# ---- block 1 ----
==> block_1/clock_nets.png <==
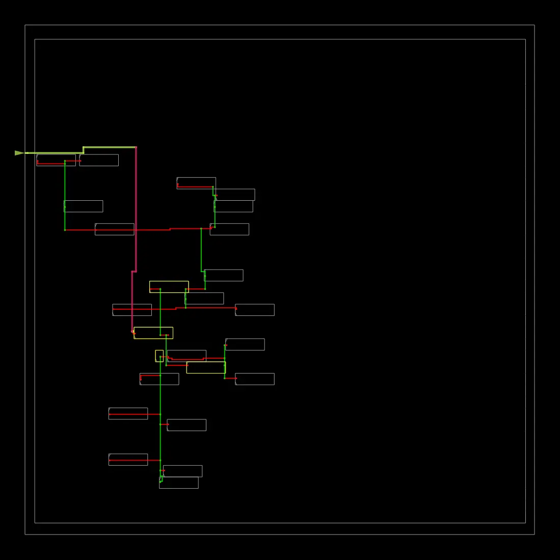

$ cat config.mk
export PLATFORM = sky130hd
export DESIGN_NAME = wishbone_arbiter_n
export DESIGN_NICKNAME = d
export VERILOG_FILES = /design/src/rtl/wb_arb_pkg.sv /design/src/rtl/rr_arbiter_core.sv /design/src/rtl/wishbone_arbiter_n.sv
export SDC_FILE = /design/constraint.sdc
export NUM_CORES = 1
export LEC_CHECK = 0
export CAP_MARGIN = 10
export CELL_PAD_IN_SITES_DETAIL_PLACEMENT = 1
export CELL_PAD_IN_SITES_GLOBAL_PLACEMENT = 1
export CORE_MARGIN = 2
export CORE_UTILIZATION = 18
export CTS_CLUSTER_DIAMETER = 30
export DETAILED_ROUTE_END_ITERATION = 16
export PLACE_DENSITY_LB_ADDON = 0.1
export SLEW_MARGIN = 5
export SYNTH_ARGS = -nofsm -noshare
export SYNTH_HDL_FRONTEND = slang
export SYNTH_SLANG_ARGS = --single-unit
export TNS_END_PERCENT = 50
$ cat constraint.sdc
create_clock -name clk -period 3.8 [get_ports clk]
set_clock_uncertainty 0.15 [all_clocks]
set_input_delay 0.57 -clock clk [delete_from_list [all_inputs] [get_ports clk]]
set_output_delay 0.57 -clock clk [all_outputs]
set_load 0.005 [all_outputs]
$ cat src/rtl/wb_arb_pkg.sv
// Shared types for the gateway Wishbone arbiter: FSM states, arbitration policy,
// and default bus widths.
`ifndef UART_ADDR_WIDTH
`define UART_ADDR_WIDTH 8
`endif
`ifndef UART_DATA_WIDTH
`define UART_DATA_WIDTH 32
`endif

package wb_arb_pkg;

  typedef enum logic [1:0] {
    IDLE  = 2'd0,
    BUSY  = 2'd1,
    ABORT = 2'd2
  } arb_state_t;

  typedef enum logic {
    ARB_FIXED = 1'b0,
    ARB_RR    = 1'b1
  } arb_mode_t;

  // Watchdog counter width; a disabled watchdog still needs one bit.
  function automatic int unsigned cnt_width(input int unsigned limit);
    return (limit == 0) ? 1 : $clog2(limit + 1);
  endfunction

endpackage

$ cat src/rtl/rr_arbiter_core.sv
// Combinational request arbiter: returns the one-hot winner. In fixed mode the
// search starts at index 0; in round-robin mode it starts at ptr and wraps.
module rr_arbiter_core
  import wb_arb_pkg::*;
#(
  parameter int unsigned N     = 3,
  parameter int unsigned IDX_W = 2
) (
  input  logic [N-1:0]     req,
  input  logic [IDX_W-1:0] ptr,
  input  arb_mode_t        mode,
  output logic [N-1:0]     winner,
  output logic [IDX_W-1:0] winner_idx,
  output logic             valid
);

  int unsigned      base;
  logic [IDX_W-1:0] sel;

  always_comb begin
    winner     = '0;
    winner_idx = '0;
    valid      = 1'b0;
    sel        = '0;
    base       = (mode == ARB_RR) ? int'(ptr) : 0;
    for (int unsigned k = 0; k < N; k++) begin
      sel = IDX_W'((base + k) % N);
      if (!valid && req[sel]) begin
        valid       = 1'b1;
        winner[sel] = 1'b1;
        winner_idx  = sel;
      end
    end
  end

endmodule

$ cat src/rtl/wishbone_arbiter_n.sv
// N-master to single-slave Wishbone classic arbiter with fixed/round-robin policy,
// per-cycle bus lock and a watchdog that aborts hung slave cycles.
module wishbone_arbiter_n
  import wb_arb_pkg::*;
#(
  parameter int unsigned NUM_MASTERS = 3,
  parameter int unsigned ADDR_W      = `UART_ADDR_WIDTH,
  parameter int unsigned DATA_W      = `UART_DATA_WIDTH,
  parameter int unsigned SEL_W       = 4,
  parameter int unsigned TIMEOUT_CYC = 255
) (
  input  logic                          clk,
  input  logic                          rst,
  input  logic                          mode,
  input  logic [NUM_MASTERS-1:0]        m_cyc,
  input  logic [NUM_MASTERS-1:0]        m_stb,
  input  logic [NUM_MASTERS-1:0]        m_we,
  input  logic [NUM_MASTERS*ADDR_W-1:0] m_adr,
  input  logic [NUM_MASTERS*SEL_W-1:0]  m_sel,
  input  logic [NUM_MASTERS*DATA_W-1:0] m_dat_w,
  output logic [DATA_W-1:0]             m_dat_r,
  output logic [NUM_MASTERS-1:0]        m_ack,
  output logic [NUM_MASTERS-1:0]        m_err,
  output logic                          s_cyc,
  output logic                          s_stb,
  output logic                          s_we,
  output logic [ADDR_W-1:0]             s_adr,
  output logic [SEL_W-1:0]              s_sel,
  output logic [DATA_W-1:0]             s_dat_w,
  input  logic [DATA_W-1:0]             s_dat_r,
  input  logic                          s_ack,
  input  logic                          s_err,
  output logic [NUM_MASTERS-1:0]        grant,
  output logic                          timeout_evt
);

  localparam int unsigned IDX_W = $clog2(NUM_MASTERS);
  localparam int unsigned CNT_W = cnt_width(TIMEOUT_CYC);

  arb_state_t             state;
  logic [IDX_W-1:0]       owner;
  logic [IDX_W-1:0]       rr_ptr;
  logic [IDX_W-1:0]       next_ptr;
  logic [CNT_W-1:0]       cnt;
  logic [NUM_MASTERS-1:0] err_pulse;

  logic [NUM_MASTERS-1:0] winner;
  logic [IDX_W-1:0]       winner_idx;
  logic                   arb_valid;

  logic busy;
  logic own_cyc;
  logic own_stb;
  logic own_we;
  logic wd_fire;

  rr_arbiter_core #(
    .N     (NUM_MASTERS),
    .IDX_W (IDX_W)
  ) u_core (
    .req        (m_cyc),
    .ptr        (rr_ptr),
    .mode       (arb_mode_t'(mode)),
    .winner     (winner),
    .winner_idx (winner_idx),
    .valid      (arb_valid)
  );

  // Owner's request, muxed combinationally so each beat adds no latency.
  assign busy    = (state == BUSY);
  assign own_cyc = |(grant & m_cyc);
  assign own_stb = |(grant & m_stb);
  assign own_we  = |(grant & m_we);

  assign s_cyc   = busy & own_cyc;
  assign s_stb   = s_cyc & own_stb;
  assign s_we    = busy & own_we;
  assign m_dat_r = s_dat_r;

  always_comb begin
    s_adr   = '0;
    s_sel   = '0;
    s_dat_w = '0;
    for (int unsigned i = 0; i < NUM_MASTERS; i++) begin
      if (busy && grant[i]) begin
        s_adr   = s_adr   | m_adr[i*ADDR_W +: ADDR_W];
        s_sel   = s_sel   | m_sel[i*SEL_W +: SEL_W];
        s_dat_w = s_dat_w | m_dat_w[i*DATA_W +: DATA_W];
      end
    end
  end

  // Responses reach only the owner; a watchdog abort adds a one-cycle error.
  assign m_ack = busy ? (grant & {NUM_MASTERS{s_ack}}) : '0;
  assign m_err = (busy ? (grant & {NUM_MASTERS{s_err}}) : '0) | err_pulse;

  assign next_ptr = (owner == IDX_W'(NUM_MASTERS - 1)) ? '0 : owner + IDX_W'(1);

  assign wd_fire = (TIMEOUT_CYC != 0) && s_stb && !s_ack && !s_err &&
                   (cnt == CNT_W'(TIMEOUT_CYC - 1));

  always_ff @(posedge clk or posedge rst) begin
    if (rst) begin
      state       <= IDLE;
      grant       <= '0;
      owner       <= '0;
      rr_ptr      <= '0;
      cnt         <= '0;
      err_pulse   <= '0;
      timeout_evt <= 1'b0;
    end else begin
      err_pulse   <= '0;
      timeout_evt <= 1'b0;
      case (state)
        IDLE: begin
          if (arb_valid) begin
            grant <= winner;
            owner <= winner_idx;
            cnt   <= '0;
            state <= BUSY;
          end
        end
        BUSY: begin
          if (!own_cyc) begin
            state  <= IDLE;
            grant  <= '0;
            rr_ptr <= next_ptr;
          end else if (wd_fire) begin
            state       <= ABORT;
            timeout_evt <= 1'b1;
            err_pulse   <= grant;
          end else if (s_ack || s_err) begin
            cnt <= '0;
          end else if (s_stb && (cnt != '1)) begin
            cnt <= cnt + CNT_W'(1);
          end
        end
        ABORT: begin
          if (!own_cyc) begin
            state  <= IDLE;
            grant  <= '0;
            rr_ptr <= next_ptr;
          end
        end
        default: state <= IDLE;
      endcase
    end
  end

endmodule

# ---- block 2 ----
File: src/rtl/alu_pkg.sv
// alu_pkg: shared definitions for the ALU issue stage.
//   - ALU control codes understood by the downstream alu datapath
//   - RV32I opcodes recognised by the decoder
//   - issue_entry_t: one decoded instruction as held in the issue queue
//   - queue_state_t: occupancy of the two-entry head/skid queue
package alu_pkg;

    localparam logic [3:0] ALU_ADD  = 4'b0000;
    localparam logic [3:0] ALU_SUB  = 4'b1000;
    localparam logic [3:0] ALU_SSUB = 4'b1001;
    localparam logic [3:0] ALU_SLL  = 4'b0001;
    localparam logic [3:0] ALU_SLT  = 4'b0010;
    localparam logic [3:0] ALU_SLTU = 4'b0011;
    localparam logic [3:0] ALU_XOR  = 4'b0100;
    localparam logic [3:0] ALU_SRL  = 4'b0101;
    localparam logic [3:0] ALU_SRA  = 4'b1101;
    localparam logic [3:0] ALU_OR   = 4'b0110;
    localparam logic [3:0] ALU_AND  = 4'b0111;

    localparam logic [6:0] OPC_OP     = 7'b0110011;
    localparam logic [6:0] OPC_OP_IMM = 7'b0010011;
    localparam logic [6:0] OPC_LUI    = 7'b0110111;
    localparam logic [6:0] OPC_AUIPC  = 7'b0010111;
    localparam logic [6:0] OPC_BRANCH = 7'b1100011;

    typedef struct packed {
        logic [31:0] in1;
        logic [31:0] in2;
        logic [3:0]  control;
        logic [4:0]  rd;
        logic        wr_en;
        logic        is_branch;
        logic [2:0]  funct3;
        logic        illegal;
    } issue_entry_t;

    typedef enum logic [1:0] {
        Q_EMPTY = 2'd0,
        Q_ONE   = 2'd1,
        Q_FULL  = 2'd2
    } queue_state_t;

endpackage

File: src/rtl/alu_decode.sv
// alu_decode: purely combinational RV32I decode into an issue entry.
// Ports:
//   instr     in  32  raw instruction word
//   pc        in  32  address of instr
//   rs1_data  in  32  register-file read data for instr[19:15]
//   rs2_data  in  32  register-file read data for instr[24:20]
//   entry     out     decoded issue_entry_t
module alu_decode
    import alu_pkg::*;
(
    input  logic [31:0]  instr,
    input  logic [31:0]  pc,
    input  logic [31:0]  rs1_data,
    input  logic [31:0]  rs2_data,
    output issue_entry_t entry
);

    logic [6:0]  opcode;
    logic [2:0]  f3;
    logic [6:0]  f7;
    logic [4:0]  rd_field;
    logic [31:0] imm_i;
    logic [31:0] imm_u;
    logic [31:0] shamt;

    assign opcode   = instr[6:0];
    assign rd_field = instr[11:7];
    assign f3       = instr[14:12];
    assign f7       = instr[31:25];
    assign imm_i    = {{20{instr[31]}}, instr[31:20]};
    assign imm_u    = {instr[31:12], 12'b0};
    assign shamt    = {27'b0, instr[24:20]};

    logic        legal;
    logic        writes;
    logic        branch;
    logic [3:0]  ctl;
    logic [31:0] op1;
    logic [31:0] op2;

    always_comb begin
        legal  = 1'b1;
        writes = 1'b0;
        branch = 1'b0;
        ctl    = ALU_ADD;
        op1    = '0;
        op2    = '0;
        case (opcode)
            OPC_OP: begin
                op1    = rs1_data;
                op2    = rs2_data;
                writes = 1'b1;
                if (f7 == 7'h00)
                    ctl = {1'b0, f3};
                else if (f7 == 7'h20 && f3 == 3'b000)
                    ctl = ALU_SUB;
                else if (f7 == 7'h20 && f3 == 3'b101)
                    ctl = ALU_SRA;
                else
                    legal = 1'b0;
            end
            OPC_OP_IMM: begin
                op1    = rs1_data;
                op2    = imm_i;
                writes = 1'b1;
                case (f3)
                    3'b001: begin
                        op2 = shamt;
                        if (f7 == 7'h00) ctl = ALU_SLL;
                        else             legal = 1'b0;
                    end
                    3'b101: begin
                        op2 = shamt;
                        if (f7 == 7'h00)      ctl = ALU_SRL;
                        else if (f7 == 7'h20) ctl = ALU_SRA;
                        else                  legal = 1'b0;
                    end
                    default: ctl = {1'b0, f3};
                endcase
            end
            OPC_LUI: begin
                op2    = imm_u;
                writes = 1'b1;
            end
            OPC_AUIPC: begin
                op1    = pc;
                op2    = imm_u;
                writes = 1'b1;
            end
            OPC_BRANCH: begin
                op1    = rs1_data;
                op2    = rs2_data;
                branch = 1'b1;
                case (f3)
                    3'b000, 3'b001: ctl = ALU_SUB;
                    3'b100, 3'b101: ctl = ALU_SLT;
                    3'b110, 3'b111: ctl = ALU_SLTU;
                    default:        legal = 1'b0;
                endcase
            end
            default: legal = 1'b0;
        endcase
    end

    // An illegal entry still travels down the pipe, but carries nothing
    // the execute stage could act on except the flag itself.
    always_comb begin
        entry           = '0;
        entry.funct3    = f3;
        entry.illegal   = ~legal;
        entry.in1       = legal ? op1 : 32'b0;
        entry.in2       = legal ? op2 : 32'b0;
        entry.control   = legal ? ctl : ALU_ADD;
        entry.is_branch = legal & branch;
        entry.wr_en     = legal & writes & (rd_field != 5'd0);
        entry.rd        = entry.wr_en ? rd_field : 5'd0;
    end

endmodule

File: src/rtl/alu_issue.sv
// alu_issue: registered issue stage in front of the alu datapath.
// Decodes one instruction per cycle and holds it in a two-entry
// head/skid queue so out_ready never reaches in_ready combinationally.
// Ports:
//   clk, reset             clock, synchronous active-high reset
//   in_valid / in_ready    upstream handshake
//   instr, pc              instruction word and its address
//   rs1_data, rs2_data     register-file operands
//   out_valid / out_ready  execute-stage handshake
//   alu_in1, alu_in2       operand pair of the head entry
//   alu_control            ALU operation code of the head entry
//   rd, wr_en              writeback tag of the head entry
//   is_branch, funct3      branch marker and condition for the resolver
//   illegal                head entry was not a supported instruction
//
// state   | meaning
// --------+----------------------------------------------
// Q_EMPTY | no entry, out_valid low
// Q_ONE   | head valid, skid free
// Q_FULL  | head and skid valid, in_ready low
module alu_issue
    import alu_pkg::*;
(
    input  logic        clk,
    input  logic        reset,
    input  logic        in_valid,
    output logic        in_ready,
    input  logic [31:0] instr,
    input  logic [31:0] pc,
    input  logic [31:0] rs1_data,
    input  logic [31:0] rs2_data,
    output logic        out_valid,
    input  logic        out_ready,
    output logic [31:0] alu_in1,
    output logic [31:0] alu_in2,
    output logic [3:0]  alu_control,
    output logic [4:0]  rd,
    output logic        wr_en,
    output logic        is_branch,
    output logic [2:0]  funct3,
    output logic        illegal
);

    issue_entry_t decoded;
    issue_entry_t head;
    issue_entry_t skid;
    queue_state_t state;
    queue_state_t state_next;

    logic push;
    logic pop;
    logic load_head;
    logic load_skid;
    logic skid_to_head;

    alu_decode u_decode (
        .instr    (instr),
        .pc       (pc),
        .rs1_data (rs1_data),
        .rs2_data (rs2_data),
        .entry    (decoded)
    );

    assign in_ready  = ~reset & (state != Q_FULL);
    assign out_valid = (state != Q_EMPTY);
    assign push      = in_valid & in_ready;
    assign pop       = out_valid & out_ready;

    always_comb begin
        state_next   = state;
        load_head    = 1'b0;
        load_skid    = 1'b0;
        skid_to_head = 1'b0;
        case (state)
            Q_EMPTY: begin
                if (push) begin
                    state_next = Q_ONE;
                    load_head  = 1'b1;
                end
            end
            Q_ONE: begin
                if (push && pop) begin
                    load_head = 1'b1;
                end else if (push) begin
                    state_next = Q_FULL;
                    load_skid  = 1'b1;
                end else if (pop) begin
                    state_next = Q_EMPTY;
                end
            end
            Q_FULL: begin
                if (pop) begin
                    state_next   = Q_ONE;
                    skid_to_head = 1'b1;
                end
            end
            default: state_next = Q_EMPTY;
        endcase
    end

    always_ff @(posedge clk) begin
        if (reset) begin
            state <= Q_EMPTY;
            head  <= '0;
            skid  <= '0;
        end else begin
            state <= state_next;
            if (load_head)
                head <= decoded;
            else if (skid_to_head)
                head <= skid;
            if (load_skid)
                skid <= decoded;
        end
    end

    assign alu_in1     = head.in1;
    assign alu_in2     = head.in2;
    assign alu_control = head.control;
    assign rd          = head.rd;
    assign wr_en       = head.wr_en;
    assign is_branch   = head.is_branch;
    assign funct3      = head.funct3;
    assign illegal     = head.illegal;

endmodule

File: config.mk
export PLATFORM = sky130hd
export DESIGN_NAME = alu_issue
export DESIGN_NICKNAME = d
export VERILOG_FILES = /design/src/rtl/alu_pkg.sv /design/src/rtl/alu_decode.sv /design/src/rtl/alu_issue.sv
export SDC_FILE = /design/constraint.sdc
export NUM_CORES = 1
export LEC_CHECK = 0
export CORE_MARGIN = 3
export CORE_UTILIZATION = 43
export CTS_CLUSTER_DIAMETER = 150
export DETAILED_ROUTE_END_ITERATION = 8
export MAX_ROUTING_LAYER = met4
export PLACE_DENSITY = 0.77
export SYNTH_ARGS = -nofsm -noshare
export SYNTH_HDL_FRONTEND = slang
export SYNTH_SLANG_ARGS = --single-unit
File: constraint.sdc
create_clock -name clk -period 2.35 [get_ports clk]
set_clock_uncertainty 0.05 [all_clocks]
set_input_delay 0.47 -clock clk [delete_from_list [all_inputs] [get_ports clk]]
set_output_delay 0.47 -clock clk [all_outputs]
set_load 0.03 [all_outputs]
# ---- block 3 ----
$ cat src/rtl/syscall_unit.sv
// Services SYSCALL requests retiring from writeback: console print of int/char/string, or halt.
// Stalls the pipeline from the accept cycle until the DONE cycle; the HALT state stalls until reset.
module syscall_unit #(
    parameter int unsigned MAX_STR = 256
) (
    input  logic        clk_i,
    input  logic        rst_n_i,
    input  logic        syscall_in_i,
    input  logic [31:0] v0_i,
    input  logic [31:0] a0_i,
    output logic        stall_o,
    output logic        mem_rd_o,
    output logic [31:0] mem_addr_o,
    input  logic [31:0] mem_rdata_i,
    output logic        out_valid_o,
    input  logic        out_ready_i,
    output logic        out_type_o,
    output logic [31:0] out_data_o,
    output logic        halted_o,
    output logic        bad_code_o
);
    localparam int CNT_W = $clog2(MAX_STR + 1);

    typedef enum logic [2:0] {
        IDLE, EMIT, STR_REQ, STR_WAIT, STR_EMIT, DONE, HALT
    } state_t;

    state_t           state_q, state_d;
    logic [31:0]      ptr_q, ptr_d;
    logic [31:0]      data_q, data_d;
    logic             type_q, type_d;
    logic             bad_q, bad_d;
    logic [CNT_W-1:0] cnt_q, cnt_d;
    logic [7:0]       byte_sel;

    // Strings are stored big-endian within each word.
    always_comb begin
        case (ptr_q[1:0])
            2'd0:    byte_sel = mem_rdata_i[31:24];
            2'd1:    byte_sel = mem_rdata_i[23:16];
            2'd2:    byte_sel = mem_rdata_i[15:8];
            default: byte_sel = mem_rdata_i[7:0];
        endcase
    end

    always_ff @(posedge clk_i) begin
        if (!rst_n_i) begin
            state_q <= IDLE;
            ptr_q   <= '0;
            data_q  <= '0;
            type_q  <= 1'b0;
            bad_q   <= 1'b0;
            cnt_q   <= '0;
        end else begin
            state_q <= state_d;
            ptr_q   <= ptr_d;
            data_q  <= data_d;
            type_q  <= type_d;
            bad_q   <= bad_d;
            cnt_q   <= cnt_d;
        end
    end

    always_comb begin
        state_d     = state_q;
        ptr_d       = ptr_q;
        data_d      = data_q;
        type_d      = type_q;
        bad_d       = bad_q;
        cnt_d       = cnt_q;
        stall_o     = 1'b0;
        mem_rd_o    = 1'b0;
        mem_addr_o  = '0;
        out_valid_o = 1'b0;
        case (state_q)
            IDLE: begin
                // Accept is gated by reset so a held syscall cannot restart during reset.
                if (syscall_in_i && rst_n_i) begin
                    ptr_d = a0_i;
                    cnt_d = '0;
                    case (v0_i)
                        32'd1: begin
                            state_d = EMIT;
                            type_d  = 1'b1;
                            data_d  = a0_i;
                            stall_o = 1'b1;
                        end
                        32'd11: begin
                            state_d = EMIT;
                            type_d  = 1'b0;
                            data_d  = {24'd0, a0_i[7:0]};
                            stall_o = 1'b1;
                        end
                        32'd4: begin
                            state_d = STR_REQ;
                            type_d  = 1'b0;
                            stall_o = 1'b1;
                        end
                        32'd10: begin
                            state_d = HALT;
                            stall_o = 1'b1;
                        end
                        default: bad_d = 1'b1;
                    endcase
                end
            end
            EMIT: begin
                stall_o     = 1'b1;
                out_valid_o = 1'b1;
                if (out_ready_i) state_d = DONE;
            end
            STR_REQ: begin
                stall_o    = 1'b1;
                mem_rd_o   = 1'b1;
                mem_addr_o = {ptr_q[31:2], 2'b00};
                state_d    = STR_WAIT;
            end
            STR_WAIT: begin
                stall_o = 1'b1;
                if (byte_sel == 8'd0 || cnt_q == CNT_W'(MAX_STR)) begin
                    state_d = DONE;
                end else begin
                    data_d  = {24'd0, byte_sel};
                    state_d = STR_EMIT;
                end
            end
            STR_EMIT: begin
                stall_o     = 1'b1;
                out_valid_o = 1'b1;
                if (out_ready_i) begin
                    ptr_d   = ptr_q + 32'd1;
                    cnt_d   = cnt_q + CNT_W'(1);
                    state_d = STR_REQ;
                end
            end
            DONE:    state_d = IDLE;
            HALT:    stall_o = 1'b1;
            default: state_d = IDLE;
        endcase
    end

    assign out_type_o = type_q;
    assign out_data_o = data_q;
    assign halted_o   = (state_q == HALT);
    assign bad_code_o = bad_q;
endmodule

$ cat config.mk
export PLATFORM = sky130hd
export DESIGN_NAME = syscall_unit
export DESIGN_NICKNAME = d
export VERILOG_FILES = /design/src/rtl/syscall_unit.sv
export SDC_FILE = /design/constraint.sdc
export NUM_CORES = 1
export LEC_CHECK = 0
export CORE_ASPECT_RATIO = 1.25
export CORE_MARGIN = 4
export CORE_UTILIZATION = 49
export DETAILED_ROUTE_END_ITERATION = 12
export PLACE_DENSITY = 0.87
export SYNTH_ARGS = -nofsm -noshare
export SYNTH_HDL_FRONTEND = slang
export SYNTH_SLANG_ARGS = --single-unit
$ cat constraint.sdc
create_clock -name clk_i -period 6.1 [get_ports clk_i]
set_input_delay 0.61 -clock clk_i [delete_from_list [all_inputs] [get_ports clk_i]]
set_output_delay 0.61 -clock clk_i [all_outputs]
set_load 0.01 [all_outputs]
# ---- block 4 ----
<file path="src/rtl/tenkey_debounce_pkg.sv">
// Shared definitions for the ten-key debounce front end.
//   state_t    : FSM state encoding, exposed on the top-level debug port
//   NKEYS_DEF  : default number of keys
//   MAX_KEYS   : widest key vector the helper functions accept
//   is_onehot  : exactly one bit set
//   is_multi   : two or more bits set
package tenkey_debounce_pkg;

    typedef enum logic [2:0] {
        IDLE = 3'd0,
        QUAL = 3'd1,
        HELD = 3'd2,
        REL  = 3'd3,
        ERR  = 3'd4
    } state_t;

    localparam int NKEYS_DEF = 10;
    localparam int MAX_KEYS  = 32;

    // v & (v - 1) clears the lowest set bit; the result is zero
    // only when at most one bit was set.
    function automatic logic is_onehot(input logic [MAX_KEYS-1:0] v);
        return (v != '0) && ((v & (v - MAX_KEYS'(1))) == '0);
    endfunction

    function automatic logic is_multi(input logic [MAX_KEYS-1:0] v);
        return (v & (v - MAX_KEYS'(1))) != '0;
    endfunction

endpackage

</file>
<file path="src/rtl/tenkey_debounce_sync2.sv">
// Two-flop synchroniser for a bundle of asynchronous inputs.
//   clk   : destination clock
//   rst_n : asynchronous active-low clear of both stages
//   d     : asynchronous input bits
//   q     : synchronised copy of d, two clk edges later
module tenkey_debounce_sync2 #(
    parameter int W = 1
) (
    input  logic         clk,
    input  logic         rst_n,
    input  logic [W-1:0] d,
    output logic [W-1:0] q
);

    logic [W-1:0] meta;

    always_ff @(posedge clk or negedge rst_n) begin
        if (!rst_n) begin
            meta <= '0;
            q    <= '0;
        end else begin
            meta <= d;
            q    <= meta;
        end
    end

endmodule

</file>
<file path="src/rtl/tenkey_debounce.sv">
// Ten-key front end for the electronic lock: synchronises, debounces and
// qualifies one key at a time, rejecting (and flagging) multi-key presses.
//   clk       : system clock
//   rst_n     : asynchronous active-low reset
//   sw_raw    : raw active-high buttons, asynchronous, may bounce
//   tenkey    : one-hot qualified key while held, zero otherwise
//   key_press : one-cycle pulse on the first cycle tenkey is non-zero
//   multi_err : high while more than one key is being seen
//   dbg_state : current FSM state
//
// Handshake: none. tenkey/key_press/multi_err are plain registered levels
// that the lock core samples every clk; there is no back-pressure.
module tenkey_debounce
    import tenkey_debounce_pkg::*;
#(
    parameter int NKEYS     = NKEYS_DEF,
    parameter int DB_CYCLES = 4
) (
    input  logic             clk,
    input  logic             rst_n,
    input  logic [NKEYS-1:0] sw_raw,
    output logic [NKEYS-1:0] tenkey,
    output logic             key_press,
    output logic             multi_err,
    output state_t           dbg_state
);

    localparam int CW = $clog2(DB_CYCLES + 1);
    localparam logic [CW-1:0] CNT_LAST = CW'(DB_CYCLES - 1);

    logic [NKEYS-1:0]    sync;
    logic [MAX_KEYS-1:0] sync_w;
    logic                sync_onehot;
    logic                sync_multi;
    logic                sync_zero;

    state_t              state;
    logic [CW-1:0]       cnt;
    logic [NKEYS-1:0]    cand;

    tenkey_debounce_sync2 #(
        .W (NKEYS)
    ) u_sync (
        .clk   (clk),
        .rst_n (rst_n),
        .d     (sw_raw),
        .q     (sync)
    );

    assign sync_w      = MAX_KEYS'(sync);
    assign sync_onehot = is_onehot(sync_w);
    assign sync_multi  = is_multi(sync_w);
    assign sync_zero   = (sync == '0);
    assign dbg_state   = state;

    // Outputs are registered alongside the state so that tenkey, key_press
    // and multi_err always agree with the state they describe.
    always_ff @(posedge clk or negedge rst_n) begin
        if (!rst_n) begin
            state     <= IDLE;
            cnt       <= '0;
            cand      <= '0;
            tenkey    <= '0;
            key_press <= 1'b0;
            multi_err <= 1'b0;
        end else begin
            key_press <= 1'b0;
            if (sync_multi) begin
                // Multi-key rejection overrides every state.
                state     <= ERR;
                cnt       <= '0;
                tenkey    <= '0;
                multi_err <= 1'b1;
            end else begin
                case (state)
                    IDLE: begin
                        if (sync_onehot) begin
                            cand  <= sync;
                            cnt   <= '0;
                            state <= QUAL;
                        end
                    end
                    QUAL: begin
                        if (sync == cand) begin
                            if (cnt == CNT_LAST) begin
                                state     <= HELD;
                                tenkey    <= cand;
                                key_press <= 1'b1;
                            end else begin
                                cnt <= cnt + CW'(1);
                            end
                        end else if (sync_zero) begin
                            // A drop to zero abandons the candidate entirely.
                            state <= IDLE;
                            cnt   <= '0;
                        end else begin
                            // A different single key restarts qualification.
                            cand <= sync;
                            cnt  <= '0;
                        end
                    end
                    HELD: begin
                        // Any change, including a new key, forces a full
                        // release before another key can qualify.
                        if (sync != cand) begin
                            state  <= REL;
                            cnt    <= '0;
                            tenkey <= '0;
                        end
                    end
                    REL, ERR: begin
                        if (sync_zero) begin
                            if (cnt == CNT_LAST) begin
                                state     <= IDLE;
                                cnt       <= '0;
                                multi_err <= 1'b0;
                            end else begin
                                cnt <= cnt + CW'(1);
                            end
                        end else begin
                            cnt <= '0;
                        end
                    end
                    default: begin
                        state     <= IDLE;
                        cnt       <= '0;
                        tenkey    <= '0;
                        multi_err <= 1'b0;
                    end
                endcase
            end
        end
    end

endmodule

</file>
<file path="config.mk">
export PLATFORM = sky130hd
export DESIGN_NAME = tenkey_debounce
export DESIGN_NICKNAME = d
export VERILOG_FILES = /design/src/rtl/tenkey_debounce_pkg.sv /design/src/rtl/tenkey_debounce_sync2.sv /design/src/rtl/tenkey_debounce.sv
export SDC_FILE = /design/constraint.sdc
export NUM_CORES = 1
export LEC_CHECK = 0
export ABC_AREA = 1
export ABC_CLOCK_PERIOD_IN_PS = 2300
export CELL_PAD_IN_SITES_DETAIL_PLACEMENT = 0
export CELL_PAD_IN_SITES_GLOBAL_PLACEMENT = 1
export CORE_UTILIZATION = 45
export DETAILED_ROUTE_END_ITERATION = 10
export DONT_BUFFER_PORTS = 1
export GPL_ROUTABILITY_DRIVEN = 0
export PLACE_DENSITY_LB_ADDON = 0.08
export SLEW_MARGIN = 20
export SYNTH_ARGS = -nofsm -noshare
export SYNTH_HDL_FRONTEND = slang
export SYNTH_SLANG_ARGS = --single-unit
</file>
<file path="constraint.sdc">
create_clock -name clk -period 2.3 [get_ports clk]
set_clock_uncertainty 0.05 [all_clocks]
set_input_delay 0.46 -clock clk [delete_from_list [all_inputs] [get_ports clk]]
set_output_delay 0.46 -clock clk [all_outputs]
set_load 0.005 [all_outputs]
</file>
==> block_2/util_map.png <==
Drawn at 3 px/um. The die is cut into 14 by 14 equal tiles; black is low, pale yellow is high, 0 to 100% covered.
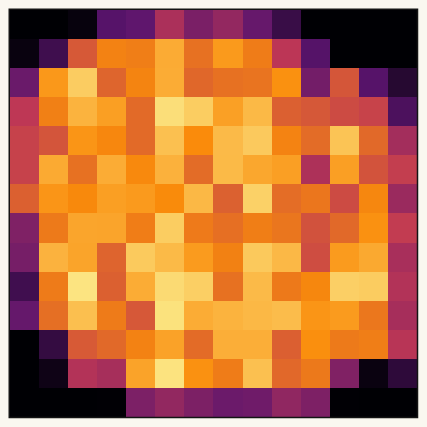
densest ninth of the die: middle
emptiest ninth of the die: top right
nearly empty tiles: 9.2%
fullest tile: 94%
mean over tiles: 58%
tiles over 75% full: 33%

==> block_2/layers.png <==
Drawn at 2 px/um.
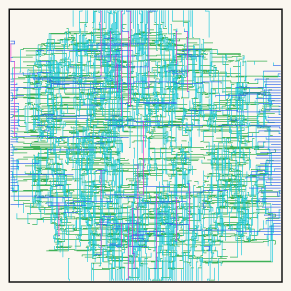
legend:
  M2:
    colour: cyan
    wire_length: 11300 um
  M1:
    colour: green
    wire_length: 10200 um
  M4:
    colour: magenta
    wire_length: 615 um
  M3:
    colour: blue
    wire_length: 1880 um

==> results.py, block 2 <==
# Auto-generated metrics
metrics = {
    "status": {
        "status": "finished clean",
    },
    "pwr": {
        "totalPowerFinal_mw": 6.538,
        "ir_drop_mv": 0.4380,
    },
    "final_layout": {
        "sh_seq_area": 0.2944,
        "nNetsFinal": 1260,
        "fill_cells": 1274,
        "nMultiInputCombCells": 647,
        "drive_above_1_share": 0.1201,
        "antenna_cells": 1,
        "buf_share": 0.2825,
        "n_all_inverters": 2,
    },
    "synth": {
        "netlist_area_um2": 7221,
        "synth_cells": 893,
    },
    "drt": {
        "ant_nets": 0,
    },
    "final_timing": {
        "max_slew.worst_pin.slew_ns": 0.5544,
        "fmax_mhz": 441.9,
    },
    "flow_run": {
        "maxCapViolCount": 0,
        "warnings": 26,
    },
    "cts": {
        "cts.clk_slew.worst_paths_ns": 0.06,
        "post_cts_resized": 13,
    },
    "worst_setup_path": {
        "worstPathRequired_ns": 2.62,
        "cp_top_family": "simple AND/OR/NAND/NOR gates",
        "path_buffers": 3,
    },
}
## block 2: worst paths after layout
path,end,slack [ns],cells after the start
max,alu_in1[29]$_SDFFE_PP0P_,0.09,8
min,skid[66]$_SDFFE_PP0P_,0.40,2
max reg2reg,alu_in1[17]$_SDFFE_PP0P_,0.65,6
min reg2reg,skid[66]$_SDFFE_PP0P_,0.40,2
## block 2: sequential cells by signal, indices dropped and copies added (netlist names)
name and cells:
skid 79, illegal 1, wr_en 1, is_branch 1, alu_in1 32, funct3 3, alu_control 4, state 2
rd 5, alu_in2 32
## block 2: report_power, final
part / total, mW / internal [mW] / switching [mW] / leakage [nW]
clock network: 2.72 / 1.61 / 1.11 / 0.276
logic: 0.985 / 0.499 / 0.487 / 2.33
registers: 2.83 / 2.79 / 0.0420 / 1.30
total: 6.54 / 4.90 / 1.64 / 3.90
## block 2: layer usage
layer	GRT usage	vias to the layer above	part of all wire	wire (um)
met3	0.06464	50	0.079	1882
met4	0.09518	0	0.026	615
met1	0.3312	3697	0.42	10170
met2	0.4110	321	0.47	11280
li1	-	3717	-	-
met5	-	-	0	0
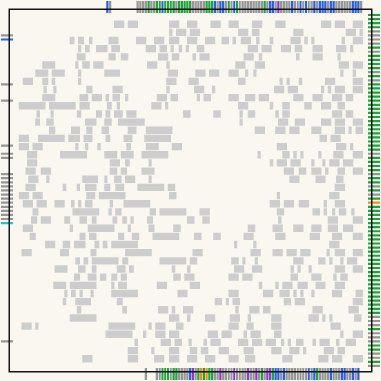
(block_1/pinout.png)
Drawn at 3 px/um. Pins as bars across the die edge, other pins in grey.
legend:
  `m_err`:
    colour: orange
    pins: 3
    direction: output
    edge: 2 bottom, 1 right
  `s_ack`:
    colour: cyan
    pins: 1
    direction: input
    edge: left
  `s_adr`:
    colour: purple
    pins: 8
    direction: output
    edge: 7 bottom, 1 top
  `s_dat_r`:
    colour: blue
    pins: 32
    direction: input
    edge: 20 top, 11 bottom, 1 left
  `m_dat_w`:
    colour: green
    pins: 96
    direction: input
    edge: 66 right, 18 top, 12 bottom
all pins by edge: 87 right, 84 top, 75 bottom, 21 left

==> block_1/layers.png <==
Drawn at 2 px/um.
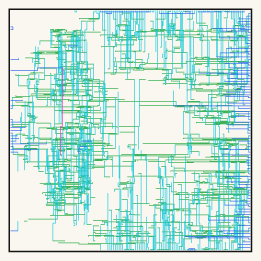
legend:
  M1:
    colour: green
    wire_length: 5210 um
  M3:
    colour: blue
    wire_length: 893 um
  M2:
    colour: cyan
    wire_length: 6460 um
  M4:
    colour: magenta
    wire_length: 44.4 um

Notes on block_1/clock_nets.png above:
CLK BUF: 3
Clock Power: 0.222 mW
CTS Buf Count: 3

==> results.py, block 1 <==
# Auto-generated metrics
metrics = {
    "cts": {
        "cts_setup_buffers": 0,
        "h-tree-depth": 1,
    },
    "worst_hold_path": {
        "min_path_type": "reg2reg",
    },
    "final_layout": {
        "nMultiInputCombCells": 258,
        "drive_above_1_share": 0.05128,
        "n_all_inverters": 12,
    },
    "floorplan": {
        "tapCellCount": 176,
    },
    "synth": {
        "top_cell_area_share": 0.2157,
        "synth.distinct_cells": 49,
    },
    "status": {
        "status": "finished clean",
    },
    "final_timing": {
        "period_used_share": 0.8987,
        "setup_viol": 0,
    },
    "global_routing": {
        "grt_util_met3": 0.03679,
    },
    "pwr": {
        "totalPowerFinal_mw": 1.987,
    },
    "placement": {
        "dp.cells": 679,
        "gp_congestion": 0.8210,
    },
}
==> block 1: per-layer routing <==
layer | vias up | routed length, um
li1 | 1525 | -
met1 | 1513 | 5208
met2 | 134 | 6455
met3 | 2 | 893
met4 | 0 | 44
met5 | - | 0
==> block 1: kinds of logic after synthesis <==
| kind of cell | share of synthesized area |
|---|---|
| AND/OR/NAND/NOR | 0.2686 |
| AND-OR/OR-AND | 0.2938 |
| buffers and inverters | 0.1402 |
| flip-flops | 0.2157 |
| adder cells (fa/ha/maj) | 0.05136 |
| multiplexers | 0.03030 |
==> block 1: Yosys cell counts (all sizes together), types with 3 or more instances <==
master  number
clkbuf      15
a21o         3
inv         12
buf         32
and2         5
and4         3
dfrtp       21
a22o         4
nor2         7
a222oi       4
o21ai        6
a22oi       45
nand2b       5
mux2         5
a21oi       13
and3         9
a31oi        4
nand2      104
ha          10
==> block 1: state kept, by name (all words and copies together) (netlist names) <==
name	count
rr_ptr	2
owner	2
state	2
timeout_evt	1
grant	3
cnt	8
err_pulse	3
==> block 1: power by group <==
group	internal [mW]	switching [mW]	leakage (nW)
clock	0.141	0.0812	0.0409
combinational	0.785	0.661	1.62
sequential	0.261	0.0574	0.285
total	1.19	0.800	1.94
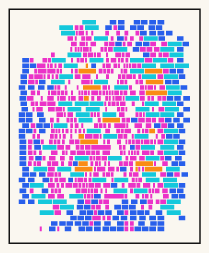
(block_3/class_map.png)
Drawn at 2 px/um.
legend:
  remaining buffers and delay cells:
    colour: blue
    cells: 172
    share_of_their_area: 27%
  sequential cells:
    colour: cyan
    cells: 78
    share_of_their_area: 24%
  remaining logic cells:
    colour: magenta
    cells: 451
    share_of_their_area: 44%
  clock drivers and dummy loads:
    colour: orange
    cells: 16
    share_of_their_area: 4.7%

==> results.py, block 3 <==
# Auto-generated metrics
metrics = {
    "status": {
        "status": "finished clean",
    },
    "floorplan": {
        "core_area_um2": 9125,
        "die_h_um": 116.3,
    },
    "cts": {
        "cts.clk_slew.worst_paths_ns": 0.06,
        "clockRootBuffer": "clkbuf_16",
    },
    "final_layout": {
        "area_delta_synth_final_pct": 43.19,
        "n_all_inverters": 14,
        "antenna_cells": 0,
        "n_all_buffers": 172,
    },
    "final_timing": {
        "period_used_share": 0.5603,
        "fin_skew_ns": 0.006166,
        "setup_ws_ns": 2.682,
    },
    "worst_setup_path": {
        "reg2reg_depth": 5,
        "worstPathRequired_ns": 6.37,
    },
    "pwr": {
        "maxPowerGroup": "registers",
        "pg_comb_mw": 0.158,
    },
    "drt": {
        "num_vias": 5080,
        "route.detailed.drc": 0,
    },
    "worst_hold_path": {
        "min_path_type": "reg2reg",
    },
}
block 3: worst max-delay path, stage by stage:
cell and delay [ns]:
clkdlybuf4s50_1 0.45, buf_4 0.32, nand3_1 0.33, a2111oi_4 0.86
and3_1 0.84, a22o_1 0.25
block 3: worst min path at each step:
| stage | start | slack, ns | endpoint | cells after the start |
|---|---|---|---|---|
| finish | out_data_o[9]$_SDFFE_PN0P_ | 0.48 | out_data_o[9]$_SDFFE_PN0P_ | 1 |
| global route | out_data_o[25]$_SDFFE_PN0P_ | 0.49 | out_data_o[25]$_SDFFE_PN0P_ | 1 |
| CTS | out_data_o[22]$_SDFFE_PN0P_ | 0.48 | out_data_o[22]$_SDFFE_PN0P_ | 1 |
| detailed placement | out_data_o[22]$_SDFFE_PN0P_ | 0.47 | out_data_o[22]$_SDFFE_PN0P_ | 1 |
| global placement | bad_code_o$_SDFFE_PN0P_ | 0.45 | bad_code_o$_SDFFE_PN0P_ | 2 |
| floorplan | cnt_q[8]$_SDFFE_PN0P_ | 0.47 | cnt_q[8]$_SDFFE_PN0P_ | 2 |
block 3: flip-flops by register name, indices dropped and copies added, names as in the netlist:
name	flops
state_q	3
out_data_o	32
cnt_q	9
ptr_q	32
out_type_o	1
bad_code_o	1
==> block_4/clock_nets.png <==
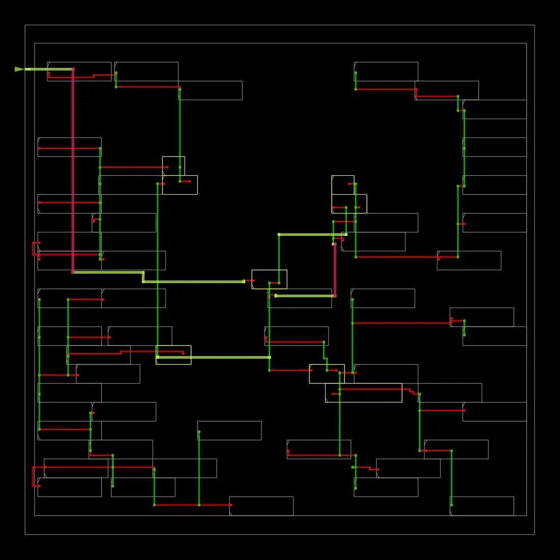
flop count: 48
CLK BUF: 5
clk sinks: 48

==> block_4/util_map.png <==
Drawn at 4 px/um. The die is cut into 7 by 7 equal tiles; black is low, pale yellow is high, 0 to 100% covered.
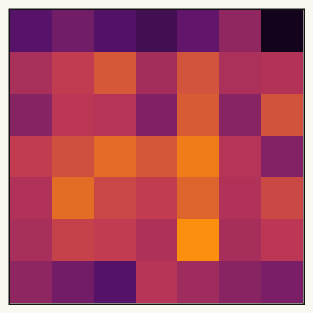
densest ninth of the die: middle
tiles over 75% full: 2.0%
mean over tiles: 45%

==> results.py, block 4 <==
# Auto-generated metrics
metrics = {
    "status": {
        "status": "finished clean",
    },
    "worst_setup_path": {
        "cp_slowest_stage_delay_ns": 0.44,
        "path_depth": 11,
        "start_kind": "flip-flop",
    },
    "floorplan": {
        "die_x_um": 73.35,
        "ioPinCount": 27,
        "core_area_um2": 4817,
    },
    "final_layout": {
        "comb_area_frac": 0.3686,
        "nMultiInputCombCells": 174,
    },
    "synth": {
        "synth_nets": 277,
        "synth-simple-area-share": 0.2884,
        "synth.distinct_cells": 25,
        "ys_seq_elements": 48,
        "syn_area_per_cell_um2": 8.744,
    },
    "placement": {
        "port_buffers": 0,
        "dpl.hpwl_mm": 3.068,
    },
    "pwr": {
        "power.leakage_nw": 1.243,
    },
    "drt": {
        "route.detailed.drc": 0,
    },
    "global_routing": {
        "grt_use_met2": 0.2623,
        "grt.met1_usage": 0.2542,
        "gr-usage-all-layers": 0.1799,
    },
}
[block 4: Yosys cell counts]
cell      number
nand2_1       66
dfrtp_1       48
inv_1         30
nand3_1       30
nor2_1        22
o21ai_1        8
o21ai_2        8
inv_2          6
nand2_2        6
nor2_4         4
xor2_1         4
a21oi_1        3
buf_6          3
ha_1           3
nor2_2         3
o21ai_0        3
o21bai_1       3
buf_2          2
nand3_2        2
nand4_1        2
nor3_2         2
a211oi_1       1
nand4_4        1
nor3_1         1
o21a_1         1
[block 4: placed cells by master (no fill, tap or decap), drive strengths merged]
| cell | count |
|---|---|
| nand2 | 72 |
| dfrtp | 48 |
| inv | 36 |
| nand3 | 32 |
| nor2 | 29 |
| o21ai | 19 |
| clkbuf | 5 |
| xor2 | 4 |
| buf | 4 |
| nand4 | 4 |
| a21oi | 3 |
| o21bai | 3 |
| ha | 3 |
| nor3 | 3 |
| clkinv | 2 |
| a211oi | 1 |
| o21a | 1 |
| bufinv | 1 |
| dlygate4sd3 | 1 |
[block 4: power by group]
group / switching [mW] / leakage [nW] / internal [mW]
clock: 0.291 / 0.0583 / 0.328
sequential: 0.0156 / 0.614 / 0.861
combinational: 0.0469 / 0.571 / 0.0217
total: 0.354 / 1.24 / 1.21

# ---- block 5 ----
==> block_5/util_map.png <==
Drawn at 6 px/um. The die is cut into 6 by 6 equal tiles; black is low, pale yellow is high, 0 to 100% covered.
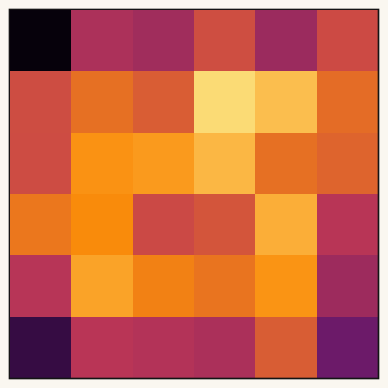

**config.mk**
```make
export PLATFORM = sky130hd
export DESIGN_NAME = boot_seq_ctrl_flat
export DESIGN_NICKNAME = d
export VERILOG_FILES = /design/src/rtl/boot_seq_ctrl_if.sv /design/src/rtl/boot_seq_ctrl.sv /design/src/flat_wrapper.sv
export SDC_FILE = /design/constraint.sdc
export NUM_CORES = 1
export LEC_CHECK = 0
export CAP_MARGIN = 20
export CORE_UTILIZATION = 54
export DETAILED_ROUTE_END_ITERATION = 8
export GPL_TIMING_DRIVEN = 0
export PLACE_DENSITY = 0.76
export SKIP_CTS_REPAIR_TIMING = 1
export SLEW_MARGIN = 0
export SYNTH_ARGS = -nofsm -noshare
export SYNTH_HDL_FRONTEND = slang
export SYNTH_SLANG_ARGS = --single-unit
```
**constraint.sdc**
```tcl
create_clock -name s_clk -period 2.5 [get_ports s_clk]
set_input_delay 0.375 -clock s_clk [delete_from_list [all_inputs] [get_ports s_clk]]
set_output_delay 0.375 -clock s_clk [all_outputs]
set_load 0.005 [all_outputs]
```
**src/rtl/boot_seq_ctrl_if.sv**
```systemverilog
// boot_seq_if: start/mask/channel handshake and boot status bundle for boot_seq_ctrl
interface boot_seq_if #(
  parameter int N_CH      = 3,
  parameter int MAX_RETRY = 2
);
  logic                           start_i;
  logic [N_CH-1:0]                ch_en_i;
  logic [N_CH-1:0]                ch_done_i;
  logic [N_CH-1:0]                ch_err_i;
  logic                           s_rst_n;
  logic                           fetch_enable;
  logic [N_CH-1:0]                ch_start_o;
  logic                           busy_o;
  logic                           done_o;
  logic                           fail_o;
  logic [$clog2(N_CH):0]          fail_ch_o;
  logic [$clog2(MAX_RETRY+1):0]   retry_o;
  modport slave (
    input  start_i, ch_en_i, ch_done_i, ch_err_i,
    output s_rst_n, fetch_enable, ch_start_o, busy_o, done_o, fail_o, fail_ch_o, retry_o
  );
  modport master (
    output start_i, ch_en_i, ch_done_i, ch_err_i,
    input  s_rst_n, fetch_enable, ch_start_o, busy_o, done_o, fail_o, fail_ch_o, retry_o
  );
endinterface

```
**src/rtl/boot_seq_ctrl.sv**
```systemverilog
// boot_seq_ctrl: holds the core in reset, runs masked loader channels in order with watchdog and retry
module boot_seq_ctrl #(
  parameter int N_CH       = 3,
  parameter int RST_CYCLES = 10,
  parameter int GAP_CYCLES = 10,
  parameter int TIMEOUT    = 4096,
  parameter int MAX_RETRY  = 2,
  parameter int AUTO_START = 1
) (
  input  logic       s_clk,
  input  logic       rst_n,
  boot_seq_if.slave  bus
);
  localparam int IW    = $clog2(N_CH) + 1;
  localparam int RW    = $clog2(MAX_RETRY + 1) + 1;
  localparam int MAXC  = (RST_CYCLES > GAP_CYCLES) ?
                         ((RST_CYCLES > TIMEOUT) ? RST_CYCLES : TIMEOUT) :
                         ((GAP_CYCLES > TIMEOUT) ? GAP_CYCLES : TIMEOUT);
  localparam int CW    = $clog2(MAXC + 1);
  localparam int TO_M1 = (TIMEOUT == 0) ? 0 : TIMEOUT - 1;

  typedef enum logic [2:0] {HALT, RST_HOLD, SETTLE, LOAD, GAP, FETCH, FAIL} state_e;

  state_e          state_q, state_d;
  logic [CW-1:0]   cnt_q, cnt_d, cnt_inc;
  logic [IW-1:0]   ch_q, ch_d, fail_ch_q, fail_ch_d;
  logic [N_CH-1:0] mask_q, mask_d, start_q, start_d, sel;
  logic [RW-1:0]   retry_q, retry_d;
  logic            s_rst_n_q, s_rst_n_d, fetch_q, fetch_d, busy_q, busy_d;
  logic            done_q, done_d, fail_q, fail_d;
  logic            first_ok, next_ok, fail_now, done_now;
  logic [IW-1:0]   first_idx, next_idx;

  // Lowest enabled channel overall and lowest enabled channel above the current one
  always_comb begin
    first_ok  = 1'b0;
    first_idx = '0;
    next_ok   = 1'b0;
    next_idx  = '0;
    for (int i = N_CH - 1; i >= 0; i--) begin
      if (mask_q[i]) begin
        first_ok  = 1'b1;
        first_idx = IW'(i);
      end
      if (mask_q[i] && IW'(i) > ch_q) begin
        next_ok  = 1'b1;
        next_idx = IW'(i);
      end
    end
  end

  assign sel      = N_CH'(1) << ch_q;
  assign cnt_inc  = (cnt_q == CW'(MAXC)) ? cnt_q : cnt_q + CW'(1);
  assign fail_now = (|(bus.ch_err_i & sel)) || (TIMEOUT != 0 && cnt_q == CW'(TO_M1));
  assign done_now = |(bus.ch_done_i & sel);

  always_comb begin
    state_d   = state_q;
    cnt_d     = cnt_inc;
    ch_d      = ch_q;
    mask_d    = mask_q;
    retry_d   = retry_q;
    fail_ch_d = fail_ch_q;
    case (state_q)
      HALT: if (AUTO_START != 0 || bus.start_i) begin
        state_d = RST_HOLD;
        mask_d  = bus.ch_en_i;
        cnt_d   = '0;
      end
      RST_HOLD: if (cnt_q == CW'(RST_CYCLES - 1)) begin
        state_d = SETTLE;
        cnt_d   = '0;
      end
      SETTLE: if (cnt_q == CW'(GAP_CYCLES - 1)) begin
        state_d = first_ok ? LOAD : FETCH;
        ch_d    = first_idx;
        cnt_d   = '0;
      end
      LOAD: if (fail_now) begin
        fail_ch_d = ch_q;
        cnt_d     = '0;
        state_d   = (retry_q < RW'(MAX_RETRY)) ? RST_HOLD : FAIL;
        retry_d   = (retry_q < RW'(MAX_RETRY)) ? retry_q + RW'(1) : retry_q;
      end else if (done_now) begin
        state_d = GAP;
        cnt_d   = '0;
      end
      GAP: if (cnt_q == CW'(GAP_CYCLES - 1)) begin
        state_d = next_ok ? LOAD : FETCH;
        ch_d    = next_ok ? next_idx : ch_q;
        cnt_d   = '0;
      end
      default: ;
    endcase
  end

  // Outputs are registered from the next state so they line up with the state they describe
  always_comb begin
    s_rst_n_d = state_d inside {SETTLE, LOAD, GAP, FETCH};
    fetch_d   = state_d == FETCH;
    done_d    = state_d == FETCH;
    fail_d    = state_d == FAIL;
    busy_d    = !(state_d inside {HALT, FETCH, FAIL});
    start_d   = (state_d == LOAD) ? N_CH'(1) << ch_d : '0;
  end

  always_ff @(posedge s_clk or negedge rst_n) begin
    if (!rst_n) begin
      state_q   <= HALT;
      cnt_q     <= '0;
      ch_q      <= '0;
      mask_q    <= '0;
      retry_q   <= '0;
      fail_ch_q <= '0;
      s_rst_n_q <= 1'b0;
      fetch_q   <= 1'b0;
      done_q    <= 1'b0;
      fail_q    <= 1'b0;
      busy_q    <= 1'b0;
      start_q   <= '0;
    end else begin
      state_q   <= state_d;
      cnt_q     <= cnt_d;
      ch_q      <= ch_d;
      mask_q    <= mask_d;
      retry_q   <= retry_d;
      fail_ch_q <= fail_ch_d;
      s_rst_n_q <= s_rst_n_d;
      fetch_q   <= fetch_d;
      done_q    <= done_d;
      fail_q    <= fail_d;
      busy_q    <= busy_d;
      start_q   <= start_d;
    end
  end

  assign bus.s_rst_n      = s_rst_n_q;
  assign bus.fetch_enable = fetch_q;
  assign bus.ch_start_o   = start_q;
  assign bus.busy_o       = busy_q;
  assign bus.done_o       = done_q;
  assign bus.fail_o       = fail_q;
  assign bus.fail_ch_o    = fail_ch_q;
  assign bus.retry_o      = retry_q;
endmodule

```
**src/flat_wrapper.sv**
```systemverilog
// flat-port wrapper written by rule: the top's interface ports become plain ports
module boot_seq_ctrl_flat 
#(
  parameter int N_CH       = 3,
  parameter int RST_CYCLES = 10,
  parameter int GAP_CYCLES = 10,
  parameter int TIMEOUT    = 4096,
  parameter int MAX_RETRY  = 2,
  parameter int AUTO_START = 1
)
  (s_clk, rst_n, bus_start_i, bus_ch_en_i, bus_ch_done_i, bus_ch_err_i, bus_s_rst_n, bus_fetch_enable, bus_ch_start_o, bus_busy_o, bus_done_o, bus_fail_o, bus_fail_ch_o, bus_retry_o);
  boot_seq_if #(.N_CH(N_CH), .MAX_RETRY(MAX_RETRY)) bus_i ();
  input  logic s_clk;
  input  logic rst_n;
  input wire logic [$bits(bus_i.start_i)-1:0] bus_start_i;
  input wire logic [$bits(bus_i.ch_en_i)-1:0] bus_ch_en_i;
  input wire logic [$bits(bus_i.ch_done_i)-1:0] bus_ch_done_i;
  input wire logic [$bits(bus_i.ch_err_i)-1:0] bus_ch_err_i;
  output wire logic [$bits(bus_i.s_rst_n)-1:0] bus_s_rst_n;
  output wire logic [$bits(bus_i.fetch_enable)-1:0] bus_fetch_enable;
  output wire logic [$bits(bus_i.ch_start_o)-1:0] bus_ch_start_o;
  output wire logic [$bits(bus_i.busy_o)-1:0] bus_busy_o;
  output wire logic [$bits(bus_i.done_o)-1:0] bus_done_o;
  output wire logic [$bits(bus_i.fail_o)-1:0] bus_fail_o;
  output wire logic [$bits(bus_i.fail_ch_o)-1:0] bus_fail_ch_o;
  output wire logic [$bits(bus_i.retry_o)-1:0] bus_retry_o;
  assign bus_i.start_i = bus_start_i;
  assign bus_i.ch_en_i = bus_ch_en_i;
  assign bus_i.ch_done_i = bus_ch_done_i;
  assign bus_i.ch_err_i = bus_ch_err_i;
  assign bus_s_rst_n = bus_i.s_rst_n;
  assign bus_fetch_enable = bus_i.fetch_enable;
  assign bus_ch_start_o = bus_i.ch_start_o;
  assign bus_busy_o = bus_i.busy_o;
  assign bus_done_o = bus_i.done_o;
  assign bus_fail_o = bus_i.fail_o;
  assign bus_fail_ch_o = bus_i.fail_ch_o;
  assign bus_retry_o = bus_i.retry_o;
  boot_seq_ctrl #(.N_CH(N_CH), .RST_CYCLES(RST_CYCLES), .GAP_CYCLES(GAP_CYCLES), .TIMEOUT(TIMEOUT), .MAX_RETRY(MAX_RETRY), .AUTO_START(AUTO_START)) u_core (.s_clk(s_clk), .rst_n(rst_n), .bus(bus_i));
endmodule
```
# ---- block 6 ----
### config.mk
export PLATFORM = sky130hd
export DESIGN_NAME = twilight_fade_sequencer
export DESIGN_NICKNAME = d
export VERILOG_FILES = /design/src/rtl/twilight_fade_sequencer.sv
export SDC_FILE = /design/constraint.sdc
export NUM_CORES = 1
export LEC_CHECK = 0
export ABC_AREA = 1
export ABC_CLOCK_PERIOD_IN_PS = 2800
export CAP_MARGIN = 25
export CORE_UTILIZATION = 50
export DETAILED_ROUTE_END_ITERATION = 16
export HOLD_SLACK_MARGIN = 0.12
export PLACE_DENSITY = 0.69
export SYNTH_ARGS = -nofsm -noshare
export SYNTH_HDL_FRONTEND = slang
export SYNTH_SLANG_ARGS = --single-unit
### constraint.sdc
create_clock -name clk_pix -period 2.8 [get_ports clk_pix]
set_input_delay 0.42 -clock clk_pix [delete_from_list [all_inputs] [get_ports clk_pix]]
set_output_delay 0.42 -clock clk_pix [all_outputs]
set_load 0.02 [all_outputs]
### src/rtl/twilight_fade_sequencer.sv
// Day/night background fade sequencer: holds, ramps and override commands,
// all advancing only on frame boundaries so the blend never changes mid-frame.
module twilight_fade_sequencer #(
    parameter int unsigned HOLD_FRAMES     = 120,
    parameter int unsigned FRAMES_PER_STEP = 2,
    parameter int unsigned STEP            = 1
) (
    input  logic       clk_pix,
    input  logic       rst,
    input  logic       frame_start,
    input  logic       enable,
    input  logic       cmd_valid,
    input  logic       cmd_day,
    output logic       cmd_ready,
    output logic [7:0] fade_level,
    output logic [1:0] phase,
    output logic       phase_change
);

    typedef enum logic [1:0] {
        NIGHT_HOLD = 2'b00,
        DAWN       = 2'b01,
        DAY_HOLD   = 2'b10,
        DUSK       = 2'b11
    } phase_t;

    localparam logic [15:0] HOLD_LAST = 16'(HOLD_FRAMES - 1);
    localparam logic [7:0]  DIV_LAST  = 8'(FRAMES_PER_STEP - 1);
    localparam logic [8:0]  STEP_9    = 9'(STEP);

    phase_t      state;
    logic [7:0]  level;
    logic [15:0] hold_cnt;
    logic [7:0]  div_cnt;
    logic        pending;
    logic        pending_day;
    logic        change;

    logic [8:0]  level_up;
    logic [8:0]  level_dn;
    logic        cmd_accept;

    // Bit 8 of level_dn is the borrow: set whenever STEP exceeds the level.
    always_comb begin
        level_up   = {1'b0, level} + STEP_9;
        level_dn   = {1'b0, level} - STEP_9;
        cmd_accept = cmd_valid && !pending;
    end

    always_ff @(posedge clk_pix) begin
        if (rst) begin
            state       <= NIGHT_HOLD;
            level       <= '0;
            hold_cnt    <= '0;
            div_cnt     <= '0;
            pending     <= 1'b0;
            pending_day <= 1'b0;
            change      <= 1'b0;
        end else begin
            change <= 1'b0;
            if (cmd_accept) begin
                pending     <= 1'b1;
                pending_day <= cmd_day;
            end
            if (frame_start) begin
                // A command latched on this same edge is not yet pending, so it waits a frame.
                if (pending) begin
                    pending  <= 1'b0;
                    hold_cnt <= '0;
                    div_cnt  <= '0;
                    if (pending_day) begin
                        level  <= '1;
                        state  <= DAY_HOLD;
                        change <= (state != DAY_HOLD);
                    end else begin
                        level  <= '0;
                        state  <= NIGHT_HOLD;
                        change <= (state != NIGHT_HOLD);
                    end
                end else if (enable) begin
                    unique case (state)
                        NIGHT_HOLD, DAY_HOLD: begin
                            if (hold_cnt == HOLD_LAST) begin
                                hold_cnt <= '0;
                                div_cnt  <= '0;
                                state    <= (state == NIGHT_HOLD) ? DAWN : DUSK;
                                change   <= 1'b1;
                            end else begin
                                hold_cnt <= hold_cnt + 16'd1;
                            end
                        end
                        DAWN: begin
                            if (div_cnt == DIV_LAST) begin
                                div_cnt <= '0;
                                if (level_up >= 9'd255) begin
                                    level    <= '1;
                                    hold_cnt <= '0;
                                    state    <= DAY_HOLD;
                                    change   <= 1'b1;
                                end else begin
                                    level <= level_up[7:0];
                                end
                            end else begin
                                div_cnt <= div_cnt + 8'd1;
                            end
                        end
                        DUSK: begin
                            if (div_cnt == DIV_LAST) begin
                                div_cnt <= '0;
                                if (level_dn[8] || level_dn == 9'd0) begin
                                    level    <= '0;
                                    hold_cnt <= '0;
                                    state    <= NIGHT_HOLD;
                                    change   <= 1'b1;
                                end else begin
                                    level <= level_dn[7:0];
                                end
                            end else begin
                                div_cnt <= div_cnt + 8'd1;
                            end
                        end
                    endcase
                end
            end
        end
    end

    assign cmd_ready    = !pending;
    assign fade_level   = level;
    assign phase        = state;
    assign phase_change = change;

endmodule


## Gallery

Placed cells, one colour a class.
Drawn at 4 px/um.
shot_01.png
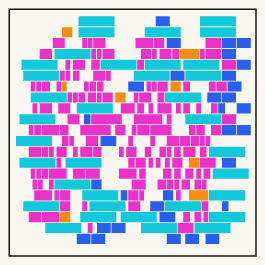
shot_02.png
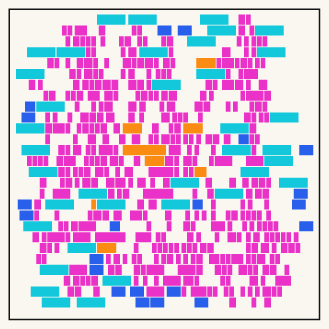
- block 5 = shot_01.png
- block 6 = shot_02.png
- most cells: shot_02.png

Key to shot_01.png:
legend:
  clock drivers and dummy loads:
    colour: orange
    cells: 8
    share_of_their_area: 3.1%
  remaining buffers and delay cells:
    colour: blue
    cells: 32
    share_of_their_area: 14%
  remaining logic cells:
    colour: magenta
    cells: 150
    share_of_their_area: 44%
  sequential cells:
    colour: cyan
    cells: 35
    share_of_their_area: 40%

==> block_5/layers.png <==
Drawn at 4 px/um.
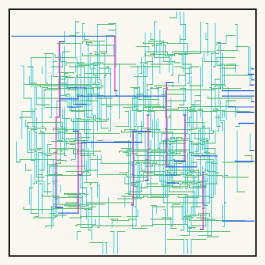
legend:
  M1:
    colour: green
    wire_length: 1580 um
  M4:
    colour: magenta
    wire_length: 166 um
  M2:
    colour: cyan
    wire_length: 1940 um
  M3:
    colour: blue
    wire_length: 164 um

About block_5/util_map.png:
mean over tiles: 59%
tiles over 75% full: 22%
nearly empty tiles: 2.8%
fullest tile: 92%
emptiest ninth of the die: top left

==> results.py, block 5 <==
# Auto-generated metrics
metrics = {
    "cts": {
        "cts_tree": "yes",
        "clk_path_buf_depth": 2,
        "cts.clk_slew.worst_paths_ns": 0.11,
    },
    "final_layout": {
        "drive_above_1_share": 0.1333,
        "regArea_um2": 875.8,
    },
    "drt": {
        "first_pass_iters": 4,
    },
    "pwr": {
        "pg_comb_mw": 0.508,
        "totalPowerFinal_mw": 1.611,
        "pg_clk_mw": 0.356,
    },
    "placement": {
        "placed_area_um2": 2192,
    },
    "worst_setup_path": {
        "rr_endpoint": "u_core.bus.ch_start_o[1]$_DFF_PN0_",
        "worstPathRequired_ns": 2.77,
        "reg2reg_depth": 8,
    },
    "synth": {
        "postSynthSeqShare": 0.4611,
        "top_cell_area_share": 0.4611,
    },
    "final_timing": {
        "fin_skew_ns": 0.009108,
        "period_needed_ns": 2.321,
        "fmax_mhz": 430.9,
    },
    "floorplan": {
        "die_area_um2": 3758,
        "die_x_um": 61.31,
    },
    "global_routing": {
        "grt_pass1_wl_mm": 6.499,
        "grt_remaining_overflow": 0,
    },
    "status": {
        "status": "finished clean",
    },
}
block 5: layer usage:
metal / global-route usage / part of all wire / vias to the layer above
met5: 0 / 0 / -
met4: 0.1688 / 0.043 / 0
met3: 0.06723 / 0.042 / 20
met2: 0.4146 / 0.50 / 44
met1: 0.2615 / 0.41 / 724
li1: - / - / 730
block 5: logic make-up after synthesis:
family                     Yosys count  synth area share
DFF                                 35            0.4611
buffers and inverters               17           0.04941
AOI/OAI and AO/OA                   37            0.1397
and+or+nand+nor                     80            0.2293
muxes                                6           0.03425
adders and majority gates            4           0.02635
xor gates and xnor gates            13           0.05995
block 5: cell type report:
| class | instances | share of cell area |
|---|---|---|
| plain buffers | 7 | 0.02482 |
| clock buffers | 8 | 0.03034 |
| inverters | 10 | 0.01655 |
| multi-input cells | 140 | 0.4098 |
| flip-flops and latches | 35 | 0.3861 |
| well taps | 46 | 0.02537 |
| repair buffers | 25 | 0.1070 |
block 5: stage by stage:
step             util  setup TNS, ns
3_5_place_dp   0.6518              0
2_1_floorplan       -              0
4_1_cts        0.6722              0
3_3_place_gp   0.6533              0
6_report       0.6745              0
5_1_grt        0.6745     -0.0001410
==> block_6/layers.png <==
Drawn at 4 px/um.
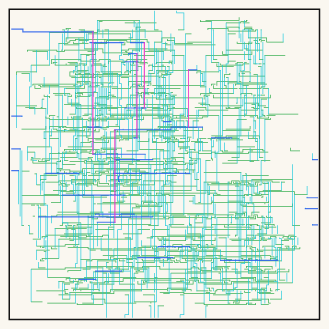
legend:
  M4:
    colour: magenta
    wire_length: 105 um
  M1:
    colour: green
    wire_length: 3530 um
  M2:
    colour: cyan
    wire_length: 3040 um
  M3:
    colour: blue
    wire_length: 244 um

==> block_6/util_map.png <==
Drawn at 4 px/um. The die is cut into 8 by 8 equal tiles; black is low, pale yellow is high, 0 to 100% covered.
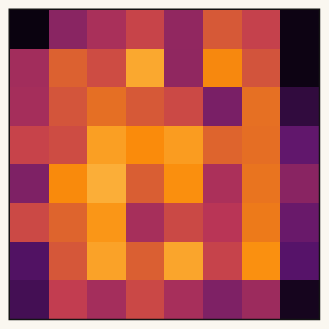
fullest tile: 82%
densest ninth of the die: middle
mean over tiles: 51%
tiles over 75% full: 14%

==> results.py, block 6 <==
# Auto-generated metrics
metrics = {
    "drt": {
        "first_iter_violations": 174,
        "num_vias": 2880,
        "wl_met2_mm": 3.040,
    },
    "flow_run": {
        "warnings": 33,
    },
    "worst_setup_path": {
        "path_max_fanout": 22,
        "startpoint": "phase[1]$_SDFFE_PP0P_",
        "r2r-start": "phase[1]$_SDFFE_PP0P_",
        "crit_end": "hold_cnt[1]$_SDFFE_PP0P_",
        "path_class": "reg2reg",
    },
    "final_layout": {
        "stdcell_count": 544,
    },
    "cts": {
        "clk_path_buf_depth": 2,
        "h-tree-depth": 2,
        "cts_tree": "yes",
    },
    "final_timing": {
        "fin_skew_ns": 0.007164,
        "fmax_mhz": 412.7,
    },
    "synth": {
        "synth.yosys.warnings": 0,
        "synth_cells": 455,
        "yosysMostFrequentCell": "nand2_1",
        "xor_share": 0.01858,
    },
    "floorplan": {
        "fp-utilization": 0.5167,
        "ioPinCount": 18,
        "die_area_um2": 5960,
    },
    "placement": {
        "gp_congestion": 0.9135,
    },
    "pwr": {
        "pg_clk_mw": 0.477,
        "switching_share": 0.3113,
        "pg_comb_mw": 0.268,
    },
    "status": {
        "status": "finished clean",
    },
}
## block 6: state kept, by name (all words and copies together), names as in the netlist
name          cells
hold_cnt         16
phase_change      1
div_cnt           8
phase             2
pending           1
fade_level        8
pending_day       1
## block 6: cell usage in the layout, fill, tap and decap left out, types with 2 or more instances in the layout
master	instances
nor2_4	3
buf_4	4
a21oi_2	2
nor3_1	15
nand3b_1	2
clkbuf_8	5
o21ai_0	23
ha_1	11
nand4_1	26
nor4_1	5
nand3_1	26
a21oi_1	30
dfxtp_1	37
or2_2	3
nand2_2	3
xor2_1	5
nor2_1	51
inv_2	3
nand2_1	119
o21ai_1	6
clkdlybuf4s50_1	17
nor2_2	2
inv_1	59
nand4_4	2
nor3_2	2
## block 6: worst max-delay path: stages, from the launching register on
cell and delay [ns]:
dfxtp_1 0.39, inv_1 0.09, ha_1 0.23, nor2_2 0.34
inv_1 0.18, nand2_1 0.14, nand2_1 0.06, inv_1 0.31
nand3_4 0.28, o21ai_0 0.22, nor2_1 0.06
## block 6: routing by layer
layer  global-route usage  vias up
met5                    0        -
met4              0.08679        0
met3              0.02976       11
met2               0.3929       54
met1               0.3420     1283
li1                     -     1532

# ---- block 7 ----
==> block_7/clock_nets.png <==
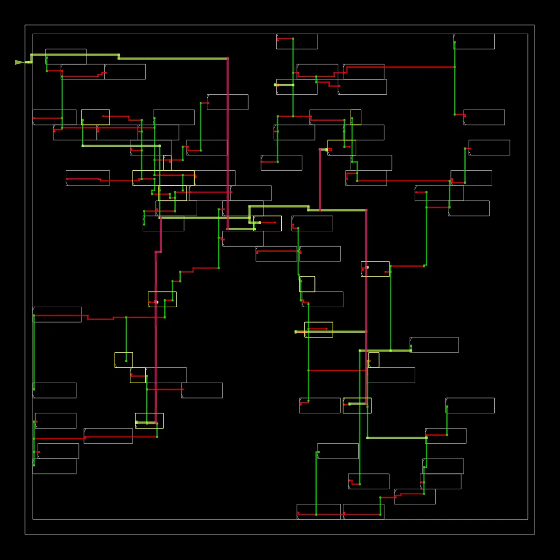

==> config.mk <==
export PLATFORM = sky130hd
export DESIGN_NAME = prga_encrypt
export DESIGN_NICKNAME = d
export VERILOG_FILES = /design/src/rtl/arc4_pkg.sv /design/src/rtl/prga_encrypt.sv
export SDC_FILE = /design/constraint.sdc
export NUM_CORES = 1
export LEC_CHECK = 0
export CAP_MARGIN = 20
export CORE_MARGIN = 1
export CORE_UTILIZATION = 53
export CTS_CLUSTER_SIZE = 8
export DETAILED_ROUTE_END_ITERATION = 8
export PLACE_DENSITY = 0.8
export SETUP_SLACK_MARGIN = 0.3
export SYNTH_ARGS = -nofsm -noshare
export SYNTH_HDL_FRONTEND = slang
export SYNTH_SLANG_ARGS = --single-unit
==> constraint.sdc <==
create_clock -name clk -period 2.6 [get_ports clk]
set_input_delay 0.52 -clock clk [delete_from_list [all_inputs] [get_ports clk]]
set_output_delay 0.52 -clock clk [all_outputs]
set_load 0.01 [all_outputs]
==> src/rtl/arc4_pkg.sv <==
// Shared ARC4 definitions used by the init, ksa and prga blocks.
package arc4_pkg;

  localparam int BYTE_W = 8;

  typedef logic [BYTE_W-1:0] byte_t;

  typedef enum logic [3:0] {
    ST_IDLE,
    ST_LEN_RD,
    ST_LEN_WR,
    ST_RD_I,
    ST_WAIT_I,
    ST_WAIT_J,
    ST_WR_I,
    ST_WR_J,
    ST_RD_PAD,
    ST_WR_CT
  } prga_state_t;

endpackage

==> src/rtl/prga_encrypt.sv <==
// ARC4 PRGA encryptor: reads a length-prefixed PT message, writes CT = PT ^ keystream.
// S must already hold the KSA permutation; all memories are external with 1-cycle reads.
module prga_encrypt
  import arc4_pkg::*;
#(
  parameter int ADDR_W = 8
) (
  input  logic              clk,
  input  logic              rst,
  input  logic              en,
  output logic              rdy,
  output logic [ADDR_W-1:0] s_addr,
  input  logic [BYTE_W-1:0] s_rddata,
  output logic [BYTE_W-1:0] s_wrdata,
  output logic              s_wren,
  output logic [ADDR_W-1:0] pt_addr,
  input  logic [BYTE_W-1:0] pt_rddata,
  output logic [ADDR_W-1:0] ct_addr,
  output logic [BYTE_W-1:0] ct_wrdata,
  output logic              ct_wren,
  output prga_state_t       dbg_state
);

  // Handshake: a run starts on any cycle where rdy=1 and en=1; en is ignored while rdy=0.

  prga_state_t state_q, state_d;
  byte_t i_q, i_d, j_q, j_d, k_q, k_d, len_q, len_d;
  byte_t si_q, si_d, sj_q, sj_d, ptb_q, ptb_d;
  byte_t s_addr_b, pt_addr_b, ct_addr_b;

  always_comb begin
    state_d   = state_q;
    i_d       = i_q;
    j_d       = j_q;
    k_d       = k_q;
    len_d     = len_q;
    si_d      = si_q;
    sj_d      = sj_q;
    ptb_d     = ptb_q;
    rdy       = 1'b0;
    s_addr_b  = '0;
    s_wrdata  = '0;
    s_wren    = 1'b0;
    pt_addr_b = '0;
    ct_addr_b = '0;
    ct_wrdata = '0;
    ct_wren   = 1'b0;
    case (state_q)
      ST_IDLE: begin
        rdy = 1'b1;
        if (en) begin
          i_d     = '0;
          j_d     = '0;
          k_d     = '0;
          state_d = ST_LEN_RD;
        end
      end
      ST_LEN_RD: begin
        pt_addr_b = '0;
        state_d   = ST_LEN_WR;
      end
      ST_LEN_WR: begin
        len_d     = pt_rddata;
        ct_addr_b = '0;
        ct_wrdata = pt_rddata;
        ct_wren   = 1'b1;
        state_d   = (pt_rddata == '0) ? ST_IDLE : ST_RD_I;
      end
      ST_RD_I: begin
        s_addr_b  = i_q + 8'd1;
        pt_addr_b = k_q + 8'd1;
        i_d       = i_q + 8'd1;
        state_d   = ST_WAIT_I;
      end
      ST_WAIT_I: begin
        // si is not registered yet, so the j+si address uses the live read data.
        si_d     = s_rddata;
        ptb_d    = pt_rddata;
        s_addr_b = j_q + s_rddata;
        state_d  = ST_WAIT_J;
      end
      ST_WAIT_J: begin
        sj_d    = s_rddata;
        j_d     = j_q + si_q;
        state_d = ST_WR_I;
      end
      ST_WR_I: begin
        s_addr_b = i_q;
        s_wrdata = sj_q;
        s_wren   = 1'b1;
        state_d  = ST_WR_J;
      end
      ST_WR_J: begin
        s_addr_b = j_q;
        s_wrdata = si_q;
        s_wren   = 1'b1;
        state_d  = ST_RD_PAD;
      end
      ST_RD_PAD: begin
        s_addr_b = si_q + sj_q;
        state_d  = ST_WR_CT;
      end
      ST_WR_CT: begin
        ct_addr_b = k_q + 8'd1;
        ct_wrdata = s_rddata ^ ptb_q;
        ct_wren   = 1'b1;
        k_d       = k_q + 8'd1;
        state_d   = (k_q + 8'd1 == len_q) ? ST_IDLE : ST_RD_I;
      end
      default: state_d = ST_IDLE;
    endcase
    // Reset silences every output in the same cycle, so an aborted run writes nothing more.
    if (rst) begin
      rdy       = 1'b0;
      s_addr_b  = '0;
      s_wrdata  = '0;
      s_wren    = 1'b0;
      pt_addr_b = '0;
      ct_addr_b = '0;
      ct_wrdata = '0;
      ct_wren   = 1'b0;
    end
  end

  always_ff @(posedge clk) begin
    if (rst) begin
      state_q <= ST_IDLE;
      i_q     <= '0;
      j_q     <= '0;
      k_q     <= '0;
      len_q   <= '0;
      si_q    <= '0;
      sj_q    <= '0;
      ptb_q   <= '0;
    end else begin
      state_q <= state_d;
      i_q     <= i_d;
      j_q     <= j_d;
      k_q     <= k_d;
      len_q   <= len_d;
      si_q    <= si_d;
      sj_q    <= sj_d;
      ptb_q   <= ptb_d;
    end
  end

  assign s_addr    = ADDR_W'(s_addr_b);
  assign pt_addr   = ADDR_W'(pt_addr_b);
  assign ct_addr   = ADDR_W'(ct_addr_b);
  assign dbg_state = state_q;

endmodule

# ---- block 8 ----
<file path="config.mk">
export PLATFORM = sky130hd
export DESIGN_NAME = seg7_scan_mux
export DESIGN_NICKNAME = d
export VERILOG_FILES = /design/src/rtl/seg7_scan_mux.sv
export SDC_FILE = /design/constraint.sdc
export NUM_CORES = 1
export LEC_CHECK = 0
export ABC_AREA = 0
export CORE_MARGIN = 2
export CORE_UTILIZATION = 50
export DETAILED_ROUTE_END_ITERATION = 12
export DONT_BUFFER_PORTS = 1
export PLACE_DENSITY = 0.68
export SYNTH_ARGS = -nofsm -noshare
export SYNTH_HDL_FRONTEND = slang
export SYNTH_SLANG_ARGS = --single-unit
</file>
<file path="constraint.sdc">
create_clock -name CLK -period 2.5 [get_ports CLK]
set_input_delay 0.5 -clock CLK [delete_from_list [all_inputs] [get_ports CLK]]
set_output_delay 0.5 -clock CLK [all_outputs]
set_load 0.01 [all_outputs]
</file>
<file path="src/rtl/seg7_scan_mux.sv">
// Time-multiplexed common-anode 7-segment driver with active-low registered outputs.
// The displayed value is latched once per frame so a digit sweep never mixes two values.
module seg7_scan_mux #(
    parameter int unsigned N_DIGITS      = 4,
    parameter bit          BLANK_LEADING = 1'b1
) (
    input  logic                  CLK,
    input  logic                  RESET_N,
    input  logic                  SCAN_CLK,
    input  logic                  ENABLE,
    input  logic [4*N_DIGITS-1:0] VALUE,
    input  logic [N_DIGITS-1:0]   DP,
    output logic [N_DIGITS-1:0]   AN,
    output logic [6:0]            SEG,
    output logic                  DP_OUT,
    output logic                  FRAME_START
);

    localparam int unsigned      IDX_W    = (N_DIGITS > 2) ? $clog2(N_DIGITS) : 1;
    localparam logic [IDX_W-1:0] LAST_IDX = IDX_W'(N_DIGITS - 1);
    localparam logic [6:0]       SEG_OFF  = 7'h7F;

    logic                  scan_d;
    logic [IDX_W-1:0]      idx;
    logic [4*N_DIGITS-1:0] shadow_value;
    logic [N_DIGITS-1:0]   shadow_dp;

    logic                  advance_c;
    logic                  wrap_c;
    logic [IDX_W-1:0]      idx_next_c;
    logic                  upper_zero_c;
    logic [N_DIGITS-1:0]   blank_c;
    logic [3:0]            nibble_c;
    logic                  dp_sel_c;
    logic                  blank_sel_c;
    logic [N_DIGITS-1:0]   an_c;
    logic [6:0]            seg_c;

    // One advance per SCAN_CLK rising edge, regardless of its high time.
    assign advance_c = SCAN_CLK & ~scan_d;
    assign wrap_c    = advance_c & (idx == LAST_IDX);

    always_comb begin
        idx_next_c = idx;
        if (advance_c) begin
            idx_next_c = (idx == LAST_IDX) ? '0 : idx + IDX_W'(1);
        end
    end

    // Scan position, frame shadow registers and frame strobe.
    always_ff @(posedge CLK or negedge RESET_N) begin
        if (!RESET_N) begin
            scan_d       <= 1'b0;
            idx          <= LAST_IDX;
            shadow_value <= '0;
            shadow_dp    <= '0;
            FRAME_START  <= 1'b0;
        end else begin
            scan_d      <= SCAN_CLK;
            idx         <= idx_next_c;
            FRAME_START <= wrap_c;
            if (wrap_c) begin
                shadow_value <= VALUE;
                shadow_dp    <= DP;
            end
        end
    end

    // Digit i>0 is blank when it and every more significant nibble are zero and its DP is off.
    always_comb begin
        upper_zero_c = 1'b1;
        blank_c      = '0;
        for (int i = int'(N_DIGITS) - 1; i > 0; i--) begin
            upper_zero_c = upper_zero_c & (shadow_value[4*i +: 4] == 4'h0);
            blank_c[i]   = BLANK_LEADING & upper_zero_c & ~shadow_dp[i];
        end
    end

    always_comb begin
        nibble_c    = 4'h0;
        dp_sel_c    = 1'b0;
        blank_sel_c = 1'b0;
        an_c        = '1;
        for (int unsigned i = 0; i < N_DIGITS; i++) begin
            if (idx == IDX_W'(i)) begin
                nibble_c    = shadow_value[4*i +: 4];
                dp_sel_c    = shadow_dp[i];
                blank_sel_c = blank_c[i];
                an_c[i]     = 1'b0;
            end
        end
    end

    // Segment pattern {g,f,e,d,c,b,a}, active-low.
    always_comb begin
        seg_c = SEG_OFF;
        case (nibble_c)
            4'h0: seg_c = 7'b1000000;
            4'h1: seg_c = 7'b1111001;
            4'h2: seg_c = 7'b0100100;
            4'h3: seg_c = 7'b0110000;
            4'h4: seg_c = 7'b0011001;
            4'h5: seg_c = 7'b0010010;
            4'h6: seg_c = 7'b0000010;
            4'h7: seg_c = 7'b1111000;
            4'h8: seg_c = 7'b0000000;
            4'h9: seg_c = 7'b0010000;
            4'hA: seg_c = 7'b0001000;
            4'hB: seg_c = 7'b0000011;
            4'hC: seg_c = 7'b1000110;
            4'hD: seg_c = 7'b0100001;
            4'hE: seg_c = 7'b0000110;
            4'hF: seg_c = 7'b0001110;
            default: seg_c = SEG_OFF;
        endcase
    end

    // Output register; disabled or blanked digits show the dark pattern.
    always_ff @(posedge CLK or negedge RESET_N) begin
        if (!RESET_N) begin
            AN     <= '1;
            SEG    <= SEG_OFF;
            DP_OUT <= 1'b1;
        end else if (ENABLE && !blank_sel_c) begin
            AN     <= an_c;
            SEG    <= seg_c;
            DP_OUT <= ~dp_sel_c;
        end else begin
            AN     <= '1;
            SEG    <= SEG_OFF;
            DP_OUT <= 1'b1;
        end
    end

endmodule

</file>
# ---- block 9 ----
<file path="config.mk">
export PLATFORM = sky130hd
export DESIGN_NAME = tlc_conflict_monitor
export DESIGN_NICKNAME = d
export VERILOG_FILES = /design/src/rtl/tlc_mon_pkg.sv /design/src/rtl/tlc_conflict_monitor_tracker.sv /design/src/rtl/tlc_conflict_monitor.sv
export SDC_FILE = /design/constraint.sdc
export NUM_CORES = 1
export LEC_CHECK = 0
export ABC_AREA = 1
export CORE_ASPECT_RATIO = 0.5
export CORE_MARGIN = 2
export CORE_UTILIZATION = 50
export CTS_BUF_LIST = sky130_fd_sc_hd__clkbuf_4 sky130_fd_sc_hd__clkbuf_8
export DETAILED_ROUTE_END_ITERATION = 10
export PLACE_DENSITY = 0.85
export SYNTH_ARGS = -nofsm -noshare
export SYNTH_HDL_FRONTEND = slang
export SYNTH_SLANG_ARGS = --single-unit
</file>
<file path="constraint.sdc">
create_clock -name clk -period 4.2 [get_ports clk]
set_input_delay 0.63 -clock clk [delete_from_list [all_inputs] [get_ports clk]]
set_output_delay 0.63 -clock clk [all_outputs]
set_load 0.05 [all_outputs]
</file>
<file path="src/rtl/tlc_mon_pkg.sv">
// Shared types and constants for the traffic-light conflict monitor.
// The optional dark-lamp check is enabled with TLC_MON_DARK_CHECK_EN.
package tlc_mon_pkg;

    typedef enum logic [2:0] {
        COL_DARK  = 3'd0,
        COL_G     = 3'd1,
        COL_Y     = 3'd2,
        COL_R     = 3'd3,
        COL_MULTI = 3'd4
    } colour_t;

    typedef enum logic [1:0] {
        ST_STARTUP = 2'd0,
        ST_RUN     = 2'd1,
        ST_FLASH   = 2'd2,
        ST_RECOVER = 2'd3
    } mon_state_t;

    localparam logic [2:0] FC_NONE     = 3'd0;
    localparam logic [2:0] FC_MULTI    = 3'd1;
    localparam logic [2:0] FC_CONFLICT = 3'd2;
    localparam logic [2:0] FC_SKIP_Y   = 3'd3;
    localparam logic [2:0] FC_SHORT_Y  = 3'd4;
    localparam logic [2:0] FC_DARK     = 3'd5;

    localparam int APP_EAST  = 0;
    localparam int APP_NORTH = 1;
    localparam int APP_WEST  = 2;
    localparam int APP_SOUTH = 3;

    localparam logic [11:0] LAMPS_RED  = 12'h00F;
    localparam logic [11:0] LAMPS_DARK = 12'h000;

    function automatic colour_t classify(
        input logic g,
        input logic y,
        input logic r
    );
        colour_t c;
        unique case ({g, y, r})
            3'b000:  c = COL_DARK;
            3'b100:  c = COL_G;
            3'b010:  c = COL_Y;
            3'b001:  c = COL_R;
            default: c = COL_MULTI;
        endcase
        return c;
    endfunction

endpackage

</file>
<file path="src/rtl/tlc_conflict_monitor_tracker.sv">
// Per-lamp colour history: previous colour, yellow run and dark run.
// The dark run counter exists only with TLC_MON_DARK_CHECK_EN.
module tlc_lamp_tracker
    import tlc_mon_pkg::*;
#(
    parameter int MIN_YELLOW = 2,
    parameter int DARK_LIMIT = 16
) (
    input  logic clk,
    input  logic reset,
    input  logic g,
    input  logic y,
    input  logic r,
    input  logic live,
    output logic multi,
    output logic skipped_y,
    output logic short_y,
    output logic dark_over
);

    localparam int YW = $clog2(MIN_YELLOW + 1);
    localparam logic [YW-1:0] Y_SAT = YW'(MIN_YELLOW);

    colour_t       cur;
    colour_t       prev;
    logic [YW-1:0] ycnt;

    assign cur = classify(g, y, r);

    always_ff @(posedge clk or posedge reset) begin
        if (reset) begin
            prev <= COL_R;
            ycnt <= '0;
        end else begin
            prev <= cur;
            if (cur != COL_Y) begin
                ycnt <= '0;
            end else if (ycnt != Y_SAT) begin
                ycnt <= ycnt + YW'(1);
            end
        end
    end

    assign multi     = (cur == COL_MULTI);
    assign skipped_y = (prev == COL_G) && (cur == COL_R);
    assign short_y   = (prev == COL_Y) && (cur == COL_R) && (ycnt < Y_SAT);

`ifdef TLC_MON_DARK_CHECK_EN
    localparam int DW = $clog2(DARK_LIMIT + 1);
    localparam logic [DW-1:0] D_SAT = DW'(DARK_LIMIT);

    logic [DW-1:0] dcnt;

    // Only dark samples the monitor actually checks extend the run.
    always_ff @(posedge clk or posedge reset) begin
        if (reset) begin
            dcnt <= '0;
        end else if (!live || cur != COL_DARK) begin
            dcnt <= '0;
        end else if (dcnt != D_SAT) begin
            dcnt <= dcnt + DW'(1);
        end
    end

    assign dark_over = live && (cur == COL_DARK) && (dcnt == D_SAT);
`else
    logic unused_live;
    assign unused_live = live;
    assign dark_over   = 1'b0;
`endif

endmodule

</file>
<file path="src/rtl/tlc_conflict_monitor.sv">
// Safety stage between the TLC FSM and the lamp drivers; forces flash on faults.
// Optional dark-lamp timeout check: define TLC_MON_DARK_CHECK_EN.
module tlc_conflict_monitor
    import tlc_mon_pkg::*;
#(
    parameter int MIN_YELLOW     = 2,
    parameter int STARTUP_CYCLES = 8,
    parameter int FLASH_HALF     = 4,
    parameter int DARK_LIMIT     = 16
) (
    input  logic        clk,
    input  logic        reset,
    input  logic [11:0] south_in,
    input  logic [11:0] west_in,
    input  logic [11:0] north_in,
    input  logic [11:0] east_in,
    input  logic        fault_clr,
    output logic [11:0] south_lights_gyr,
    output logic [11:0] west_lights_gyr,
    output logic [11:0] north_lights_gyr,
    output logic [11:0] east_lights_gyr,
    output logic        fault,
    output logic [2:0]  fault_code,
    output logic [3:0]  fault_lamp
);

    localparam int SW = (STARTUP_CYCLES > 1) ? $clog2(STARTUP_CYCLES) : 1;
    localparam int FW = $clog2(2 * FLASH_HALF);

    localparam logic [SW-1:0] HOLD_LAST  = SW'(STARTUP_CYCLES - 1);
    localparam logic [FW-1:0] FLASH_LAST = FW'(2 * FLASH_HALF - 1);
    localparam logic [FW-1:0] FLASH_MID  = FW'(FLASH_HALF);
    localparam logic [47:0]   RED_ALL    = {4{LAMPS_RED}};
    localparam logic [47:0]   DARK_ALL   = {4{LAMPS_DARK}};

    logic [47:0] bus_in;
    logic [15:0] f_multi;
    logic [15:0] f_skip;
    logic [15:0] f_short;
    logic [15:0] f_dark;
    logic [15:0] f_conf;
    logic [15:0] g_low;
    logic [3:0]  app_green;
    logic        conflict;
    logic        live;
    logic        hold_done;
    logic        clr_ok;
    logic        viol;
    logic [2:0]  v_code;
    logic [3:0]  v_lamp;

    mon_state_t    state;
    logic [SW-1:0] hold_cnt;
    logic [FW-1:0] flash_cnt;
    logic [FW-1:0] flash_nxt;
    logic [47:0]   out_q;

    assign bus_in[APP_SOUTH*12 +: 12] = south_in;
    assign bus_in[APP_WEST*12  +: 12] = west_in;
    assign bus_in[APP_NORTH*12 +: 12] = north_in;
    assign bus_in[APP_EAST*12  +: 12] = east_in;

    for (genvar l = 0; l < 16; l++) begin : g_lamp
        localparam int A = l / 4;
        localparam int B = l % 4;

        tlc_lamp_tracker #(
            .MIN_YELLOW (MIN_YELLOW),
            .DARK_LIMIT (DARK_LIMIT)
        ) u_trk (
            .clk       (clk),
            .reset     (reset),
            .g         (bus_in[A*12 + 8 + B]),
            .y         (bus_in[A*12 + 4 + B]),
            .r         (bus_in[A*12 + B]),
            .live      (live),
            .multi     (f_multi[l]),
            .skipped_y (f_skip[l]),
            .short_y   (f_short[l]),
            .dark_over (f_dark[l])
        );

        // Left-turn greens (bit 3) may overlap other approaches.
        if (B < 3) begin : g_thru
            assign g_low[l] = bus_in[A*12 + 8 + B];
        end else begin : g_left
            assign g_low[l] = 1'b0;
        end
    end

    for (genvar a = 0; a < 4; a++) begin : g_app
        assign app_green[a] = |bus_in[a*12 + 8 +: 3];
    end

    assign conflict = (app_green & (app_green - 4'd1)) != 4'd0;
    assign f_conf   = conflict ? g_low : 16'd0;

    function automatic logic [3:0] lowest(input logic [15:0] v);
        logic [3:0] idx;
        idx = '0;
        for (int i = 15; i >= 0; i--) begin
            if (v[i]) idx = 4'(i);
        end
        return idx;
    endfunction

    always_comb begin
        viol   = 1'b1;
        v_code = FC_NONE;
        v_lamp = '0;
        if (|f_multi) begin
            v_code = FC_MULTI;
            v_lamp = lowest(f_multi);
        end else if (|f_conf) begin
            v_code = FC_CONFLICT;
            v_lamp = lowest(f_conf);
        end else if (|f_skip) begin
            v_code = FC_SKIP_Y;
            v_lamp = lowest(f_skip);
        end else if (|f_short) begin
            v_code = FC_SHORT_Y;
            v_lamp = lowest(f_short);
        end else if (|f_dark) begin
            v_code = FC_DARK;
            v_lamp = lowest(f_dark);
        end else begin
            viol = 1'b0;
        end
    end

    assign hold_done = (hold_cnt == HOLD_LAST);
    assign clr_ok    = fault_clr && (bus_in == RED_ALL);
    assign flash_nxt = (flash_cnt == FLASH_LAST) ? '0 : flash_cnt + FW'(1);

    // The edge leaving an all-red hold forwards, and so checks, its sample.
    assign live = (state == ST_RUN) ||
                  (((state == ST_STARTUP) || (state == ST_RECOVER)) && hold_done);

    always_ff @(posedge clk or posedge reset) begin
        if (reset) begin
            state      <= ST_STARTUP;
            hold_cnt   <= '0;
            flash_cnt  <= '0;
            out_q      <= RED_ALL;
            fault      <= 1'b0;
            fault_code <= FC_NONE;
            fault_lamp <= '0;
        end else begin
            unique case (state)
                ST_STARTUP, ST_RECOVER: begin
                    if (!hold_done) begin
                        hold_cnt <= hold_cnt + SW'(1);
                        out_q    <= RED_ALL;
                    end
                end
                ST_FLASH: begin
                    flash_cnt <= flash_nxt;
                    out_q     <= (flash_nxt < FLASH_MID) ? RED_ALL : DARK_ALL;
                    if (clr_ok) begin
                        state    <= ST_RECOVER;
                        hold_cnt <= '0;
                        out_q    <= RED_ALL;
                    end
                end
                ST_RUN: begin
                end
            endcase

            if (live) begin
                hold_cnt <= '0;
                if (viol) begin
                    state      <= ST_FLASH;
                    flash_cnt  <= '0;
                    out_q      <= RED_ALL;
                    fault      <= 1'b1;
                    fault_code <= v_code;
                    fault_lamp <= v_lamp;
                end else begin
                    state      <= ST_RUN;
                    out_q      <= bus_in;
                    fault      <= 1'b0;
                    fault_code <= FC_NONE;
                    fault_lamp <= '0;
                end
            end
        end
    end

    assign south_lights_gyr = out_q[APP_SOUTH*12 +: 12];
    assign west_lights_gyr  = out_q[APP_WEST*12  +: 12];
    assign north_lights_gyr = out_q[APP_NORTH*12 +: 12];
    assign east_lights_gyr  = out_q[APP_EAST*12  +: 12];

endmodule

</file>
==> block_9/util_map.png <==
Drawn at 3 px/um. The die is cut into 18 by 9 equal tiles; black is low, pale yellow is high, 0 to 100% covered.
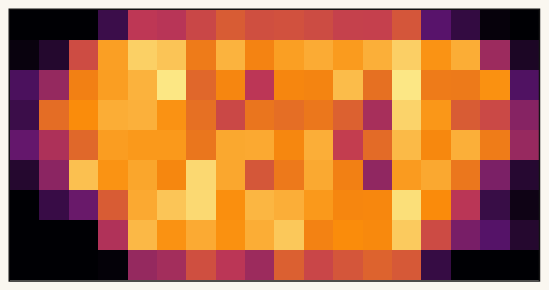
emptiest ninth of the die: bottom left
nearly empty tiles: 9.9%
tiles over 75% full: 34%
mean over tiles: 56%
fullest tile: 95%

==> block_9/clock_nets.png <==
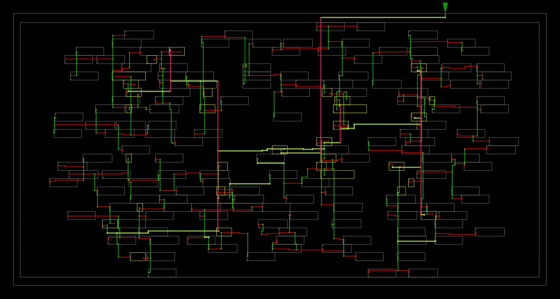
Clock Power: 1.16 mW
flop count: 144
CTS Buf Count: 17

==> results.py, block 9 <==
# Auto-generated metrics
metrics = {
    "global_routing": {
        "grt_remaining_overflow": 0,
    },
    "final_layout": {
        "area_delta_synth_final_pct": 23.25,
        "stdcell_count": 1241,
        "finish.utilization": 0.6317,
    },
    "status": {
        "status": "finished clean",
    },
    "drt": {
        "num_vias": 6695,
    },
    "cts": {
        "postCtsHoldBufs": 0,
        "post_cts_resized": 0,
        "clkSinkCount": 144,
        "clockRootBuffer": "clkbuf_8",
        "h-tree-depth": 4,
    },
    "floorplan": {
        "die_x_um": 176.2,
        "std_cell_rows": 31,
    },
    "worst_setup_path": {
        "arrival_ns": 3.60,
        "path_common_cell": "nand2_4",
        "path_class": "in2reg",
    },
    "synth": {
        "topCellsByArea": "dfrtp_1 (32%), dfstp_2 (17%), nand2_1 (9.4%), nor2_1 (8.5%), inv_1 (5.9%)",
        "synth_cells": 912,
        "postSynthSeqShare": 0.4941,
        "synth-simple-area-share": 0.2683,
        "synth_nets": 985,
        "ff_type": "dfrtp_1",
        "xor_share": 0.01890,
    },
    "pwr": {
        "switching_share": 0.3141,
        "ir_drop_mv": 0.2075,
    },
    "final_timing": {
        "period_used_share": 0.7647,
    },
    "placement": {
        "placed_area_um2": 8732,
        "gp_congestion": 0.9410,
        "dp.cells": 1209,
    },
}
==> block 9: cell type report <==
| cell class | instances | area, um^2 | share of cell area |
|---|---|---|---|
| clock buffer | 18 | 241.5 | 0.02642 |
| clock inverter | 14 | 165.2 | 0.01807 |
| inverter | 140 | 530.5 | 0.05805 |
| multi-input combinational | 615 | 3172 | 0.3471 |
| sequential | 144 | 3664 | 0.4009 |
| tap | 198 | 247.7 | 0.02711 |
| timing repair buffer | 112 | 1119 | 0.1224 |
==> block 9: placed cells by master, fill, tap and decap left out, types with 2 or more instances in the layout <==
cell,count
bufinv_16,3
inv_2,22
buf_4,5
xor2_1,16
dfstp_2,48
clkinv_2,6
nor2_2,6
nor4_1,5
a21oi_1,33
nand2_4,3
o21ai_0,27
nor3_2,4
nand3b_1,3
clkbuf_8,17
clkinvlp_4,3
nand2_1,186
inv_1,116
nor2_4,3
nand3_1,39
clkinv_4,2
nor3_1,17
nor2_1,166
ha_1,22
nand3_2,3
dfrtp_1,96
clkdlybuf4s50_1,106
nand4_1,14
inv_6,2
o21ai_1,2
a21oi_2,11
o211ai_1,2
a31oi_1,5
o31ai_1,33
nand2_2,3
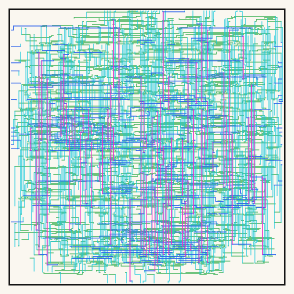
(block_7/layers.png)
Drawn at 3 px/um.
legend:
  M2:
    colour: cyan
    wire_length: 8900 um
  M1:
    colour: green
    wire_length: 6490 um
  M3:
    colour: blue
    wire_length: 1810 um
  M4:
    colour: magenta
    wire_length: 1590 um

==> block_7/util_map.png <==
Drawn at 4 px/um. The die is cut into 9 by 9 equal tiles; black is low, pale yellow is high, 0 to 100% covered.
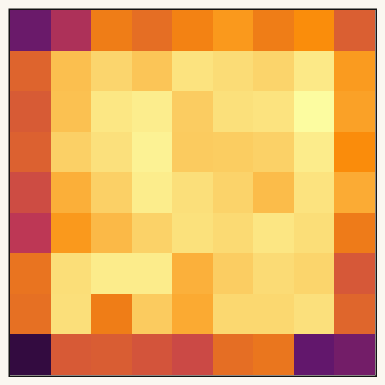
tiles over 75% full: 67%
mean over tiles: 79%
fullest tile: 99%

## Picture notes: block_7/clock_nets.png
CTS Buf Count: 9
flop count: 60

==> results.py, block 7 <==
# Auto-generated metrics
metrics = {
    "status": {
        "status": "complete, but fails checks",
        "violations": "setup timing",
    },
    "final_timing": {
        "fin_skew_ns": 0.01751,
        "setup_ws_ns": -0.3304,
        "fmax_mhz": 341.2,
        "period_needed_ns": 2.930,
        "rsz0062_at_grt": "yes",
        "whs_ns": 0.4766,
        "setup_viol": 13,
    },
    "worst_setup_path": {
        "path_max_fanout": 2,
        "start_kind": "flip-flop",
    },
    "worst_hold_path": {
        "whs_path_depth": 2,
        "min_path_type": "reg2reg",
    },
    "synth": {
        "ys_seq_elements": 60,
        "synth_nets": 592,
        "synth.yosys.warnings": 0,
        "syn_area_per_cell_um2": 7.736,
        "synth_cells": 547,
        "yosys-stat-cells": 547,
        "synth.distinct_cells": 62,
    },
    "cts": {
        "post_cts_resized": 307,
    },
    "drt": {
        "ant_nets": 0,
    },
    "global_routing": {
        "grt_use_met2": 0.6357,
    },
    "final_layout": {
        "n_clock_buffer": 10,
    },
}
block 7: layer usage:
metal,routed length [um],up-vias,share of wire
met2,8896,479,0.47
met1,6494,2595,0.35
met4,1589,0,0.085
li1,-,2340,-
met3,1807,163,0.096
met5,0,-,0
block 7: stage by stage:
stage,setup WS [ns],util
finish,-0.3304,0.8680
detailed placement,-0.9883,0.7222
global route,-0.3593,0.8680
CTS,-0.2968,0.8104
global placement,-0.9537,0.7222
floorplan,0.1520,-
block 7: critical path, cell delays in order, from the launching register on:
cell	delay, ns
dfxtp_2	0.35
ha_4	0.17
fa_2	0.42
a211oi_4	0.27
o21bai_1	0.13
a21oi_2	0.16
mux2i_1	0.25
a41oi_2	0.14
buf_2	0.16
block 7: cells by family after synthesis:
kind of cell,synth area share
AND-OR/OR-AND,0.2309
flip-flops,0.2839
adder cells (fa/ha/maj),0.08220
buffers and inverters,0.04139
AND/OR/NAND/NOR,0.2564
multiplexers,0.01449
XOR/XNOR,0.09077
block 7: where the power goes:
| group | switching [mW] | internal [mW] |
|---|---|---|
| sequential | 0.0275 | 0.937 |
| clock | 0.430 | 0.443 |
| combinational | 0.308 | 0.274 |
==> block_8/layers.png <==
Drawn at 4 px/um.
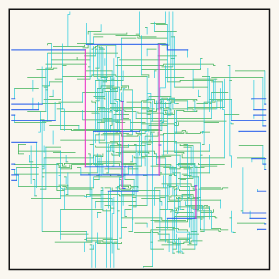
legend:
  M4:
    colour: magenta
    wire_length: 91.8 um
  M3:
    colour: blue
    wire_length: 184 um
  M2:
    colour: cyan
    wire_length: 1600 um
  M1:
    colour: green
    wire_length: 1580 um

==> results.py, block 8 <==
# Auto-generated metrics
metrics = {
    "synth": {
        "synth-simple-area-share": 0.1257,
        "yosysMostFrequentCell": "dfrtp_1",
        "yosys_area_um2": 1842,
        "edf_count": 0,
    },
    "global_routing": {
        "grt_use_met2": 0.3151,
    },
    "status": {
        "status": "finished clean",
    },
    "flow_run": {
        "warnings": 34,
    },
    "final_timing": {
        "fin_tns_setup_ns": 0,
        "slew_viol_final": 0,
    },
    "floorplan": {
        "ioPinCount": 37,
        "std_cell_rows": 22,
    },
    "pwr": {
        "p_switching_mw": 1.177,
        "pg_clk_mw": 0.554,
    },
    "cts": {
        "clk_latency_ns": 0.29,
    },
    "worst_setup_path": {
        "regToRegSetupSlack_ns": 0.17,
    },
    "final_layout": {
        "area_delta_synth_final_pct": 11.96,
    },
    "drt": {
        "num_vias": 1210,
    },
}
block 8: worst max-delay path by stage:
stage | startpoint | to | slack, ns | cells past startpoint
6_report | idx[0]$_DFFE_PN1P_ | SEG[3]$_DFF_PN1_ | 0.17 | 7
5_1_grt | idx[0]$_DFFE_PN1P_ | SEG[3]$_DFF_PN1_ | 0.01 | 7
4_1_cts | idx[1]$_DFFE_PN1P_ | SEG[3]$_DFF_PN1_ | 0.01 | 11
3_5_place_dp | idx[1]$_DFFE_PN1P_ | SEG[3]$_DFF_PN1_ | 0.02 | 11
3_3_place_gp | idx[1]$_DFFE_PN1P_ | SEG[3]$_DFF_PN1_ | 0.15 | 10
2_1_floorplan | idx[0]$_DFFE_PN1P_ | SEG[3]$_DFF_PN1_ | 0.17 | 12
block 8: timing repair:
item,in CTS,in global routing
buffers inserted,0,1
resized,0,7
setup endpoints to repair,0,5
hold buffers,1,0
endpoints found under the hold margin,22,0
block 8: area by class of cell:
class                      count  area (um^2)
fill                         303         1544
sequential                    36        918.4
multi-input combinational    104        849.6
clock buffer                   7        96.34
timing repair buffer           8        62.56
tap                           48        60.06
inverter                      12        45.04
clock inverter                 1        30.03

==> notes/layouts.md <==
Pictures saved along the way, in no particular order.

Placed cells, one colour a class.
image #1
Drawn at 3 px/um.
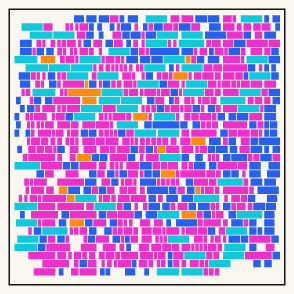
image #2
Drawn at 2 px/um.
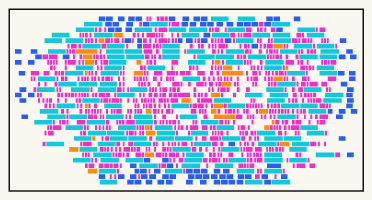
image #3
Drawn at 4 px/um.
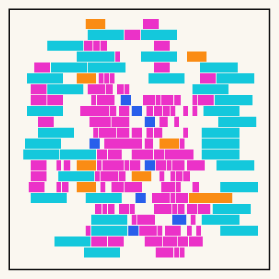
- most cells: image #2
- largest die: image #2
- block 9 = image #2
- block 7 = image #1
- block 8 = image #3


# ---- block 10 ----
## config.mk

```make
export PLATFORM = sky130hd
export DESIGN_NAME = esi_manifest_reader
export DESIGN_NICKNAME = d
export VERILOG_FILES = /design/src/rtl/esi_manifest_pkg.sv /design/src/rtl/esi_manifest_word_mux.sv /design/src/rtl/esi_manifest_reader.sv
export SDC_FILE = /design/constraint.sdc
export NUM_CORES = 1
export LEC_CHECK = 0
export CORE_UTILIZATION = 25
export CTS_CLUSTER_SIZE = 30
export DETAILED_ROUTE_END_ITERATION = 10
export GPL_TIMING_DRIVEN = 1
export PLACE_DENSITY = 0.61
export SETUP_SLACK_MARGIN = 0.1
export SLEW_MARGIN = 20
export SYNTH_ARGS = -nofsm -noshare
export SYNTH_HDL_FRONTEND = slang
export SYNTH_SLANG_ARGS = --single-unit
```

## constraint.sdc

```tcl
create_clock -name clk -period 3.4 [get_ports clk]
set_input_delay 0.85 -clock clk [delete_from_list [all_inputs] [get_ports clk]]
set_output_delay 0.85 -clock clk [all_outputs]
set_load 0.01 [all_outputs]
```

## src/rtl/esi_manifest_pkg.sv

```systemverilog
// Shared types and constants for the ESI manifest read port.
// State encoding, header word layout and the manifest word-count helper.
package esi_manifest_pkg;

    typedef enum logic {
        IDLE  = 1'b0,
        BURST = 1'b1
    } state_t;

    localparam int HDR_VERSION_LSB = 32;
    localparam int HDR_SIZE_LSB    = 0;
    localparam int HDR_FIELD_W     = 32;

    // One header word followed by the manifest packed eight bytes per word.
    function automatic int num_words(input int size);
        return 1 + (size + 7) / 8;
    endfunction

endpackage

```

## src/rtl/esi_manifest_word_mux.sv

```systemverilog
// Combinational word select over the manifest image: header word, packed
// manifest bytes with zero padding, and an out-of-range error flag.
module esi_manifest_word_mux
    import esi_manifest_pkg::*;
#(
    parameter int          SIZE        = 1,
    parameter logic [31:0] ESI_VERSION = 32'd1
) (
    input  logic [SIZE-1:0][7:0] manifest,
    input  logic [15:0]          addr,
    output logic [63:0]          word,
    output logic                 err
);

    localparam int NUM_WORDS = num_words(SIZE);
    localparam int SEL_W     = $clog2(NUM_WORDS);
    localparam int SLOTS     = 1 << SEL_W;

    logic [63:0]     header;
    logic [7:0][7:0] words [SLOTS];
    logic            in_range;

    assign header[HDR_VERSION_LSB +: HDR_FIELD_W] = ESI_VERSION;
    assign header[HDR_SIZE_LSB +: HDR_FIELD_W]    = 32'(SIZE);
    assign words[0] = header;

    // Slots past NUM_WORDS only exist to round the table to a power of two.
    for (genvar k = 1; k < SLOTS; k++) begin : g_word
        for (genvar j = 0; j < 8; j++) begin : g_byte
            if (k < NUM_WORDS && (8 * (k - 1) + j) < SIZE) begin : g_data
                assign words[k][j] = manifest[8 * (k - 1) + j];
            end else begin : g_pad
                assign words[k][j] = 8'h00;
            end
        end
    end

    assign in_range = 32'(addr) < 32'(NUM_WORDS);
    assign word     = in_range ? words[addr[SEL_W-1:0]] : 64'd0;
    assign err      = !in_range;

endmodule

```

## src/rtl/esi_manifest_reader.sv

```systemverilog
// Host read port serving the compressed ESI manifest as 64-bit burst beats.
// Optional build macro ESI_MANIFEST_PARITY_EN adds even parity on resp_data.
module esi_manifest_reader
    import esi_manifest_pkg::*;
#(
    parameter int          COMPRESSED_MANIFEST_SIZE = 1,
    parameter logic [31:0] ESI_VERSION              = 32'd1
) (
    input  logic                                     clk,
    input  logic                                     rst_n,
    input  logic [COMPRESSED_MANIFEST_SIZE-1:0][7:0] compressed_manifest,
    input  logic                                     req_valid,
    output logic                                     req_ready,
    input  logic [15:0]                              req_addr,
    input  logic [7:0]                               req_len,
    output logic                                     resp_valid,
    input  logic                                     resp_ready,
    output logic [63:0]                              resp_data,
    output logic                                     resp_last,
    output logic                                     resp_err,
    output logic                                     resp_parity
);

    state_t      state;
    logic [15:0] addr;
    logic [7:0]  remaining;

    logic [15:0] mux_addr;
    logic [63:0] mux_word;
    logic        mux_err;
    logic        accept;
    logic        advance;
    logic        finish;

    assign accept  = (state == IDLE) && req_valid && req_ready;
    assign advance = (state == BURST) && resp_ready && (remaining != 8'd0);
    assign finish  = (state == BURST) && resp_ready && (remaining == 8'd0);

    // The mux looks one word ahead so the output register can load on the handshake.
    assign mux_addr = (state == IDLE) ? req_addr : addr + 16'd1;

    esi_manifest_word_mux #(
        .SIZE        (COMPRESSED_MANIFEST_SIZE),
        .ESI_VERSION (ESI_VERSION)
    ) u_word_mux (
        .manifest (compressed_manifest),
        .addr     (mux_addr),
        .word     (mux_word),
        .err      (mux_err)
    );

    always_ff @(posedge clk or negedge rst_n) begin
        if (!rst_n) begin
            state      <= IDLE;
            addr       <= 16'd0;
            remaining  <= 8'd0;
            req_ready  <= 1'b0;
            resp_valid <= 1'b0;
            resp_data  <= 64'd0;
            resp_last  <= 1'b0;
            resp_err   <= 1'b0;
        end else begin
            case (state)
                IDLE: begin
                    if (accept) begin
                        state      <= BURST;
                        addr       <= req_addr;
                        remaining  <= req_len;
                        req_ready  <= 1'b0;
                        resp_valid <= 1'b1;
                        resp_data  <= mux_word;
                        resp_err   <= mux_err;
                        resp_last  <= (req_len == 8'd0);
                    end else begin
                        req_ready <= 1'b1;
                    end
                end
                BURST: begin
                    if (finish) begin
                        state      <= IDLE;
                        req_ready  <= 1'b1;
                        resp_valid <= 1'b0;
                        resp_data  <= 64'd0;
                        resp_err   <= 1'b0;
                        resp_last  <= 1'b0;
                    end else if (advance) begin
                        addr      <= addr + 16'd1;
                        remaining <= remaining - 8'd1;
                        resp_data <= mux_word;
                        resp_err  <= mux_err;
                        resp_last <= (remaining == 8'd1);
                    end
                end
            endcase
        end
    end

`ifdef ESI_MANIFEST_PARITY_EN
    always_ff @(posedge clk or negedge rst_n) begin
        if (!rst_n) begin
            resp_parity <= 1'b0;
        end else if (accept || advance) begin
            resp_parity <= ^mux_word;
        end else if (finish) begin
            resp_parity <= 1'b0;
        end
    end
`else
    assign resp_parity = 1'b0;
`endif

endmodule

```

# ---- block 11 ----
## config.mk

```make
export PLATFORM = sky130hd
export DESIGN_NAME = ext_bus_ctrl_flat
export DESIGN_NICKNAME = d
export VERILOG_FILES = /design/src/rtl/mcu_bus_pkg.sv /design/src/rtl/ext_bus_ctrl_if.sv /design/src/rtl/bus_phase_timer.sv /design/src/rtl/ext_bus_ctrl.sv /design/src/flat_wrapper.sv
export SDC_FILE = /design/constraint.sdc
export NUM_CORES = 1
export LEC_CHECK = 0
export CORE_UTILIZATION = 54
export CTS_CLUSTER_DIAMETER = 50
export DETAILED_ROUTE_END_ITERATION = 8
export DONT_BUFFER_PORTS = 1
export PLACE_DENSITY = 0.66
export SLEW_MARGIN = 40
export SYNTH_ARGS = -nofsm -noshare
export SYNTH_HDL_FRONTEND = slang
export SYNTH_HIERARCHICAL = 1
export SYNTH_SLANG_ARGS = --single-unit
```

## constraint.sdc

```tcl
create_clock -name clk -period 2.8 [get_ports clk]
set_clock_uncertainty 0.1 [all_clocks]
set_input_delay 0.42 -clock clk [delete_from_list [all_inputs] [get_ports clk]]
set_output_delay 0.42 -clock clk [all_outputs]
set_load 0.01 [all_outputs]
```

## src/rtl/mcu_bus_pkg.sv

```systemverilog
// Shared types for the 8051 external bus sequencer: FSM states, grant encoding
// and transaction kinds.
package mcu_bus_pkg;

    typedef enum logic [2:0] {
        IDLE,
        ADDR,
        LATCH,
        STROBE,
        END
    } bus_state_e;

    localparam logic GNT_FETCH = 1'b0;
    localparam logic GNT_DATA  = 1'b1;

    typedef enum logic [1:0] {
        FETCH,
        READ,
        WRITE
    } bus_kind_e;

endpackage

```

## src/rtl/ext_bus_ctrl_if.sv

```systemverilog
// Requester and pad signals of the external bus controller. Optional port
// ext_wait_n exists only when EXT_BUS_WAIT_EN is defined.
interface ext_bus_ctrl_if;

    // Handshake: each requester raises req (level) with its address, kind and
    // data stable, and keeps them until the one-cycle ack; ack doubles as
    // "rdata valid". Only the ack pulse completes a request.
    logic        f_req;
    logic [15:0] f_addr;
    logic        f_ack;
    logic [7:0]  f_rdata;

    logic        d_req;
    logic        d_we;
    logic [15:0] d_addr;
    logic [7:0]  d_wdata;
    logic        d_ack;
    logic [7:0]  d_rdata;

    logic [7:0]  ad_out;
    logic        ad_oe;
    logic [7:0]  ad_in;
    logic [7:0]  addr_hi;
    logic        ale;
    logic        psen_n;
    logic        rd_n;
    logic        wr_n;
`ifdef EXT_BUS_WAIT_EN
    logic        ext_wait_n;
`endif

    modport master (
        input  f_req, f_addr, d_req, d_we, d_addr, d_wdata, ad_in,
`ifdef EXT_BUS_WAIT_EN
        input  ext_wait_n,
`endif
        output f_ack, f_rdata, d_ack, d_rdata,
        output ad_out, ad_oe, addr_hi, ale, psen_n, rd_n, wr_n
    );

    modport slave (
        output f_req, f_addr, d_req, d_we, d_addr, d_wdata, ad_in,
`ifdef EXT_BUS_WAIT_EN
        output ext_wait_n,
`endif
        input  f_ack, f_rdata, d_ack, d_rdata,
        input  ad_out, ad_oe, addr_hi, ale, psen_n, rd_n, wr_n
    );

endinterface

```

## src/rtl/bus_phase_timer.sv

```systemverilog
// 4-bit loadable down-counter timing the ADDR and STROBE phases; done is high
// while the count is zero (the last cycle of the phase).
module bus_phase_timer (
    input  logic       clk,
    input  logic       rst_n,
    input  logic       load,
    input  logic [3:0] load_val,
    output logic       done
);

    logic [3:0] cnt;

    always_ff @(posedge clk or negedge rst_n) begin
        if (!rst_n) begin
            cnt <= 4'd0;
        end else if (load) begin
            cnt <= load_val;
        end else if (cnt != 4'd0) begin
            cnt <= cnt - 4'd1;
        end
    end

    assign done = (cnt == 4'd0);

endmodule

```

## src/rtl/ext_bus_ctrl.sv

```systemverilog
// Round-robin arbiter and ALE/PSEN#/RD#/WR# sequencer for the 8051 external bus.
// Define EXT_BUS_WAIT_EN to add the ext_wait_n strobe-extension input.
module ext_bus_ctrl
    import mcu_bus_pkg::*;
#(
    parameter int unsigned ALE_CYCLES    = 2,
    parameter int unsigned STROBE_CYCLES = 3
) (
    input  logic           clk,
    input  logic           rst_n,
    ext_bus_ctrl_if.master bus,
    output bus_state_e     dbg_state
);

    bus_state_e state;
    bus_kind_e  kind;
    logic       last_grant;
    logic [7:0] wdata_q;

    logic        any_req;
    logic        grant_c;
    logic [15:0] sel_addr;
    bus_kind_e   sel_kind;
    logic        timer_load;
    logic [3:0]  timer_val;
    logic        timer_done;
    logic        strobe_release;

    assign any_req = bus.f_req | bus.d_req;

    always_comb begin
        grant_c = bus.f_req ? GNT_FETCH : GNT_DATA;
        if (bus.f_req && bus.d_req) begin
            grant_c = (last_grant == GNT_DATA) ? GNT_FETCH : GNT_DATA;
        end
        sel_addr = (grant_c == GNT_FETCH) ? bus.f_addr : bus.d_addr;
        sel_kind = (grant_c == GNT_FETCH) ? FETCH : (bus.d_we ? WRITE : READ);
    end

`ifdef EXT_BUS_WAIT_EN
    assign strobe_release = bus.ext_wait_n;
`else
    assign strobe_release = 1'b1;
`endif

    // One timer serves both timed phases: loaded on the grant edge for ADDR and
    // on the LATCH->STROBE edge for STROBE.
    assign timer_load = ((state == IDLE) && any_req) || (state == LATCH);
    assign timer_val  = (state == LATCH) ? 4'(STROBE_CYCLES - 1) : 4'(ALE_CYCLES - 1);

    bus_phase_timer u_timer (
        .clk      (clk),
        .rst_n    (rst_n),
        .load     (timer_load),
        .load_val (timer_val),
        .done     (timer_done)
    );

    always_ff @(posedge clk or negedge rst_n) begin
        if (!rst_n) begin
            state       <= IDLE;
            kind        <= FETCH;
            last_grant  <= GNT_DATA;
            wdata_q     <= 8'h00;
            bus.ale     <= 1'b0;
            bus.psen_n  <= 1'b1;
            bus.rd_n    <= 1'b1;
            bus.wr_n    <= 1'b1;
            bus.ad_oe   <= 1'b0;
            bus.ad_out  <= 8'h00;
            bus.addr_hi <= 8'h00;
            bus.f_ack   <= 1'b0;
            bus.d_ack   <= 1'b0;
            bus.f_rdata <= 8'h00;
            bus.d_rdata <= 8'h00;
        end else begin
            case (state)
                IDLE: begin
                    if (any_req) begin
                        last_grant  <= grant_c;
                        kind        <= sel_kind;
                        wdata_q     <= bus.d_wdata;
                        bus.ale     <= 1'b1;
                        bus.ad_oe   <= 1'b1;
                        bus.ad_out  <= sel_addr[7:0];
                        bus.addr_hi <= sel_addr[15:8];
                        state       <= ADDR;
                    end
                end
                ADDR: begin
                    if (timer_done) begin
                        bus.ale <= 1'b0;
                        state   <= LATCH;
                    end
                end
                LATCH: begin
                    bus.psen_n <= (kind != FETCH);
                    bus.rd_n   <= (kind != READ);
                    bus.wr_n   <= (kind != WRITE);
                    bus.ad_oe  <= (kind == WRITE);
                    bus.ad_out <= (kind == WRITE) ? wdata_q : 8'h00;
                    state      <= STROBE;
                end
                STROBE: begin
                    // Read data is taken on the edge that closes the final strobe cycle.
                    if (timer_done && strobe_release) begin
                        bus.psen_n <= 1'b1;
                        bus.rd_n   <= 1'b1;
                        bus.wr_n   <= 1'b1;
                        case (kind)
                            FETCH: begin
                                bus.f_rdata <= bus.ad_in;
                                bus.f_ack   <= 1'b1;
                            end
                            READ: begin
                                bus.d_rdata <= bus.ad_in;
                                bus.d_ack   <= 1'b1;
                            end
                            default: bus.d_ack <= 1'b1;
                        endcase
                        state <= END;
                    end
                end
                END: begin
                    bus.f_ack  <= 1'b0;
                    bus.d_ack  <= 1'b0;
                    bus.ad_oe  <= 1'b0;
                    bus.ad_out <= 8'h00;
                    state      <= IDLE;
                end
                default: state <= IDLE;
            endcase
        end
    end

    assign dbg_state = state;

endmodule

```

## src/flat_wrapper.sv

```systemverilog
// flat-port wrapper written by rule: the top's interface ports become plain ports
module ext_bus_ctrl_flat import mcu_bus_pkg::*;
#(
    parameter int unsigned ALE_CYCLES    = 2,
    parameter int unsigned STROBE_CYCLES = 3
)
  (clk, rst_n, dbg_state, bus_f_req, bus_f_addr, bus_d_req, bus_d_we, bus_d_addr, bus_d_wdata, bus_ad_in, bus_f_ack, bus_f_rdata, bus_d_ack, bus_d_rdata, bus_ad_out, bus_ad_oe, bus_addr_hi, bus_ale, bus_psen_n, bus_rd_n, bus_wr_n);
  ext_bus_ctrl_if bus_i ();
  input  logic clk;
  input  logic rst_n;
  output bus_state_e dbg_state;
  input wire logic [$bits(bus_i.f_req)-1:0] bus_f_req;
  input wire logic [$bits(bus_i.f_addr)-1:0] bus_f_addr;
  input wire logic [$bits(bus_i.d_req)-1:0] bus_d_req;
  input wire logic [$bits(bus_i.d_we)-1:0] bus_d_we;
  input wire logic [$bits(bus_i.d_addr)-1:0] bus_d_addr;
  input wire logic [$bits(bus_i.d_wdata)-1:0] bus_d_wdata;
  input wire logic [$bits(bus_i.ad_in)-1:0] bus_ad_in;
  output wire logic [$bits(bus_i.f_ack)-1:0] bus_f_ack;
  output wire logic [$bits(bus_i.f_rdata)-1:0] bus_f_rdata;
  output wire logic [$bits(bus_i.d_ack)-1:0] bus_d_ack;
  output wire logic [$bits(bus_i.d_rdata)-1:0] bus_d_rdata;
  output wire logic [$bits(bus_i.ad_out)-1:0] bus_ad_out;
  output wire logic [$bits(bus_i.ad_oe)-1:0] bus_ad_oe;
  output wire logic [$bits(bus_i.addr_hi)-1:0] bus_addr_hi;
  output wire logic [$bits(bus_i.ale)-1:0] bus_ale;
  output wire logic [$bits(bus_i.psen_n)-1:0] bus_psen_n;
  output wire logic [$bits(bus_i.rd_n)-1:0] bus_rd_n;
  output wire logic [$bits(bus_i.wr_n)-1:0] bus_wr_n;
  assign bus_i.f_req = bus_f_req;
  assign bus_i.f_addr = bus_f_addr;
  assign bus_i.d_req = bus_d_req;
  assign bus_i.d_we = bus_d_we;
  assign bus_i.d_addr = bus_d_addr;
  assign bus_i.d_wdata = bus_d_wdata;
  assign bus_i.ad_in = bus_ad_in;
  assign bus_f_ack = bus_i.f_ack;
  assign bus_f_rdata = bus_i.f_rdata;
  assign bus_d_ack = bus_i.d_ack;
  assign bus_d_rdata = bus_i.d_rdata;
  assign bus_ad_out = bus_i.ad_out;
  assign bus_ad_oe = bus_i.ad_oe;
  assign bus_addr_hi = bus_i.addr_hi;
  assign bus_ale = bus_i.ale;
  assign bus_psen_n = bus_i.psen_n;
  assign bus_rd_n = bus_i.rd_n;
  assign bus_wr_n = bus_i.wr_n;
  ext_bus_ctrl #(.ALE_CYCLES(ALE_CYCLES), .STROBE_CYCLES(STROBE_CYCLES)) u_core (.clk(clk), .rst_n(rst_n), .bus(bus_i), .dbg_state(dbg_state));
endmodule
```

==> block_11/pinout.png <==
Drawn at 6 px/um. Pins as bars across the die edge, other pins in grey.
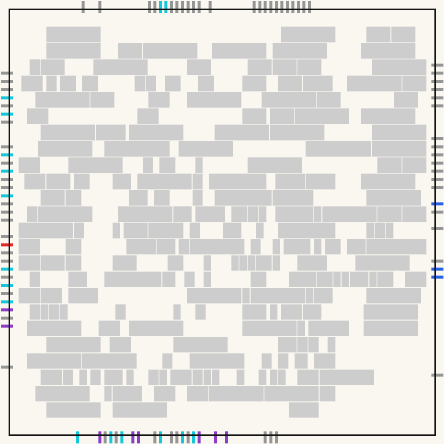
legend:
  `dbg_state`:
    colour: blue
    pins: 3
    direction: output
    edge: right
  `bus_d_addr`:
    colour: cyan
    pins: 16
    direction: input
    edge: 8 left, 6 bottom, 2 top
  `bus_addr_hi`:
    colour: purple
    pins: 8
    direction: output
    edge: 6 bottom, 2 left
  `bus_f_req`:
    colour: red
    pins: 1
    direction: input
    edge: left
all pins by edge: 30 left, 24 top, 21 bottom, 20 right

==> block_11/util_map.png <==
Drawn at 6 px/um. The die is cut into 7 by 7 equal tiles; black is low, pale yellow is high, 0 to 100% covered.
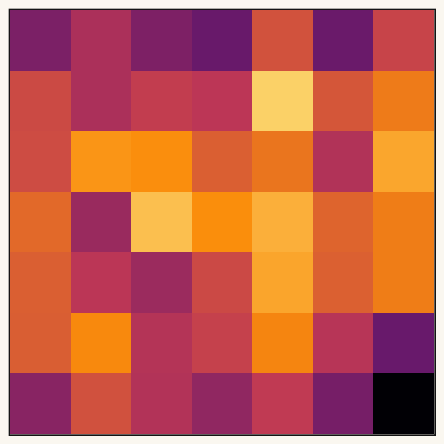
nearly empty tiles: 2.0%
fullest tile: 90%
tiles over 75% full: 16%
emptiest ninth of the die: bottom right

==> results.py, block 11 <==
# Auto-generated metrics
metrics = {
    "worst_setup_path": {
        "arrival_ns": 2.62,
    },
    "global_routing": {
        "grt_pass1_vias": 1685,
    },
    "worst_hold_path": {
        "min_path_type": "in2reg",
    },
    "placement": {
        "placed_area_um2": 2579,
        "gp_congestion": 0.8423,
    },
    "final_layout": {
        "n_all_inverters": 7,
        "stdcell_count": 271,
        "n_all_buffers": 5,
    },
    "status": {
        "violations": "DRC",
        "status": "complete, but fails checks",
    },
    "pwr": {
        "pg_clk_mw": 0.866,
        "seq_power_share": 0.483,
        "ir_drop_mv": 0.6671,
        "pg_comb_mw": 0.878,
        "switching_share": 0.3595,
        "internal_power_mw": 2.161,
    },
    "flow_run": {
        "warnings": 26,
    },
    "floorplan": {
        "ioPinCount": 95,
    },
    "drt": {
        "route.detailed.drc": 6,
    },
    "final_timing": {
        "whs_ns": 0.1256,
    },
    "synth": {
        "yosys_area_um2": 2551,
    },
    "cts": {
        "cts_setup_buffers": 0,
        "clkSinkCount": 57,
    },
}
## block 11: cells by family after synthesis
kind of cell / Yosys count / share of synthesized area
flops: 57 / 0.5611
mux: 44 / 0.1854
simple gates: 43 / 0.09957
compound gates: 41 / 0.09907
buf+inv: 18 / 0.03825
xor+xnor: 3 / 0.01030
fa+ha+maj: 1 / 0.004904
other cells: 1 / 0.001470
## block 11: path summary, 6_finish.rpt
path / start / end / slack [ns] / cells after the start
worst max-delay path: u_core/u_timer/cnt[0]$_DFFE_PN0P_ / u_core/bus.d_rdata[0]$_DFFE_PN0P_ / 0.31 / 7
worst min-delay path: bus_ad_in[2] / u_core/bus.f_rdata[2]$_DFFE_PN0P_ / 0.13 / 1
worst max register to register: u_core/u_timer/cnt[0]$_DFFE_PN0P_ / u_core/bus.d_rdata[0]$_DFFE_PN0P_ / 0.31 / 7
worst min register to register: u_core/wdata_q[5]$_DFFE_PN0P_ / u_core/wdata_q[5]$_DFFE_PN0P_ / 0.42 / 1
max in group asynchronous: rst_n / u_core/last_grant$_DFFE_PN1P_ / 1.80 / 2
min in group asynchronous: rst_n / u_core/bus.d_rdata[0]$_DFFE_PN0P_ / 0.51 / 2
==> block_10/util_map.png <==
Drawn at 3 px/um. The die is cut into 11 by 11 equal tiles; black is low, pale yellow is high, 0 to 100% covered.
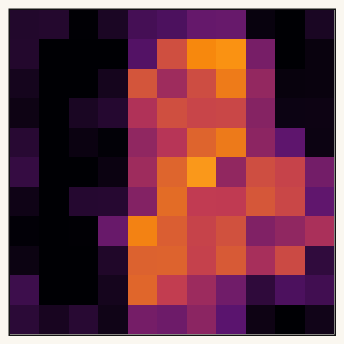
emptiest ninth of the die: top left
densest ninth of the die: middle
tiles over 75% full: 1.7%
mean over tiles: 27%
nearly empty tiles: 18%

==> block_10/layers.png <==
Drawn at 2 px/um.
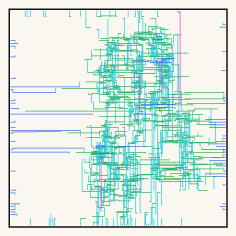
legend:
  M4:
    colour: magenta
    wire_length: 105 um
  M2:
    colour: cyan
    wire_length: 3240 um
  M3:
    colour: blue
    wire_length: 512 um
  M1:
    colour: green
    wire_length: 2890 um

==> results.py, block 10 <==
# Auto-generated metrics
metrics = {
    "drt": {
        "num_vias": 2429,
    },
    "status": {
        "status": "finished clean",
    },
    "worst_setup_path": {
        "path_max_fanout": 10,
        "worst_setup_path_end_kind": "flip-flop",
        "startpoint": "addr[0]$_DFFE_PN0P_",
        "rr_endpoint": "resp_err$_DFFE_PN0P_",
    },
    "final_layout": {
        "comb_area_frac": 0.4615,
        "regArea_um2": 950.9,
        "n_clock_buffer": 6,
        "finish.utilization": 0.3003,
        "area_delta_synth_final_pct": 16.08,
        "antenna_cells": 0,
        "largest_class": "logic gates",
    },
    "final_timing": {
        "setup_viol": 0,
        "slew_viol_final": 0,
    },
    "cts": {
        "cts_setup_buffers": 0,
    },
    "placement": {
        "dp_slack_ns": 0.6228,
    },
    "pwr": {
        "comb_power_share": 0.471,
        "p_seq_mw": 0.847,
        "switching_share": 0.4533,
    },
    "synth": {
        "async_flop_share": 1.000,
        "yosys.area.top_type": "dfrtp_1",
    },
    "floorplan": {
        "die_h_um": 108.1,
    },
    "worst_hold_path": {
        "min_path_type": "reg2reg",
    },
}
==> block 10: registers in the layout (all words and copies together), names as in the netlist <==
register    count
addr           16
resp_data       9
remaining       8
req_ready       1
resp_err        1
resp_last       1
resp_valid      1
state           1
==> block 10: worst max-delay path: stages (launching register included) <==
cell       delay [ns]
dfrtp_1          0.44
ha_1             0.31
nand4_1          0.20
nor3_1           0.32
xnor2_1          0.17
a31oi_1          0.11
or4_1            0.75
a2bb2oi_1        0.21
==> block 10: how the worst min path moves through the flow <==
stage	endpoint	cells past startpoint
global route	resp_data[6]$_DFFE_PN0P_	2
detailed placement	resp_data[6]$_DFFE_PN0P_	2
floorplan	addr[15]$_DFFE_PN0P_	1
global placement	resp_data[6]$_DFFE_PN0P_	2
CTS	resp_data[6]$_DFFE_PN0P_	2
finish	resp_data[6]$_DFFE_PN0P_	2
==> block 10: kinds of logic after synthesis <==
group	Yosys count	share of synthesized area
AND-OR/OR-AND	91	0.1955
XOR/XNOR	10	0.03110
adder cells (fa/ha/maj)	3	0.01333
buffers and inverters	84	0.1999
flip-flops	38	0.3376
multiplexers	5	0.01821
other	1	0.001331
AND/OR/NAND/NOR	111	0.2030


## Gallery

Placed cells, one colour a class.
panel A
Drawn at 2 px/um.
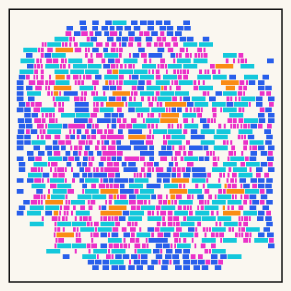
panel B
Drawn at 4 px/um.
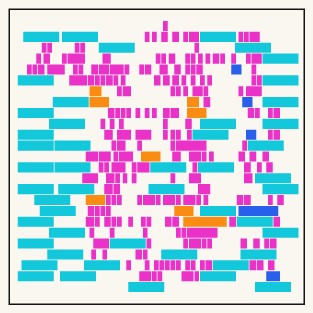
panel C
Drawn at 2 px/um.
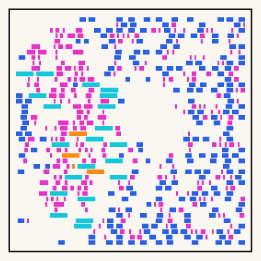
panel D
Drawn at 4 px/um.
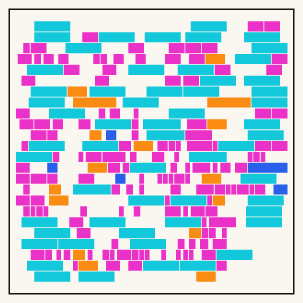
panel E
Drawn at 2 px/um.
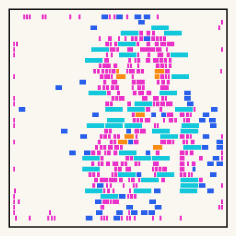
For block 10, see panel E.
For block 11, see panel D.
For block 4, see panel B.
For block 1, see panel C.
For block 2, see panel A.
The one with the most cells is panel A.


==> notes/layouts.md <==
Pictures saved along the way, in no particular order.

Local utilization.
picture 1
Drawn at 3 px/um. The die is cut into 12 by 12 equal tiles; black is low, pale yellow is high, 0 to 100% covered.
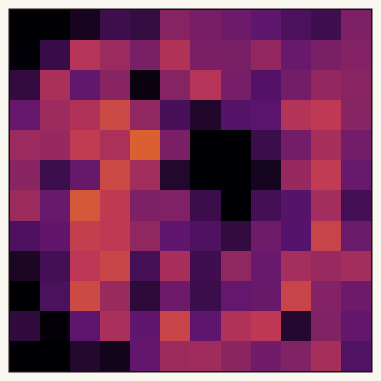
picture 2
Drawn at 6 px/um. The die is cut into 6 by 6 equal tiles; black is low, pale yellow is high, 0 to 100% covered.
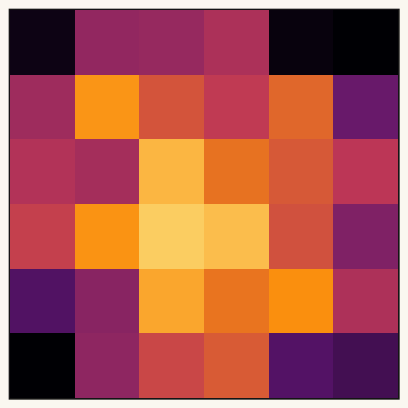
picture 3
Drawn at 3 px/um. The die is cut into 9 by 12 equal tiles; black is low, pale yellow is high, 0 to 100% covered.
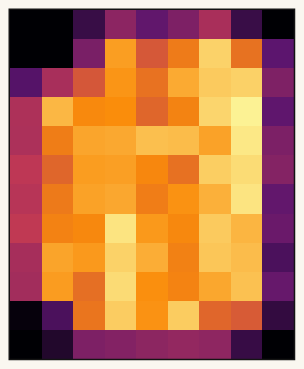
- block 1 = picture 1
- block 3 = picture 3
- block 8 = picture 2
Of these, largest die: picture 1
Of these, smallest die: picture 2

Power figures rest on the tool's default switching activity, not on a simulated workload.
